==================== fpmul_arbiter
==> fpmul_arbiter/detail.png <==
The bar under the picture is 10 um long. Region (60, 28) to (100, 68) um. Cells in grey, sequential cells in the stronger grey; small squares are vias.
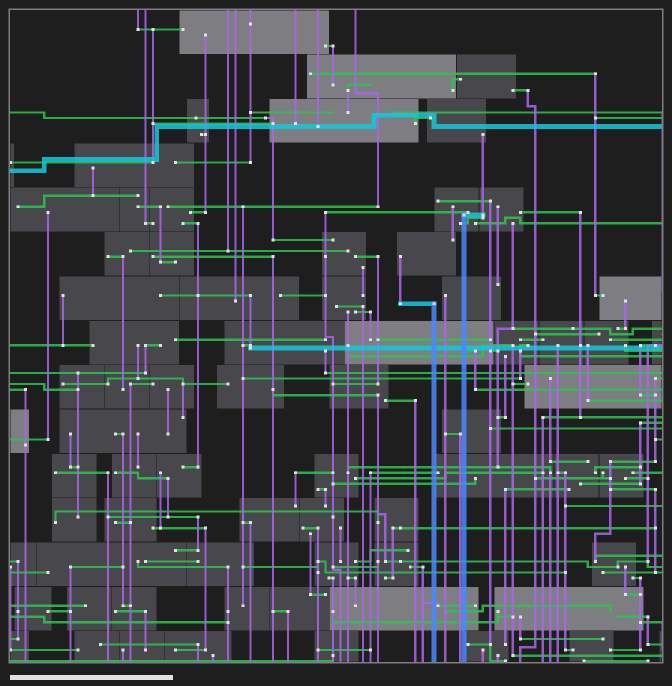

`src/rtl/fpmul_arbiter.sv`:
```
// Round-robin issue arbiter sharing one pipelined FP32 multiplier among NREQ clients.
// Define FPMUL_ARB_FIXED_PRIO_EN for fixed lowest-index priority instead of round-robin.
module fpmul_arbiter #(
    parameter int NREQ    = 4,
    parameter int IDW     = 2,
    parameter int MUL_LAT = 1
) (
    input  logic               clk,
    input  logic               rst,
    input  logic               en,
    input  logic [NREQ-1:0]    req_valid,
    input  logic [32*NREQ-1:0] req_a,
    input  logic [32*NREQ-1:0] req_b,
    output logic [NREQ-1:0]    req_ready,
    output logic [31:0]        mul_a,
    output logic [31:0]        mul_b,
    input  logic [31:0]        mul_c,
    output logic               rsp_valid,
    output logic [IDW-1:0]     rsp_id,
    output logic [31:0]        rsp_c,
    output logic               busy
);

    localparam int NST = MUL_LAT + 1;

    logic [31:0]    op_a [NREQ];
    logic [31:0]    op_b [NREQ];

    logic [IDW-1:0] ptr_q, ptr_d;
    logic [31:0]    mul_a_q, mul_a_d;
    logic [31:0]    mul_b_q, mul_b_d;
    logic [NST-1:0] tag_v_q, tag_v_d;
    logic [IDW-1:0] tag_id_q [NST];
    logic [IDW-1:0] tag_id_d [NST];
    logic           busy_q, busy_d;

    logic [NREQ-1:0] gnt;
    logic [IDW-1:0]  gnt_id;
    logic            found;
    logic            accept;

    for (genvar i = 0; i < NREQ; i++) begin : g_unpack
        assign op_a[i] = req_a[32*i +: 32];
        assign op_b[i] = req_b[32*i +: 32];
    end

    // Search starts at ptr and wraps; the first valid index found wins.
    always_comb begin
        int j;
        gnt    = '0;
        gnt_id = '0;
        found  = 1'b0;
        j      = 0;
        for (int k = 0; k < NREQ; k++) begin
            j = int'(ptr_q) + k;
            if (j >= NREQ) j = j - NREQ;
            if (!found && req_valid[j]) begin
                found  = 1'b1;
                gnt_id = IDW'(j);
            end
        end
        if (found && en && !rst) gnt[gnt_id] = 1'b1;
    end

    assign accept = |gnt;

    always_comb begin
        mul_a_d = mul_a_q;
        mul_b_d = mul_b_q;
        ptr_d   = ptr_q;
        if (accept) begin
            mul_a_d = op_a[gnt_id];
            mul_b_d = op_b[gnt_id];
`ifdef FPMUL_ARB_FIXED_PRIO_EN
            ptr_d = '0;
`else
            ptr_d = (gnt_id == IDW'(NREQ - 1)) ? '0 : gnt_id + 1'b1;
`endif
        end
    end

    // Idle cycles shift in an invalid tag with id 0 so rsp_id stays clean.
    always_comb begin
        tag_v_d[0]  = accept;
        tag_id_d[0] = accept ? gnt_id : '0;
        for (int s = 1; s < NST; s++) begin
            tag_v_d[s]  = tag_v_q[s-1];
            tag_id_d[s] = tag_id_q[s-1];
        end
        busy_d = |tag_v_d;
    end

    always_ff @(posedge clk or posedge rst) begin
        if (rst) begin
            ptr_q   <= '0;
            mul_a_q <= '0;
            mul_b_q <= '0;
            tag_v_q <= '0;
            busy_q  <= 1'b0;
            for (int s = 0; s < NST; s++) tag_id_q[s] <= '0;
        end else begin
            ptr_q   <= ptr_d;
            mul_a_q <= mul_a_d;
            mul_b_q <= mul_b_d;
            tag_v_q <= tag_v_d;
            busy_q  <= busy_d;
            for (int s = 0; s < NST; s++) tag_id_q[s] <= tag_id_d[s];
        end
    end

    assign req_ready = gnt;
    assign mul_a     = mul_a_q;
    assign mul_b     = mul_b_q;
    assign rsp_valid = tag_v_q[NST-1];
    assign rsp_id    = tag_id_q[NST-1];
    assign rsp_c     = mul_c;
    assign busy      = busy_q;

endmodule

```
`config.mk`:
```
export PLATFORM = sky130hd
export DESIGN_NAME = fpmul_arbiter
export DESIGN_NICKNAME = d
export VERILOG_FILES = /design/src/rtl/fpmul_arbiter.sv
export SDC_FILE = /design/constraint.sdc
export NUM_CORES = 1
export LEC_CHECK = 0
export CAP_MARGIN = 25
export CORE_AREA = 2 2 157 159
export DETAILED_ROUTE_END_ITERATION = 7
export DIE_AREA = 0 0 159 161
export MAX_ROUTING_LAYER = met4
export PLACE_DENSITY_LB_ADDON = 0.2
export SLEW_MARGIN = 0
export SYNTH_ARGS = -nofsm -noshare
export SYNTH_HDL_FRONTEND = slang
export SYNTH_SLANG_ARGS = --single-unit
```
`constraint.sdc`:
```
create_clock -name clk -period 2.5 [get_ports clk]
set_input_delay 0.5 -clock clk [delete_from_list [all_inputs] [get_ports clk]]
set_output_delay 0.5 -clock clk [all_outputs]
set_load 0.005 [all_outputs]
```
==================== my_risc_core
**src/rtl/my_risc_pkg.sv**
```systemverilog
// Shared definitions for the my_risc_core processor: ISA opcodes, field positions,
// FSM states and the instruction decode helper.
package my_risc_pkg;

  localparam int unsigned DATA_W    = 16;
  localparam int unsigned ADDR_W    = 7;
  localparam int unsigned MEM_DEPTH = 128;
  localparam int unsigned NUM_REGS  = 8;

  localparam logic [3:0] OP_HALT = 4'h0;
  localparam logic [3:0] OP_ADD  = 4'h1;
  localparam logic [3:0] OP_SUB  = 4'h2;
  localparam logic [3:0] OP_LW   = 4'h7;
  localparam logic [3:0] OP_SW   = 4'h8;

  localparam int unsigned OPC_MSB  = 15;
  localparam int unsigned OPC_LSB  = 12;
  localparam int unsigned IMM_BIT  = 11;
  localparam int unsigned RD_MSB   = 8;
  localparam int unsigned RD_LSB   = 6;
  localparam int unsigned IMM_MSB  = 5;
  localparam int unsigned IMM_LSB  = 1;
  localparam int unsigned RS_MSB   = 3;
  localparam int unsigned RS_LSB   = 1;
  localparam int unsigned HALT_BIT = 0;

  typedef enum logic [1:0] {
    ST_IDLE  = 2'd0,
    ST_FETCH = 2'd1,
    ST_EXEC  = 2'd2,
    ST_DONE  = 2'd3
  } state_e;

  typedef struct packed {
    logic [3:0]        opcode;
    logic              imm_mode;
    logic [2:0]        rd;
    logic [2:0]        rs;
    logic [DATA_W-1:0] imm;
    logic              halt_bit;
  } instr_t;

  // imm5 is zero-extended to the full data width
  function automatic instr_t decode(input logic [DATA_W-1:0] ir);
    instr_t d;
    d.opcode   = ir[OPC_MSB:OPC_LSB];
    d.imm_mode = ir[IMM_BIT];
    d.rd       = ir[RD_MSB:RD_LSB];
    d.rs       = ir[RS_MSB:RS_LSB];
    d.imm      = {11'd0, ir[IMM_MSB:IMM_LSB]};
    d.halt_bit = ir[HALT_BIT];
    return d;
  endfunction

endpackage

```
**src/rtl/risc_mem.sv**
```systemverilog
// Unified 128 x 16 instruction/data memory: one synchronous write port and two
// asynchronous read ports (core side and host side). Contents are never reset.
module risc_mem
  import my_risc_pkg::*;
(
  input  logic              i_clk,
  input  logic              i_we,
  input  logic [ADDR_W-1:0] i_waddr,
  input  logic [DATA_W-1:0] i_wdata,
  input  logic [ADDR_W-1:0] i_raddr_a,
  output logic [DATA_W-1:0] o_rdata_a,
  input  logic [ADDR_W-1:0] i_raddr_b,
  output logic [DATA_W-1:0] o_rdata_b
);

  logic [DATA_W-1:0] r_mem [MEM_DEPTH];

  // Write port
  always_ff @(posedge i_clk) begin
    if (i_we) begin
      r_mem[i_waddr] <= i_wdata;
    end
  end

  assign o_rdata_a = r_mem[i_raddr_a];
  assign o_rdata_b = r_mem[i_raddr_b];

endmodule

```
**src/rtl/my_risc_core.sv**
```systemverilog
// Multi-cycle 16-bit RISC core (FETCH/EXEC per instruction) with a host access
// port sharing the unified memory. Register file and ALU are inline.
module my_risc_core
  import my_risc_pkg::*;
(
  input  logic              Iclk,
  input  logic              Ireset,
  input  logic              Istart,
  input  logic              Iwrb,
  input  logic              Iaccess,
  input  logic [ADDR_W-1:0] Iaddr,
  input  logic [DATA_W-1:0] Idata_in,
  output logic [DATA_W-1:0] Odata_out,
  output logic              O_done
);

  state_e            r_state;
  state_e            w_next_state;
  logic [ADDR_W-1:0] r_pc;
  logic [DATA_W-1:0] r_ir;
  logic [DATA_W-1:0] r_regs [NUM_REGS];
  logic              r_done;

  instr_t            w_dec;
  logic              w_exec;
  logic              w_is_halt;
  logic              w_lw_reg;
  logic              w_sw;
  logic [DATA_W-1:0] w_rd_val;
  logic [DATA_W-1:0] w_rs_val;
  logic [DATA_W-1:0] w_operand;
  logic [DATA_W-1:0] w_alu;
  logic [DATA_W-1:0] w_core_rdata;
  logic [ADDR_W-1:0] w_core_raddr;
  logic              w_mem_we;
  logic [ADDR_W-1:0] w_mem_waddr;
  logic [DATA_W-1:0] w_mem_wdata;

  // Decode, operand select, ALU and core read-address select
  always_comb begin
    w_dec     = decode(r_ir);
    w_exec    = (r_state == ST_EXEC);
    w_rd_val  = r_regs[w_dec.rd];
    w_rs_val  = r_regs[w_dec.rs];
    w_is_halt = (w_dec.opcode == OP_HALT) && w_dec.halt_bit;
    w_lw_reg  = w_exec && (w_dec.opcode == OP_LW) && !w_dec.imm_mode;
    w_sw      = w_exec && (w_dec.opcode == OP_SW);
    if (w_dec.imm_mode) begin
      w_operand = w_dec.imm;
    end else begin
      w_operand = w_rs_val;
    end
    if (w_dec.opcode == OP_SUB) begin
      w_alu = w_rd_val - w_operand;
    end else begin
      w_alu = w_rd_val + w_operand;
    end
    // FETCH and the LW literal both read at PC; only register-mode LW redirects
    if (w_lw_reg) begin
      w_core_raddr = w_rs_val[ADDR_W-1:0];
    end else begin
      w_core_raddr = r_pc;
    end
  end

  // Memory write mux: the host owns the port whenever Iaccess is high
  always_comb begin
    if (Iaccess) begin
      w_mem_we    = !Iwrb;
      w_mem_waddr = Iaddr;
      w_mem_wdata = Idata_in;
    end else begin
      w_mem_we    = w_sw;
      w_mem_waddr = w_rs_val[ADDR_W-1:0];
      w_mem_wdata = w_rd_val;
    end
  end

  risc_mem u_mem (
    .i_clk     (Iclk),
    .i_we      (w_mem_we),
    .i_waddr   (w_mem_waddr),
    .i_wdata   (w_mem_wdata),
    .i_raddr_a (w_core_raddr),
    .o_rdata_a (w_core_rdata),
    .i_raddr_b (Iaddr),
    .o_rdata_b (Odata_out)
  );

  // FSM state register
  always_ff @(posedge Iclk) begin
    if (Ireset) begin
      r_state <= ST_IDLE;
    end else begin
      r_state <= w_next_state;
    end
  end

  // FSM next-state logic; Istart only matters in IDLE and DONE
  always_comb begin
    w_next_state = r_state;
    case (r_state)
      ST_IDLE, ST_DONE: begin
        if (Istart) begin
          w_next_state = ST_FETCH;
        end else begin
          w_next_state = r_state;
        end
      end
      ST_FETCH: w_next_state = ST_EXEC;
      ST_EXEC: begin
        if (w_is_halt) begin
          w_next_state = ST_DONE;
        end else begin
          w_next_state = ST_FETCH;
        end
      end
      default: w_next_state = ST_IDLE;
    endcase
  end

  // PC, IR, register file and done flag
  always_ff @(posedge Iclk) begin
    if (Ireset) begin
      r_pc   <= 7'd0;
      r_ir   <= 16'd0;
      r_done <= 1'b0;
      for (int i = 0; i < NUM_REGS; i++) begin
        r_regs[i] <= 16'd0;
      end
    end else begin
      case (r_state)
        ST_IDLE, ST_DONE: begin
          if (Istart) begin
            r_pc   <= 7'd0;
            r_done <= 1'b0;
          end
        end
        ST_FETCH: begin
          r_ir <= w_core_rdata;
          r_pc <= r_pc + 7'd1;
        end
        ST_EXEC: begin
          case (w_dec.opcode)
            OP_HALT: begin
              if (w_dec.halt_bit) begin
                r_done <= 1'b1;
              end
            end
            OP_ADD, OP_SUB: r_regs[w_dec.rd] <= w_alu;
            OP_LW: begin
              r_regs[w_dec.rd] <= w_core_rdata;
              if (w_dec.imm_mode) begin
                r_pc <= r_pc + 7'd1;
              end
            end
            default: ;
          endcase
        end
        default: ;
      endcase
    end
  end

  assign O_done = r_done;

endmodule

```
**config.mk**
```make
export PLATFORM = sky130hd
export DESIGN_NAME = my_risc_core
export DESIGN_NICKNAME = d
export VERILOG_FILES = /design/src/rtl/my_risc_pkg.sv /design/src/rtl/risc_mem.sv /design/src/rtl/my_risc_core.sv
export SDC_FILE = /design/constraint.sdc
export NUM_CORES = 2
export LEC_CHECK = 0
export CORE_UTILIZATION = 50
export DETAILED_ROUTE_END_ITERATION = 10
export PLACE_DENSITY = 0.62
export SYNTH_ARGS = -nofsm -noshare
export SYNTH_HDL_FRONTEND = slang
export SYNTH_SLANG_ARGS = --single-unit
```
**constraint.sdc**
```tcl
create_clock -name Iclk -period 8.35 [get_ports Iclk]
set_input_delay 1.67 -clock Iclk [delete_from_list [all_inputs] [get_ports Iclk]]
set_output_delay 1.67 -clock Iclk [all_outputs]
set_load 0.01 [all_outputs]
```

==> notes/layouts.md <==
Pictures saved along the way, in no particular order.

Routing congestion.
shot_01.png
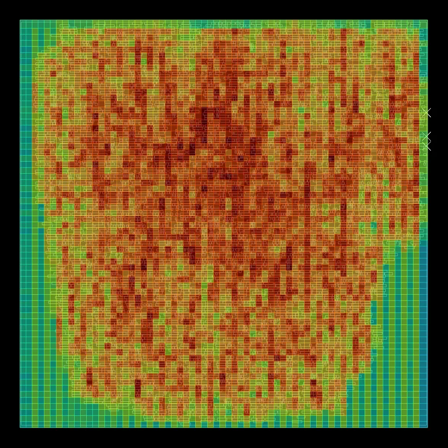
shot_02.png
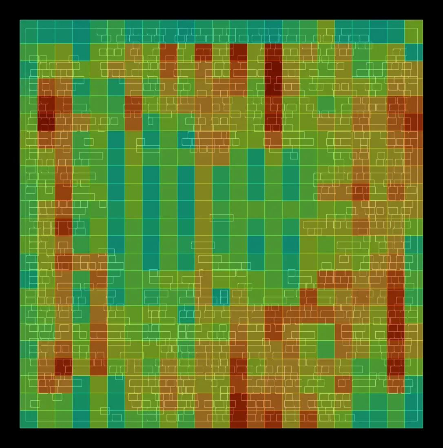
Of these, most wire per cell: shot_01.png
Of these, highest utilization: shot_01.png
| picture | from |
|---|---|
| shot_01.png | my_risc_core |
| shot_02.png | fpmul_arbiter |

==> fpmul_arbiter/layer_met1.png <==
The bar under the picture is 50 um long. Supply wires on this layer in grey. Cells faint in the background.
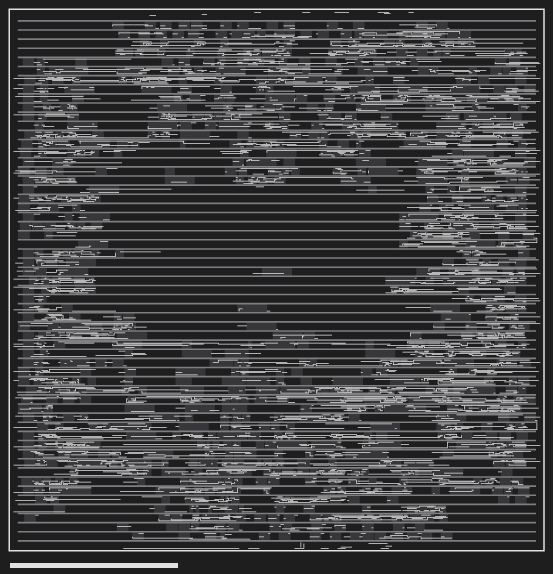
share of all routed wire	40%
wire length on this layer	10400 um
longest straight run	50.1 um
nets with wire on the layer	1011
Vias: 6312
drt total wl: 26200 um

==> fpmul_arbiter/sizes.png <==
The bar under the picture is 50 um long.
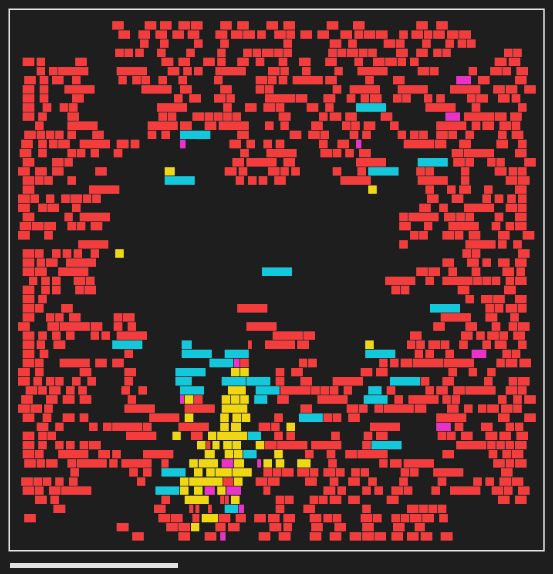
colour	size	cells
cyan	_6 and larger	30
magenta	_2 cells	14
red	_0 and _1 cells	799
yellow	_3 and _4 cells	51
Finished Cell Area: 0.00969 mm2
nonclk buf count: 386
post-route setup slack: 0.0708 ns

Notes on fpmul_arbiter/detail.png above:
colour	layer
cyan	metal 3
green	metal 1
blue	metal 4
purple	metal 2
cells with their middle in the window	65
netlist names of flops here include	`mul_b` (4), `rsp_id` (2)
sequential cells in the window	7
most frequent	buf_4 (17), clkdlybuf4s50_1 (8), dfrtp_1 (7)

==> out/results.ini, fpmul_arbiter <==
[worst_setup_path]
crit_path_end_kind = output port
crit_start = req_valid[1]
crit_arrival_ns = 1.93
worst-r2r-cell-count = 12

[synthesis]
top_area_cell = dfrtp_1
ys_sh_mux_pct = 0.179
synth.logic.top_family = AND-OR/OR-AND gates

[floorplan]
die_h_um = 161
core.rowCount = 57
fp_util_pct = 23.4

[routing]
route.detailed.drc = 0
wl_per_cell_um = 21.5
ant_nets = 0
drt_iter0_markers = 389

[power]
maxPowerGroup = combinational cells
p_switching_w = 0.00374
power_density_mw_per_mm2 = 925
comb_power_share_pct = 63.2
p_total_w = 0.00896
clkPwrFrac_pct = 14.2

[layout]
clkbuf_count = 10
fill_cells = 2488
drive_above_1_share_pct = 10.6
logic_gates = 410
fin_nets = 1185
final_common_cell = clkdlybuf4s50_1
dominant_cells = buffers

[cts]
cts.path.max_buffers = 2
clock_latency_ns = 0.35
h-tree-depth = 3
clk_pin_slew_ns = 0.06

[timing]
worst_pin_slew_ns = 0.647
fmax_mhz = 412
maxSlewViolCount = 0

[status]
status = finished, final reports clean

[fpmul_arbiter: worst max-delay path, cell delays in order]
cell             delay [ns]
clkdlybuf4s15_1        0.21
or2_1                  0.27
o2111a_4               0.16
or2_4                  0.24
buf_4                  0.13
buf_4                  0.13
nor3_4                 0.14
buf_2                  0.14
[fpmul_arbiter: routing by layer]
layer | global-route usage (%) | wire [um]
met5 | - | 0
met4 | 6.20 | 598
met3 | 5.73 | 2020
met2 | 33.5 | 13200
met1 | 22.9 | 10400
==> my_risc_core/detail.png <==
The bar under the picture is 10 um long. Region (212, 119) to (252, 159) um. Cells in grey, sequential cells in the stronger grey; small squares are vias.
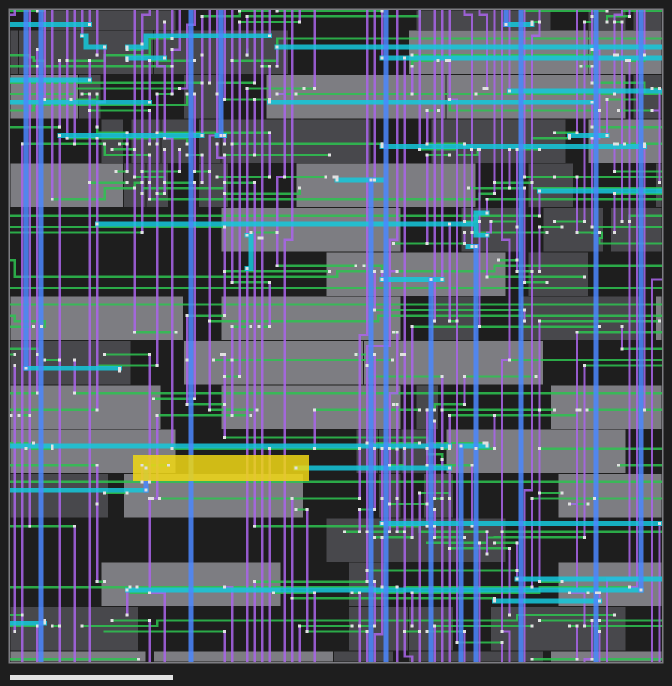
colour	layer
yellow	metal 5
green	metal 1
cyan	metal 3
blue	metal 4
purple	metal 2
netlist names of flops here include	`u_mem.r_mem` (20)
most frequent	edfxtp_1 (20), nand2_1 (8), mux4_2 (7)
cells with their middle in the window	55
sequential cells in the window	20

==> out/results.ini, my_risc_core <==
[hold_path]
worstHoldPathType = reg2reg

[worst_setup_path]
cp_common_cell = mux4_2
cp.depth = 7

[layout]
clkbuf_count = 279
comb_share_pct = 32.9

[timing]
maxSlewViolCount = 15
hold_slack_ns = 0.483

[status]
violations = design-rule violations, max-capacitance violations, max-slew violations
status = finished with violations

[global_route]
use_met3_pct = 11.7
use_met1_pct = 47.2

[synthesis]
top_area_cell = edfxtp_1
synth.top_cell.area_share_pct = 61.0
top_cell = edfxtp_1
synth_cells = 6891
simple_gate_share_pct = 7.76

[floorplan]
dieArea_mm2 = 0.216
die_w_um = 465

[power]
seqPwrFrac_pct = 42.1
maxPowerGroup = registers
clkPwrFrac_pct = 31.8

[routing]
route.detailed.drc = 12

[job]
drv_cap = 4

[cts]
clock_latency_ns = 0.90

[placed_design]
dpl_worst_slack_ns = 1.32

[my_risc_core: worst min-delay path, stage by stage (launching register included)]
cell      delay, ns
dfxtp_1        0.32
nand2b_1       0.07
a21oi_1        0.05
[my_risc_core: flip-flops by register name, indices dropped and copies added (netlist names), named ones only]
signal       cells
O_done           1
r_ir            14
r_pc             7
r_regs         128
r_state          2
u_mem.r_mem   2048

==================== fpu_addsub_align
==> fpu_addsub_align/detail.png <==
The bar under the picture is 10 um long. Region (79, 25) to (119, 65) um. Cells in grey, sequential cells in the stronger grey; small squares are vias.
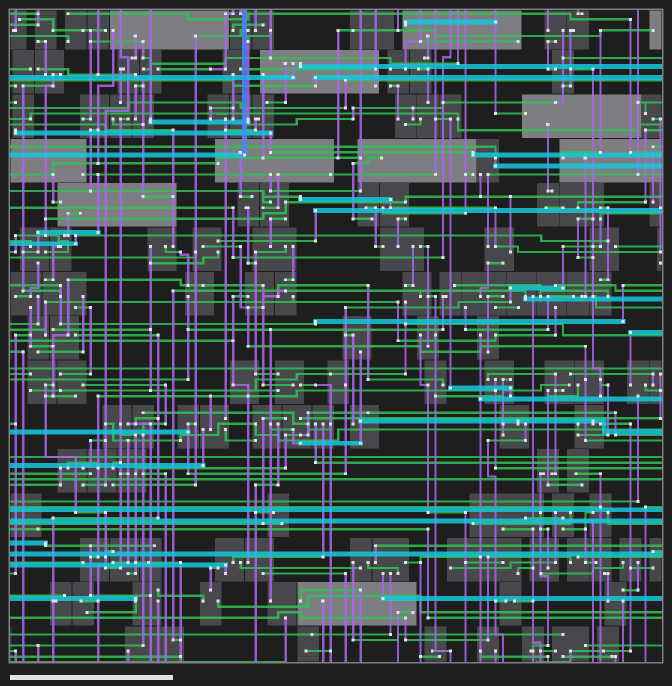

$ cat config.mk
export PLATFORM = sky130hd
export DESIGN_NAME = fpu_addsub_align
export DESIGN_NICKNAME = d
export VERILOG_FILES = /design/src/rtl/fpu_pkg.sv /design/src/rtl/fpu_sticky_shr27.sv /design/src/rtl/fpu_addsub_align.sv
export SDC_FILE = /design/constraint.sdc
export NUM_CORES = 1
export LEC_CHECK = 0
export ABC_AREA = 1
export CORE_ASPECT_RATIO = 0.75
export CORE_UTILIZATION = 35
export CTS_BUF_LIST = sky130_fd_sc_hd__clkbuf_4 sky130_fd_sc_hd__clkbuf_8
export CTS_CLUSTER_SIZE = 25
export DETAILED_ROUTE_END_ITERATION = 10
export GPL_TIMING_DRIVEN = 0
export SETUP_SLACK_MARGIN = 0.05
export SLEW_MARGIN = 25
export SYNTH_ARGS = -nofsm -noshare
export SYNTH_HDL_FRONTEND = slang
export SYNTH_HIERARCHICAL = 1
export SYNTH_SLANG_ARGS = --single-unit
$ cat constraint.sdc
create_clock -name clk -period 8.9 [get_ports clk]
set_clock_uncertainty 0.2 [all_clocks]
set_input_delay 2.225 -clock clk [delete_from_list [all_inputs] [get_ports clk]]
set_output_delay 2.225 -clock clk [all_outputs]
set_load 0.03 [all_outputs]
$ cat src/rtl/fpu_pkg.sv
// Shared types and constants for the single-precision add/sub datapath.
package fpu_pkg;

  localparam int unsigned EXP_W = 8;
  localparam int unsigned MAN_W = 23;
  localparam int unsigned SIG_W = MAN_W + 1;
  localparam int unsigned BIAS  = 127;
  localparam logic [31:0] QNAN  = 32'h7FC00000;

  typedef struct packed {
    logic             sign;
    logic [EXP_W-1:0] exp;
    logic [SIG_W-1:0] sig;
    logic             is_nan;
    logic             is_inf;
  } fp_unpacked_t;

  // Denormals take effective exponent 1 and a zero hidden bit.
  function automatic fp_unpacked_t fp_unpack(input logic [31:0] x);
    fp_unpacked_t     u;
    logic [EXP_W-1:0] e;
    logic [MAN_W-1:0] f;
    e        = x[30:23];
    f        = x[22:0];
    u.sign   = x[31];
    u.exp    = (e == '0) ? EXP_W'(1) : e;
    u.sig    = {(e != '0), f};
    u.is_nan = (e == '1) && (f != '0);
    u.is_inf = (e == '1) && (f == '0);
    return u;
  endfunction

endpackage

$ cat src/rtl/fpu_sticky_shr27.sv
// 27-bit logical right shift; every bit shifted out is ORed into bit 0.
module fpu_sticky_shr27 (
  input  logic [26:0] din,
  input  logic [7:0]  shamt,
  output logic [26:0] dout
);

  logic [26:0] mask;

  always_comb begin
    mask = '0;
    dout = '0;
    if (shamt >= 8'd27) begin
      dout = {26'd0, |din};
    end else begin
      mask = (27'd1 << shamt) - 27'd1;
      dout = (din >> shamt) | {26'd0, |(din & mask)};
    end
  end

endmodule

$ cat src/rtl/fpu_addsub_align.sv
// Two-stage operand alignment for the binary32 add/sub path: unpack/compare/swap, then
// shift with sticky capture and conditional two's-complement of the smaller significand.
module fpu_addsub_align
  import fpu_pkg::*;
(
  input  logic             clk,
  input  logic             rst,
  input  logic             in_valid,
  output logic             in_ready,
  input  logic [31:0]      op_a,
  input  logic [31:0]      op_b,
  input  logic             sub,
  output logic             out_valid,
  input  logic             out_ready,
  output logic [SIG_W-1:0] add_a,
  output logic [SIG_W-1:0] add_b,
  output logic             add_cin,
  output logic             eff_sub,
  output logic [EXP_W-1:0] exp_r,
  output logic             sign_r,
  output logic [2:0]       grs,
  output logic             special,
  output logic [31:0]      special_val
);

  logic s1_en, s2_en;
  logic s1_valid_q;

  assign s2_en    = ~out_valid | out_ready;
  assign s1_en    = ~s1_valid_q | s2_en;
  assign in_ready = s1_en;

  // Stage 1: unpack, compare, swap, exponent difference, specials.
  fp_unpacked_t     ua, ub;
  logic             sb_eff, a_ge_b;
  logic             eff_sub_d, sign_d, special_d, nan_d;
  logic [SIG_W-1:0] sig_a_d, sig_b_d;
  logic [EXP_W-1:0] exp_big, exp_small, shamt_d;
  logic [31:0]      special_val_d;

  assign ua = fp_unpack(op_a);
  assign ub = fp_unpack(op_b);

  always_comb begin
    sb_eff    = ub.sign ^ sub;
    eff_sub_d = ua.sign ^ sb_eff;
    // Ties keep op_a as the larger operand.
    a_ge_b    = op_a[30:0] >= op_b[30:0];
    sig_a_d   = a_ge_b ? ua.sig : ub.sig;
    sig_b_d   = a_ge_b ? ub.sig : ua.sig;
    exp_big   = a_ge_b ? ua.exp : ub.exp;
    exp_small = a_ge_b ? ub.exp : ua.exp;
    sign_d    = a_ge_b ? ua.sign : sb_eff;
    shamt_d   = exp_big - exp_small;
    nan_d     = ua.is_nan | ub.is_nan | (ua.is_inf & ub.is_inf & eff_sub_d);
    special_d = ua.is_nan | ub.is_nan | ua.is_inf | ub.is_inf;
    // A lone infinity is always the larger operand, so sign_d is its sign.
    special_val_d = nan_d ? QNAN : {sign_d, {EXP_W{1'b1}}, {MAN_W{1'b0}}};
  end

  logic [SIG_W-1:0] s1_sig_a_q, s1_sig_b_q;
  logic [EXP_W-1:0] s1_exp_q, s1_shamt_q;
  logic             s1_eff_sub_q, s1_sign_q, s1_special_q;
  logic [31:0]      s1_special_val_q;

  always_ff @(posedge clk) begin
    if (rst) begin
      s1_valid_q       <= 1'b0;
      s1_sig_a_q       <= '0;
      s1_sig_b_q       <= '0;
      s1_exp_q         <= '0;
      s1_shamt_q       <= '0;
      s1_eff_sub_q     <= 1'b0;
      s1_sign_q        <= 1'b0;
      s1_special_q     <= 1'b0;
      s1_special_val_q <= '0;
    end else if (s1_en) begin
      s1_valid_q <= in_valid;
      if (in_valid) begin
        s1_sig_a_q       <= sig_a_d;
        s1_sig_b_q       <= sig_b_d;
        s1_exp_q         <= exp_big;
        s1_shamt_q       <= shamt_d;
        s1_eff_sub_q     <= eff_sub_d;
        s1_sign_q        <= sign_d;
        s1_special_q     <= special_d;
        s1_special_val_q <= special_val_d;
      end
    end
  end

  // Stage 2: align, capture guard/round/sticky, negate on effective subtract.
  logic [26:0]      shifted;
  logic [SIG_W-1:0] mb_sh, add_b_d;
  logic [2:0]       grs_raw, grs_d;
  logic             add_cin_d;

  fpu_sticky_shr27 u_shr (
    .din   ({s1_sig_b_q, 3'b000}),
    .shamt (s1_shamt_q),
    .dout  (shifted)
  );

  assign mb_sh   = shifted[26:3];
  assign grs_raw = shifted[2:0];

  // ~x + 1 over 27 bits: the +1 only ripples into the significand when grs_raw is zero.
  always_comb begin
    add_b_d   = mb_sh;
    add_cin_d = 1'b0;
    grs_d     = grs_raw;
    if (s1_eff_sub_q) begin
      add_b_d   = ~mb_sh;
      add_cin_d = (grs_raw == 3'b000);
      grs_d     = ~grs_raw + 3'd1;
    end
  end

  always_ff @(posedge clk) begin
    if (rst) begin
      out_valid   <= 1'b0;
      add_a       <= '0;
      add_b       <= '0;
      add_cin     <= 1'b0;
      eff_sub     <= 1'b0;
      exp_r       <= '0;
      sign_r      <= 1'b0;
      grs         <= '0;
      special     <= 1'b0;
      special_val <= '0;
    end else if (s2_en) begin
      out_valid <= s1_valid_q;
      if (s1_valid_q) begin
        add_a       <= s1_sig_a_q;
        add_b       <= add_b_d;
        add_cin     <= add_cin_d;
        eff_sub     <= s1_eff_sub_q;
        exp_r       <= s1_exp_q;
        sign_r      <= s1_sign_q;
        grs         <= grs_d;
        special     <= s1_special_q;
        special_val <= s1_special_val_q;
      end
    end
  end

endmodule

==================== seq_square_16bit
**src/rtl/seq_square_16bit.sv**
```systemverilog
// ---------------------------------------------------------------------------
// seq_square_16bit
//   Sequential shift-add squarer. It takes an N-bit root X and returns the
//   2N-bit square O = X*X after N accumulate cycles. The datapath uses a
//   single 2N-bit ripple adder built from an array of full-adder cells.
//   A start/done handshake admits one operation at a time.
//
//   Ports
//     clk    in   1    rising-edge clock
//     rst    in   1    synchronous reset, active-high, overrides everything
//     start  in   1    request; only looked at in IDLE
//     X      in   N    root operand, captured when start is accepted
//     busy   out  1    high during the N accumulate cycles
//     done   out  1    one-cycle pulse; O is valid from this cycle
//     O      out  2N   square, held until the next accepted start
// ---------------------------------------------------------------------------

// One bit cell of the ripple adder.
module seq_square_16bit_fa (
  input  logic a,
  input  logic b,
  input  logic ci,
  output logic s,
  output logic co
);
  assign s  = a ^ b ^ ci;
  assign co = (a & b) | (ci & (a ^ b));
endmodule

module seq_square_16bit #(
  parameter int N = 8
) (
  input  logic           clk,
  input  logic           rst,
  input  logic           start,
  input  logic [N-1:0]   X,
  output logic           busy,
  output logic           done,
  output logic [2*N-1:0] O
);
  localparam int W  = 2 * N;
  localparam int CW = (N > 1) ? $clog2(N) : 1;
  localparam logic [CW-1:0] CNT_LAST = CW'(N - 1);

  typedef enum logic [1:0] {
    IDLE = 2'd0,
    CALC = 2'd1,
    DONE = 2'd2
  } state_t;

  state_t          state, state_nxt;
  logic [W-1:0]    acc;
  logic [W-1:0]    mcand;
  logic [N-1:0]    mplr;
  logic [CW-1:0]   cnt;

  // Adder operands: acc plus either the shifted multiplicand or zero.
  logic [W-1:0]    add_b;
  logic [W-1:0]    sum;
  logic [W-1:0]    carry;

  assign add_b    = mplr[0] ? mcand : '0;
  assign carry[0] = 1'b0;

  // Ripple chain. The top cell produces no carry-out: for any legal operand
  // the square fits in 2N bits, so that carry is always zero.
  for (genvar i = 0; i < W; i++) begin : g_fa
    if (i < W - 1) begin : g_mid
      seq_square_16bit_fa u_fa (
        .a  (acc[i]),
        .b  (add_b[i]),
        .ci (carry[i]),
        .s  (sum[i]),
        .co (carry[i+1])
      );
    end else begin : g_top
      assign sum[i] = acc[i] ^ add_b[i] ^ carry[i];
    end
  end

  // State register and datapath.
  always_ff @(posedge clk) begin
    if (rst) begin
      state <= IDLE;
      acc   <= '0;
      mcand <= '0;
      mplr  <= '0;
      cnt   <= '0;
      O     <= '0;
    end else begin
      state <= state_nxt;
      case (state)
        IDLE: begin
          if (start) begin
            mcand <= {{N{1'b0}}, X};
            mplr  <= X;
            acc   <= '0;
            cnt   <= '0;
          end
        end
        CALC: begin
          acc   <= sum;
          mcand <= mcand << 1;
          mplr  <= mplr >> 1;
          cnt   <= cnt + 1'b1;
          // Load the result on the final accumulate edge so O already
          // carries the square during the DONE cycle, alongside done.
          if (cnt == CNT_LAST) O <= sum;
        end
        default: ;
      endcase
    end
  end

  // Next-state and handshake outputs.
  always_comb begin
    state_nxt = state;
    busy      = 1'b0;
    done      = 1'b0;
    case (state)
      IDLE: if (start) state_nxt = CALC;
      CALC: begin
        busy = 1'b1;
        if (cnt == CNT_LAST) state_nxt = DONE;
      end
      DONE: begin
        done      = 1'b1;
        state_nxt = IDLE;
      end
      default: state_nxt = IDLE;
    endcase
  end
endmodule
```
**config.mk**
```make
export PLATFORM = sky130hd
export DESIGN_NAME = seq_square_16bit
export DESIGN_NICKNAME = d
export VERILOG_FILES = /design/src/rtl/seq_square_16bit.sv
export SDC_FILE = /design/constraint.sdc
export NUM_CORES = 1
export LEC_CHECK = 0
export ABC_AREA = 1
export CAP_MARGIN = 20
export CORE_MARGIN = 4
export CORE_UTILIZATION = 50
export CTS_CLUSTER_SIZE = 40
export DETAILED_ROUTE_END_ITERATION = 7
export PLACE_DENSITY = 0.81
export SLEW_MARGIN = 10
export SYNTH_ARGS = -nofsm -noshare
export SYNTH_HDL_FRONTEND = slang
export SYNTH_SLANG_ARGS = --single-unit
```
**constraint.sdc**
```tcl
create_clock -name clk -period 7.34 [get_ports clk]
set_clock_uncertainty 0.15 [all_clocks]
set_input_delay 1.468 -clock clk [delete_from_list [all_inputs] [get_ports clk]]
set_output_delay 1.468 -clock clk [all_outputs]
set_load 0.05 [all_outputs]
```
==================== hex_display_scan
==> src/rtl/disp_pkg.sv <==
// Shared constants for the 7-segment scan driver: segment codes (a..g, active-low)
// and the hex-to-segment decode.
package disp_pkg;

    localparam logic [0:6] SEG_0     = 7'b0000001;
    localparam logic [0:6] SEG_1     = 7'b1001111;
    localparam logic [0:6] SEG_2     = 7'b0010010;
    localparam logic [0:6] SEG_3     = 7'b0000110;
    localparam logic [0:6] SEG_4     = 7'b1001100;
    localparam logic [0:6] SEG_5     = 7'b0100100;
    localparam logic [0:6] SEG_6     = 7'b0100000;
    localparam logic [0:6] SEG_7     = 7'b0001111;
    localparam logic [0:6] SEG_8     = 7'b0000000;
    localparam logic [0:6] SEG_9     = 7'b0000100;
    localparam logic [0:6] SEG_A     = 7'b0001000;
    localparam logic [0:6] SEG_B     = 7'b1100000;
    localparam logic [0:6] SEG_C     = 7'b0110001;
    localparam logic [0:6] SEG_D     = 7'b1000010;
    localparam logic [0:6] SEG_E     = 7'b0110000;
    localparam logic [0:6] SEG_F     = 7'b0111000;
    localparam logic [0:6] SEG_BLANK = 7'b1111111;

    // Pins are active-low: segments, decimal point and anodes alike.
    localparam logic SEG_ON  = 1'b0;
    localparam logic SEG_OFF = 1'b1;
    localparam logic AN_ON   = 1'b0;
    localparam logic AN_OFF  = 1'b1;

    function automatic logic [0:6] hex2seg(input logic [3:0] h);
        logic [0:6] s;
        case (h)
            4'h0: s = SEG_0;
            4'h1: s = SEG_1;
            4'h2: s = SEG_2;
            4'h3: s = SEG_3;
            4'h4: s = SEG_4;
            4'h5: s = SEG_5;
            4'h6: s = SEG_6;
            4'h7: s = SEG_7;
            4'h8: s = SEG_8;
            4'h9: s = SEG_9;
            4'hA: s = SEG_A;
            4'hB: s = SEG_B;
            4'hC: s = SEG_C;
            4'hD: s = SEG_D;
            4'hE: s = SEG_E;
            default: s = SEG_F;
        endcase
        return s;
    endfunction

endpackage

==> src/rtl/scan_tick_gen.sv <==
// Refresh prescaler: free-running 0..SCAN_DIV-1 counter, tick high on the last count.
module scan_tick_gen #(
    parameter int SCAN_DIV = 50000
) (
    input  logic clk,
    input  logic rst_n,
    output logic tick
);

    localparam int CW = $clog2(SCAN_DIV);
    localparam logic [CW-1:0] CNT_LAST = CW'(SCAN_DIV - 1);

    logic [CW-1:0] cnt;

    assign tick = (cnt == CNT_LAST);

    always_ff @(posedge clk or negedge rst_n) begin
        if (!rst_n)
            cnt <= '0;
        else if (tick)
            cnt <= '0;
        else
            cnt <= cnt + 1'b1;
    end

endmodule

==> src/rtl/hex_display_scan.sv <==
// Time-multiplexed N-digit common-anode 7-segment driver with shadowed hex word,
// decimal points, leading-zero blanking and per-digit blink.
module hex_display_scan
    import disp_pkg::*;
#(
    parameter int N_DIGITS     = 4,
    parameter int SCAN_DIV     = 50000,
    parameter int BLINK_FRAMES = 64
) (
    input  logic                  clk,
    input  logic                  rst_n,
    input  logic [4*N_DIGITS-1:0] value_in,
    input  logic                  load,
    input  logic [N_DIGITS-1:0]   dp_in,
    input  logic [N_DIGITS-1:0]   blink_mask,
    input  logic                  blank_lz,
    output logic [0:6]            seg_out,
    output logic                  dp_out,
    output logic [N_DIGITS-1:0]   an_out
);

    localparam int IDX_W = (N_DIGITS > 1) ? $clog2(N_DIGITS) : 1;
    localparam int FRM_W = (BLINK_FRAMES > 1) ? $clog2(BLINK_FRAMES) : 1;
    localparam logic [IDX_W-1:0] IDX_LAST = IDX_W'(N_DIGITS - 1);
    localparam logic [FRM_W-1:0] FRM_LAST = FRM_W'(BLINK_FRAMES - 1);

    logic                         tick;
    logic [N_DIGITS-1:0][3:0]     value_sh;
    logic [N_DIGITS-1:0]          dp_sh;
    logic [N_DIGITS-1:0]          blink_sh;
    logic [IDX_W-1:0]             idx;
    logic [FRM_W-1:0]             frame_cnt;
    logic                         blink_phase;
    logic                         frame_end;

    logic [N_DIGITS:1]            zero_from;
    logic [N_DIGITS-1:0]          lz_vec;
    logic                         blank_d;
    logic [0:6]                   seg_d;
    logic                         dp_d;
    logic [N_DIGITS-1:0]          an_d;

    scan_tick_gen #(.SCAN_DIV(SCAN_DIV)) u_tick (
        .clk   (clk),
        .rst_n (rst_n),
        .tick  (tick)
    );

    // zero_from[i]: shadow digits N_DIGITS-1 down to i are all zero.
    assign zero_from[N_DIGITS] = 1'b1;
    assign lz_vec[0]           = 1'b0;
    for (genvar g = 1; g < N_DIGITS; g++) begin : g_lz
        assign zero_from[g] = (value_sh[g] == 4'h0) && zero_from[g+1];
        assign lz_vec[g]    = zero_from[g];
    end

    assign frame_end = tick && (idx == IDX_LAST);

    always_comb begin
        blank_d = (blank_lz && lz_vec[idx]) || (blink_sh[idx] && blink_phase);
        seg_d   = hex2seg(value_sh[idx]);
        dp_d    = ~dp_sh[idx];
        an_d    = ~(N_DIGITS'(1) << idx);
        if (blank_d) begin
            seg_d = SEG_BLANK;
            dp_d  = SEG_OFF;
        end
    end

    // Shadow capture; a load coinciding with a tick still lets that tick use the old word.
    always_ff @(posedge clk or negedge rst_n) begin
        if (!rst_n) begin
            value_sh <= '0;
            dp_sh    <= '0;
            blink_sh <= '0;
        end else if (load) begin
            value_sh <= value_in;
            dp_sh    <= dp_in;
            blink_sh <= blink_mask;
        end
    end

    always_ff @(posedge clk or negedge rst_n) begin
        if (!rst_n) begin
            idx         <= '0;
            frame_cnt   <= '0;
            blink_phase <= 1'b0;
        end else begin
            if (tick)
                idx <= (idx == IDX_LAST) ? '0 : idx + 1'b1;
            if (frame_end) begin
                if (frame_cnt == FRM_LAST) begin
                    frame_cnt   <= '0;
                    blink_phase <= ~blink_phase;
                end else begin
                    frame_cnt <= frame_cnt + 1'b1;
                end
            end
        end
    end

    always_ff @(posedge clk or negedge rst_n) begin
        if (!rst_n) begin
            seg_out <= SEG_BLANK;
            dp_out  <= SEG_OFF;
            an_out  <= {N_DIGITS{AN_OFF}};
        end else if (tick) begin
            seg_out <= seg_d;
            dp_out  <= dp_d;
            an_out  <= an_d;
        end
    end

endmodule

==> config.mk <==
export PLATFORM = sky130hd
export DESIGN_NAME = hex_display_scan
export DESIGN_NICKNAME = d
export VERILOG_FILES = /design/src/rtl/disp_pkg.sv /design/src/rtl/scan_tick_gen.sv /design/src/rtl/hex_display_scan.sv
export SDC_FILE = /design/constraint.sdc
export NUM_CORES = 1
export LEC_CHECK = 0
export CORE_MARGIN = 5
export CORE_UTILIZATION = 55
export CTS_CLUSTER_DIAMETER = 150
export DETAILED_ROUTE_END_ITERATION = 10
export PLACE_DENSITY = 0.81
export SETUP_SLACK_MARGIN = 0.02
export SYNTH_ARGS = -nofsm -noshare
export SYNTH_HDL_FRONTEND = slang
export SYNTH_SLANG_ARGS = --single-unit
==> constraint.sdc <==
create_clock -name clk -period 3.2 [get_ports clk]
set_input_delay 0.64 -clock clk [delete_from_list [all_inputs] [get_ports clk]]
set_output_delay 0.64 -clock clk [all_outputs]
set_load 0.05 [all_outputs]
==================== btn_debounce_multi_flat
<file path="config.mk">
export PLATFORM = sky130hd
export DESIGN_NAME = btn_debounce_multi_flat
export DESIGN_NICKNAME = d
export VERILOG_FILES = /design/src/rtl/btn_debounce_multi_if.sv /design/src/rtl/btn_debounce_multi.sv /design/src/flat_wrapper.sv
export SDC_FILE = /design/constraint.sdc
export NUM_CORES = 1
export LEC_CHECK = 0
export ABC_AREA = 1
export CAP_MARGIN = 5
export CELL_PAD_IN_SITES_DETAIL_PLACEMENT = 0
export CELL_PAD_IN_SITES_GLOBAL_PLACEMENT = 1
export CORE_MARGIN = 5
export CORE_UTILIZATION = 46
export DETAILED_ROUTE_END_ITERATION = 12
export HOLD_SLACK_MARGIN = 0.1
export MAX_ROUTING_LAYER = met4
export PLACE_DENSITY_LB_ADDON = 0.25
export SLEW_MARGIN = 20
export SYNTH_ARGS = -nofsm -noshare
export SYNTH_HDL_FRONTEND = slang
export SYNTH_SLANG_ARGS = --single-unit
</file>
<file path="constraint.sdc">
create_clock -name clk -period 26.3 [get_ports clk]
set_input_delay 5.26 -clock clk [delete_from_list [all_inputs] [get_ports clk]]
set_output_delay 5.26 -clock clk [all_outputs]
set_load 0.02 [all_outputs]
</file>
<file path="src/rtl/btn_debounce_multi_if.sv">
// Button conditioner bundle: raw buttons in, debounced level and event pulses out.
// The master drives the raw buttons; the conditioner is the slave.
interface btn_debounce_multi_if #(
    parameter int NUM_BTN = 5
);
    logic [NUM_BTN-1:0] i_btn;
    logic [NUM_BTN-1:0] o_level;
    logic [NUM_BTN-1:0] o_press;
    logic [NUM_BTN-1:0] o_release;
    logic [NUM_BTN-1:0] o_long;

    modport master (
        output i_btn,
        input  o_level, o_press, o_release, o_long
    );

    modport slave (
        input  i_btn,
        output o_level, o_press, o_release, o_long
    );
endinterface

</file>
<file path="src/rtl/btn_debounce_multi.sv">
// N-channel button conditioner: synchroniser, debounce, press/release/long pulses.
// Define BTN_AUTO_REPEAT_EN to add auto-repeat presses while a button is in LONG.
module btn_debounce_multi #(
    parameter int NUM_BTN       = 5,
    parameter int SYNC_STAGES   = 2,
    parameter int DB_CYCLES     = 1000000,
    parameter int LONG_CYCLES   = 100000000,
    parameter int REPEAT_CYCLES = 20000000
) (
    input logic                  clk,
    input logic                  reset,
    btn_debounce_multi_if.slave  btn_if
);
    localparam int DW = $clog2(DB_CYCLES);
    localparam int HW = $clog2(LONG_CYCLES + 1);
    localparam logic [DW-1:0] DB_LAST   = DW'(DB_CYCLES - 1);
    localparam logic [HW-1:0] LONG_MAX  = HW'(LONG_CYCLES);
    localparam logic [HW-1:0] LONG_LAST = HW'(LONG_CYCLES - 1);

    if (SYNC_STAGES < 2 || SYNC_STAGES > 4 || DB_CYCLES < 2 ||
        LONG_CYCLES <= DB_CYCLES || REPEAT_CYCLES < 1) begin : g_cfg_err
        $error("btn_debounce_multi: illegal parameter set");
    end

    typedef enum logic [1:0] {IDLE, PRESSED, LONG} state_e;

    state_e                 state_q [NUM_BTN];
    state_e                 state_d [NUM_BTN];
    logic [SYNC_STAGES-1:0] sync_q  [NUM_BTN];
    logic [SYNC_STAGES-1:0] sync_d  [NUM_BTN];
    logic [DW-1:0]          db_q    [NUM_BTN];
    logic [DW-1:0]          db_d    [NUM_BTN];
    logic [HW-1:0]          hold_q  [NUM_BTN];
    logic [HW-1:0]          hold_d  [NUM_BTN];
    logic [NUM_BTN-1:0]     level_q, level_d;
    logic [NUM_BTN-1:0]     press_q, press_d;
    logic [NUM_BTN-1:0]     rel_q, rel_d;
    logic [NUM_BTN-1:0]     long_q, long_d;
    logic [NUM_BTN-1:0]     sync_b, rise, fall;

`ifdef BTN_AUTO_REPEAT_EN
    localparam int RW = (REPEAT_CYCLES > 1) ? $clog2(REPEAT_CYCLES) : 1;
    localparam logic [RW-1:0] REP_LAST = RW'(REPEAT_CYCLES - 1);
    logic [RW-1:0] rep_q [NUM_BTN];
    logic [RW-1:0] rep_d [NUM_BTN];
`endif

    always_comb begin
        sync_b  = '0;
        rise    = '0;
        fall    = '0;
        level_d = level_q;
        press_d = '0;
        rel_d   = '0;
        long_d  = '0;
        for (int i = 0; i < NUM_BTN; i++) begin
            sync_d[i]  = {sync_q[i][SYNC_STAGES-2:0], btn_if.i_btn[i]};
            sync_b[i]  = sync_q[i][SYNC_STAGES-1];
            db_d[i]    = '0;
            hold_d[i]  = '0;
            state_d[i] = state_q[i];
`ifdef BTN_AUTO_REPEAT_EN
            rep_d[i]   = '0;
`endif
            // any cycle back at the stable level restarts the count
            if (sync_b[i] != level_q[i]) begin
                if (db_q[i] == DB_LAST) begin
                    level_d[i] = sync_b[i];
                end else begin
                    db_d[i] = db_q[i] + 1'b1;
                end
            end
            rise[i]    = level_d[i] & ~level_q[i];
            fall[i]    = ~level_d[i] & level_q[i];
            press_d[i] = rise[i];
            rel_d[i]   = fall[i];
            if (level_q[i] && !fall[i]) begin
                hold_d[i] = (hold_q[i] == LONG_MAX) ? hold_q[i]
                                                     : hold_q[i] + 1'b1;
            end
            case (state_q[i])
                IDLE: begin
                    if (rise[i]) state_d[i] = PRESSED;
                end
                PRESSED: begin
                    if (fall[i]) begin
                        state_d[i] = IDLE;
                    end else if (hold_q[i] == LONG_LAST) begin
                        state_d[i] = LONG;
                        long_d[i]  = 1'b1;
                    end
                end
                LONG: begin
                    if (fall[i]) begin
                        state_d[i] = IDLE;
                    end else begin
`ifdef BTN_AUTO_REPEAT_EN
                        if (rep_q[i] == REP_LAST) begin
                            press_d[i] = 1'b1;
                        end else begin
                            rep_d[i] = rep_q[i] + 1'b1;
                        end
`endif
                    end
                end
                default: state_d[i] = IDLE;
            endcase
        end
    end

    always_ff @(posedge clk or posedge reset) begin
        if (reset) begin
            level_q <= '0;
            press_q <= '0;
            rel_q   <= '0;
            long_q  <= '0;
            for (int i = 0; i < NUM_BTN; i++) begin
                state_q[i] <= IDLE;
                sync_q[i]  <= '0;
                db_q[i]    <= '0;
                hold_q[i]  <= '0;
`ifdef BTN_AUTO_REPEAT_EN
                rep_q[i]   <= '0;
`endif
            end
        end else begin
            level_q <= level_d;
            press_q <= press_d;
            rel_q   <= rel_d;
            long_q  <= long_d;
            for (int i = 0; i < NUM_BTN; i++) begin
                state_q[i] <= state_d[i];
                sync_q[i]  <= sync_d[i];
                db_q[i]    <= db_d[i];
                hold_q[i]  <= hold_d[i];
`ifdef BTN_AUTO_REPEAT_EN
                rep_q[i]   <= rep_d[i];
`endif
            end
        end
    end

    assign btn_if.o_level   = level_q;
    assign btn_if.o_press   = press_q;
    assign btn_if.o_release = rel_q;
    assign btn_if.o_long    = long_q;
endmodule

</file>
<file path="src/flat_wrapper.sv">
// flat-port wrapper written by rule: the top's interface ports become plain ports
module btn_debounce_multi_flat 
#(
    parameter int NUM_BTN       = 5,
    parameter int SYNC_STAGES   = 2,
    parameter int DB_CYCLES     = 1000000,
    parameter int LONG_CYCLES   = 100000000,
    parameter int REPEAT_CYCLES = 20000000
)
  (clk, reset, btn_if_i_btn, btn_if_o_level, btn_if_o_press, btn_if_o_release, btn_if_o_long);
  btn_debounce_multi_if #(.NUM_BTN(NUM_BTN)) btn_if_i ();
  input logic clk;
  input logic reset;
  input wire logic [$bits(btn_if_i.i_btn)-1:0] btn_if_i_btn;
  output wire logic [$bits(btn_if_i.o_level)-1:0] btn_if_o_level;
  output wire logic [$bits(btn_if_i.o_press)-1:0] btn_if_o_press;
  output wire logic [$bits(btn_if_i.o_release)-1:0] btn_if_o_release;
  output wire logic [$bits(btn_if_i.o_long)-1:0] btn_if_o_long;
  assign btn_if_i.i_btn = btn_if_i_btn;
  assign btn_if_o_level = btn_if_i.o_level;
  assign btn_if_o_press = btn_if_i.o_press;
  assign btn_if_o_release = btn_if_i.o_release;
  assign btn_if_o_long = btn_if_i.o_long;
  btn_debounce_multi #(.NUM_BTN(NUM_BTN), .SYNC_STAGES(SYNC_STAGES), .DB_CYCLES(DB_CYCLES), .LONG_CYCLES(LONG_CYCLES), .REPEAT_CYCLES(REPEAT_CYCLES)) u_core (.clk(clk), .reset(reset), .btn_if(btn_if_i));
endmodule
</file>
==> fpu_addsub_align/sizes.png <==
The bar under the picture is 50 um long.
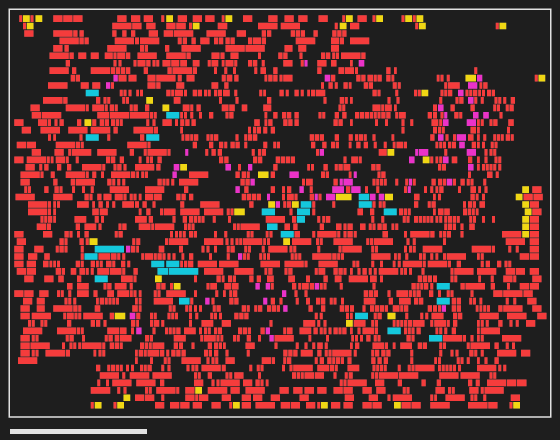
colour	size	cells
magenta	_2 cells	62
cyan	_6 and larger	26
yellow	_3 and _4 cells	50
red	_0 and _1 cells	1694
Finished Cell Area: 0.0125 mm2
nonclk buf count: 259
post-route setup slack: 2.80 ns

Notes on fpu_addsub_align/detail.png above:
colour	layer
green	metal 1
cyan	metal 3
purple	metal 2
blue	metal 4
sequential cells in the window	10
netlist names of flops here include	`s1_sig_b_q` (9), `s1_sig_a_q` (1)
most frequent	inv_1 (23), nor2_1 (16)
cells with their middle in the window	127

==> out/results.ini, fpu_addsub_align <==
[status]
status = finished, final reports clean

[synthesis]
synth.logic.top_family = simple AND/OR/NAND/NOR gates
syn-cell-area_mm2 = 0.0100
ys_sh_mux_pct = 0.499
synthTopCellsByCount = nor2_1, nand2_1, inv_1
top_area_cell = dfxtp_1
yosysChipArea_mm2 = 0.0100
synthArstFlopShare_pct = 0

[worst_setup_path]
path_class = in2out
crit_family = buffers and inverters
crit_buf_inv = 3

[power]
swShare_pct = 42.9
ir_drop_v = 0.000124
p_seq_w = 0.000720
p_leak_nw = 5.96

[cts]
post_cts_buffers = 0
cts_sinks = 138
cts_resized = 0
clock_latency_ns = 0.46
cts.path.max_buffers = 2

[layout]
dominant_cells = multi-input combinational cells
clkCellAreaFrac_pct = 3.24
clkbuf_count = 20
fin_nets = 1930
fill_cells = 3121

[floorplan]
coreArea_mm2 = 0.0281
core.rowCount = 53
io_pins = 166
die_h_um = 149

[hold_path]
holdPathStages = 2

[routing]
ant_nets = 0
vias = 11300
wl_per_cell_um = 17.6
route.detailed.drc = 0
routed_wl_um = 39000
met3RoutedLength_um = 3590

[timing]
min_period_ns = 6.10
hold_slack_ns = 0.271
fin_crit_sh_pct = 68.6

[global_route]
grt_max_degree = 17

fpu_addsub_align: sequential cells by signal, summed over array words and instances (netlist names), 3 cells and up:
| name | cells |
|---|---|
| exp_r | 8 |
| add_b | 24 |
| s1_exp_q | 8 |
| s1_special_val_q | 3 |
| s1_shamt_q | 8 |
| s1_sig_a_q | 24 |
| add_a | 24 |
| special_val | 3 |
| s1_sig_b_q | 24 |
| grs | 3 |
fpu_addsub_align: routing by layer:
metal / up-vias / GRT usage [%]
met5: - / 0
met4: 0 / 5.00
met3: 29 / 6.19
met2: 441 / 37.1
met1: 5180 / 41.3
li1: 5611 / -
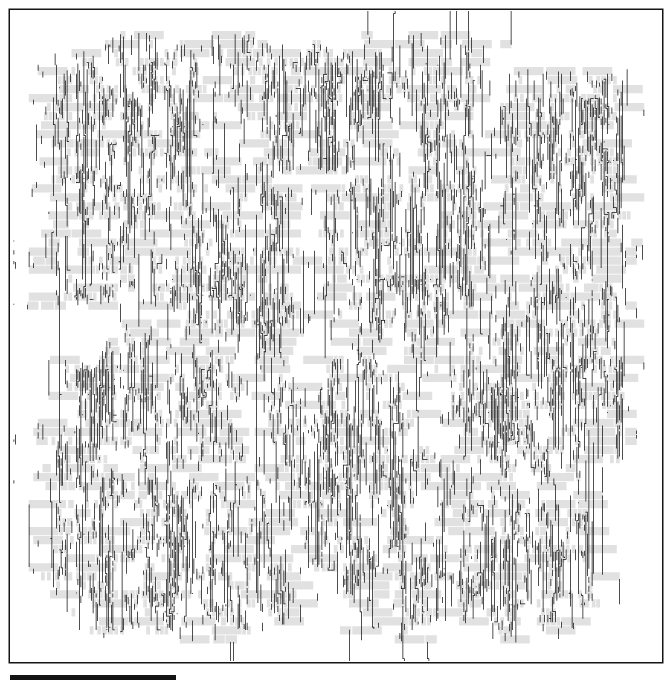
(btn_debounce_multi_flat/layer_met2.png)
The bar under the picture is 50 um long. Cells faint in the background.
nets with wire on the layer	1815
main direction	vertical
Vias: 14200
met2 Use GR: 31.2%

==> out/results.ini, btn_debounce_multi_flat <==
[layout]
top_regs = u_core.hold_q x135, u_core.db_q x100, u_core.state_q x10
dominant_cells = multi-input combinational cells
fin_util_pct = 52.4
top_register = u_core.hold_q
instances_no_fill = 2808

[cts]
clk_pin_slew_ns = 0.06

[synthesis]
synth-seq-cells = 275
synth_stat.cells = 2275
synth.logic.top_family = simple AND/OR/NAND/NOR gates
syn-cell-area_mm2 = 0.0160
synthArstFlopShare_pct = 100
synth.top_cell.area_share_pct = 43.0
ys_sh_mux_pct = 0

[placed_design]
dpl_worst_slack_ns = 18.99

[routing]
route.detailed.drc = 0
met1_length_um = 18100
routed_wl_um = 37600

[floorplan]
coreArea_mm2 = 0.0345

[power]
ir_drop_v = 0.0000545
power_density_mw_per_mm2 = 53.5

[worst_setup_path]
cp_cell_sequence = clkdlybuf4s50_1
crit_path_end_kind = output port
path_class = reg2out

[status]
status = finished, final reports clean

[hold_path]
holdPathStages = 0

[timing]
maxSlewViolCount = 0
min_period_ns = 6.91

btn_debounce_multi_flat: where the power goes:
part / switching (W) / total [W] / internal (W)
Clock: 0.000187 / 0.000520 / 0.000333
Combinational: 0.0000141 / 0.0000182 / 0.00000410
Sequential: 0.00000195 / 0.000428 / 0.000426
Total: 0.000203 / 0.000966 / 0.000763
==> hex_display_scan/layer_met2.png <==
The bar under the picture is 20 um long. Cells faint in the background.
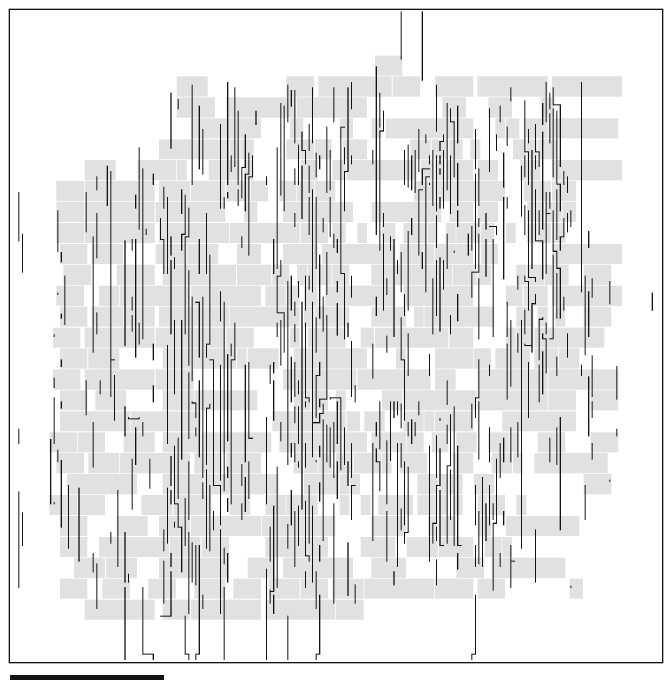
nets with wire on the layer	287
longest straight run	29.6 um
main direction	vertical
wire length on this layer	2760 um
Vias: 2117
met2 Use GR: 28.1%
drt total wl: 5940 um

==> hex_display_scan/congestion.png <==
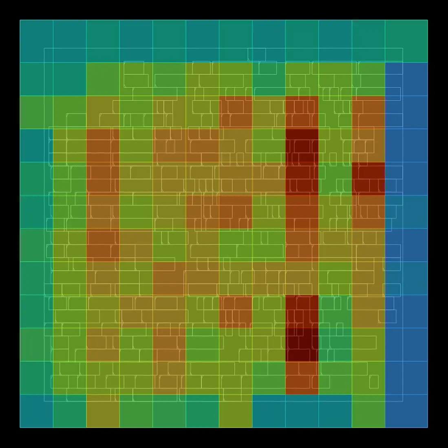
total track usage: 18.2%
fin util: 67.6%
most heavily used metal layer in global routing: met2

==> out/results.ini, hex_display_scan <==
[status]
status = finished, final reports clean

[cts]
ctsHoldBuffers = 0
cts_buffers = 9
cts_resized = 0

[global_route]
use_met1_pct = 24.1

[layout]
buf_share_pct = 11.6
dominant_cells = registers
num-nonclk-inverters = 9
top_regs = u_tick.cnt x16, value_sh x16, seg_out x7
drive_above_1_share_pct = 21.6

[timing]
fin_crit_sh_pct = 73.0
finalClockSkew_ns = 0.00551
finalHoldViolations = 0
grt_setup_unrepaired = false
setup_viol = 0
hold_slack_ns = 0.267
fin_tns_setup_ns = 0
worst_pin_slew_ns = 0.529

[routing]
drt_iter0_markers = 110
met3RoutedLength_um = 272
top_layer = met4

[synthesis]
synth_stat.cells = 258
synthTopCellsByArea = dfrtp_1, dfstp_2, mux2_2
top_cell = dfrtp_1

[placed_design]
io_buffer_count = 39
dp_hpwl_um = 4280

[worst_setup_path]
reg2reg_slack_ns = 0.86
path_class = reg2reg

[power]
p_total_w = 0.00160

-- hex_display_scan: kinds of logic after synthesis --
kind of cell	after synthesis	synth area share (%)
mux	37	16.1
buf+inv	23	3.62
fa+ha+maj	12	4.89
compound gates	35	8.02
xor+xnor	14	3.99
simple gates	76	13.2
flops	61	50.2
-- hex_display_scan: power breakdown --
| part | switching (W) | internal [W] | total [W] |
|---|---|---|---|
| sequential | 0.0000198 | 0.000803 | 0.000822 |
| clock | 0.000285 | 0.000345 | 0.000630 |
| combinational | 0.0000651 | 0.0000852 | 0.000150 |
==> seq_square_16bit/layer_met1.png <==
The bar under the picture is 20 um long. Supply wires on this layer in grey. Cells faint in the background.
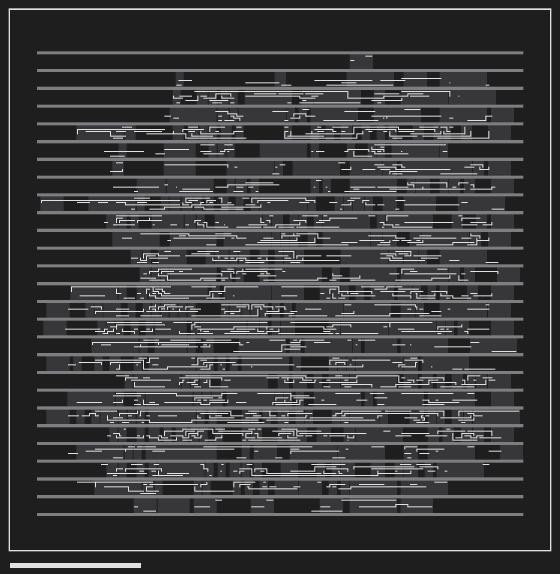
wire length on this layer	2580 um
main direction	horizontal
share of all routed wire	46%
nets with wire on the layer	382
drt total wl: 5620 um
Vias: 2292

==> out/results.ini, seq_square_16bit <==
[status]
status = finished, final reports clean

[floorplan]
fp_util_pct = 53.0
core.rowCount = 26
taps = 70
coreArea_mm2 = 0.00527

[global_route]
grt_usage_pct = 18.7

[synthesis]
syn_nets = 393
synth.top_cell.area_share_pct = 43.7
syn-cell-area_mm2 = 0.00279
synth_cells = 365
top_area_cell = dfxtp_1
synth-edff-count = 0
ys_sh_mux_pct = 0
synth-seq-cells = 61
synthArstFlopShare_pct = 0

[worst_setup_path]
cp_common_cell = fa_1
critPathRequiredTime_ns = 7.42
worstPathMaxFanout = 17

[layout]
fin_nets = 415
buf_share_pct = 8.74
clkCellAreaFrac_pct = 6.84
final_common_cell = nand2_1
num-nonclk-inverters = 55
seq_share_pct = 37.1
combGateArea_mm2 = 0.00126
regArea_mm2 = 0.00122

[power]
p_switching_w = 0.000166
clkPwrFrac_pct = 46.4
p_seq_w = 0.000344
combinationalPower_w = 0.0000462
maxPowerGroup = registers

[routing]
ant_nets = 0
via_per_inst = 4.96
drt_iter0_markers = 87

[cts]
clk_pin_slew_ns = 0.07
cts_tree = yes
cts_resized = 0

[timing]
finalHoldViolations = 0

[placed_design]
dp.cells = 446

[seq_square_16bit: registers in the layout, indices dropped and copies added, names as in the netlist]
name / cells
mplr: 8
cnt: 3
mcand: 16
acc: 16
state: 2
O: 16
[seq_square_16bit: metal layers]
metal	track usage [%]	routed length [um]	vias to the layer above
li1	-	-	1163
met1	23.0	2580	1075
met2	30.0	2620	49
met3	6.18	336	5
met4	7.84	82	0
met5	0	0	-
[seq_square_16bit: through the flow]
step,worst slack (ns),utilization [%]
floorplan,1.59,-
detailed placement,1.39,58.2
finish,1.32,62.5
global route,0.851,62.5
CTS,1.35,62.5
global placement,1.52,58.2


==> notes/layouts.md <==
Pictures saved along the way, in no particular order.

Signal wires on met2.
Plate I
The bar under the picture is 100 um long. Cells faint in the background.
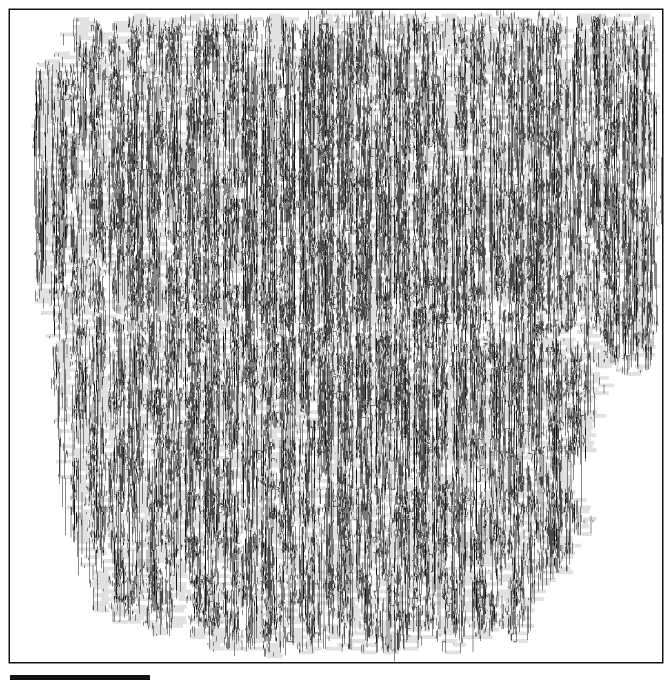
Plate II
The bar under the picture is 50 um long. Cells faint in the background.
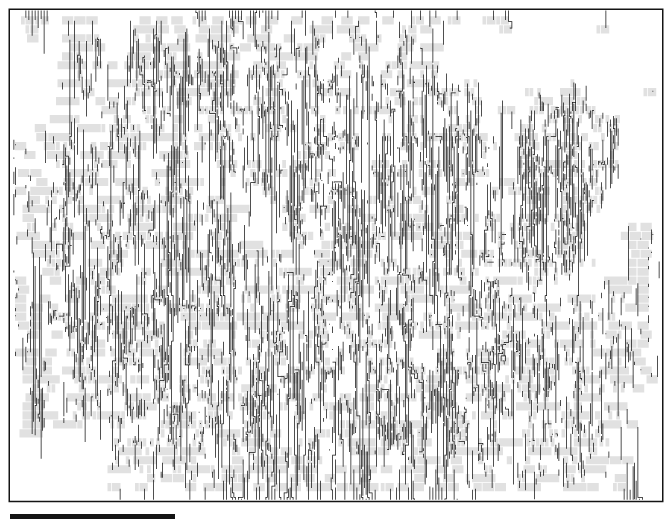
Plate III
The bar under the picture is 50 um long. Cells faint in the background.
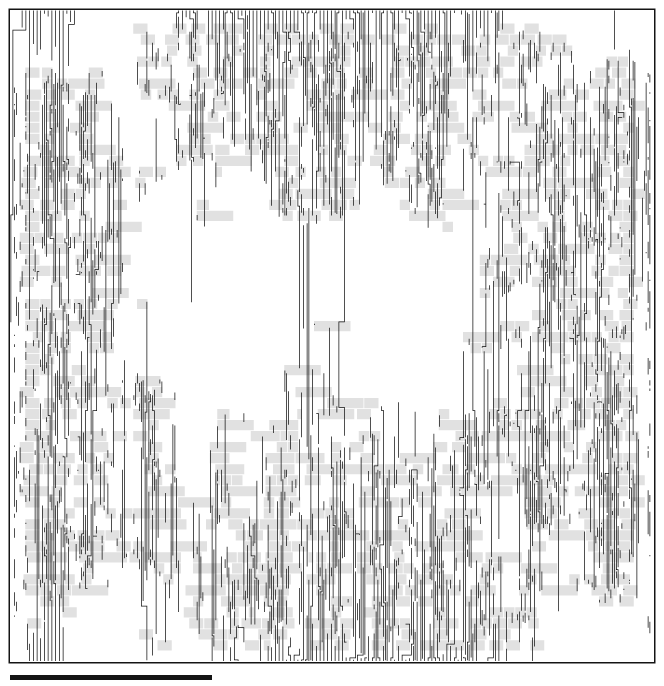
Plate IV
The bar under the picture is 20 um long. Cells faint in the background.
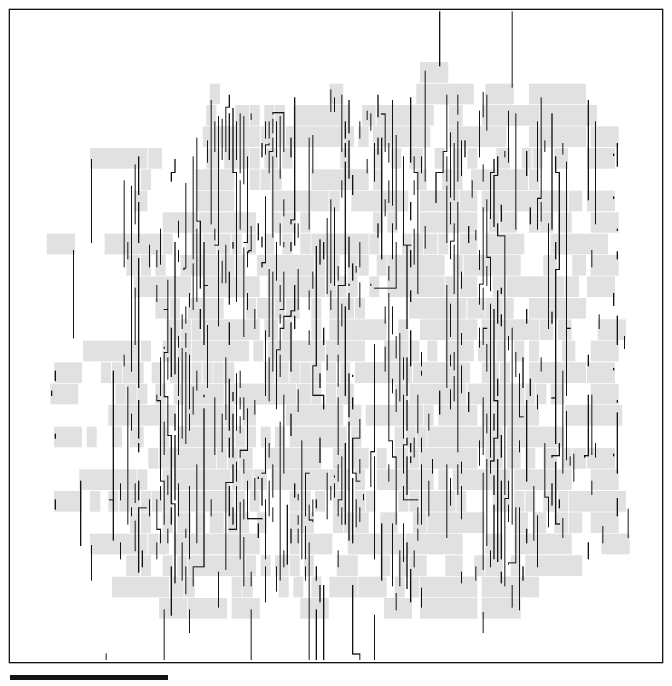
- fpu_addsub_align = Plate II
- seq_square_16bit = Plate IV
- fpmul_arbiter = Plate III
- my_risc_core = Plate I
- largest die: Plate I
- smallest die: Plate IV

Key to Plate III:
nets with wire on the layer	1004
wire length on this layer	13200 um
share of all routed wire	50%


## Gallery

Close-up of the layout.
(a)
The bar under the picture is 10 um long. Region (22, 5) to (62, 45) um. Cells in grey, sequential cells in the stronger grey; small squares are vias.
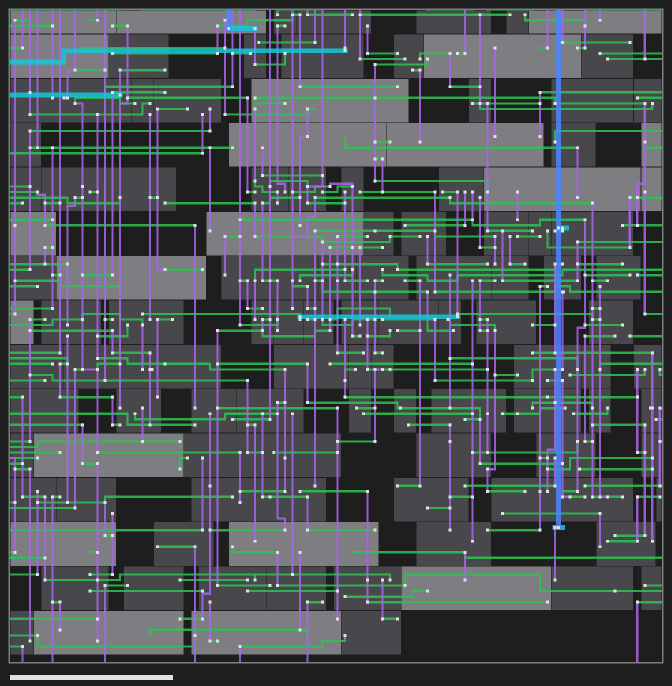
(b)
The bar under the picture is 10 um long. Region (78, 39) to (118, 79) um. Cells in grey, sequential cells in the stronger grey; small squares are vias.
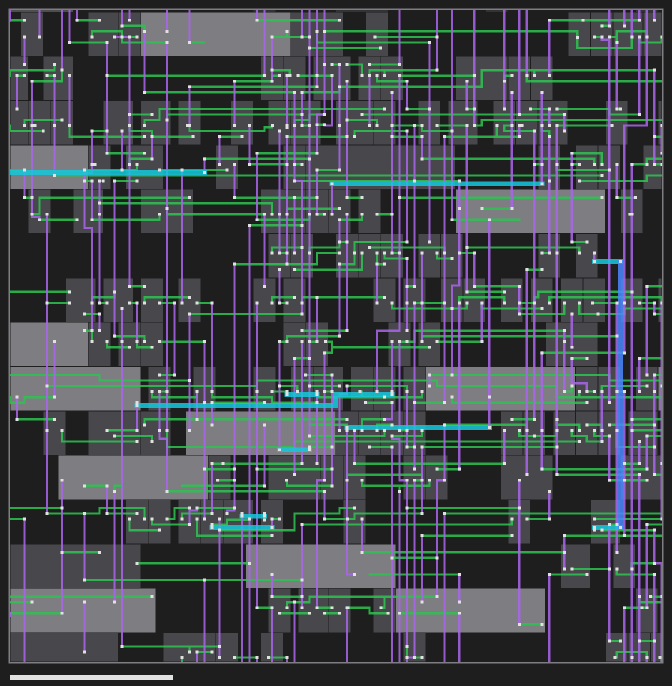
(c)
The bar under the picture is 10 um long. Region (21, 5) to (61, 45) um. Cells in grey, sequential cells in the stronger grey; small squares are vias.
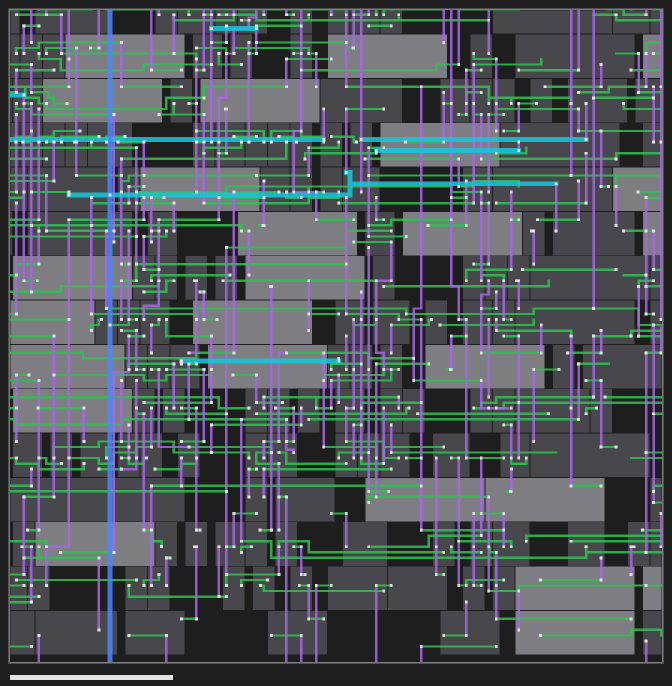
The one with the largest die is (b).
seq_square_16bit is (c).
btn_debounce_multi_flat is (b).
hex_display_scan is (a).

Power and IR drop assume default switching activity.
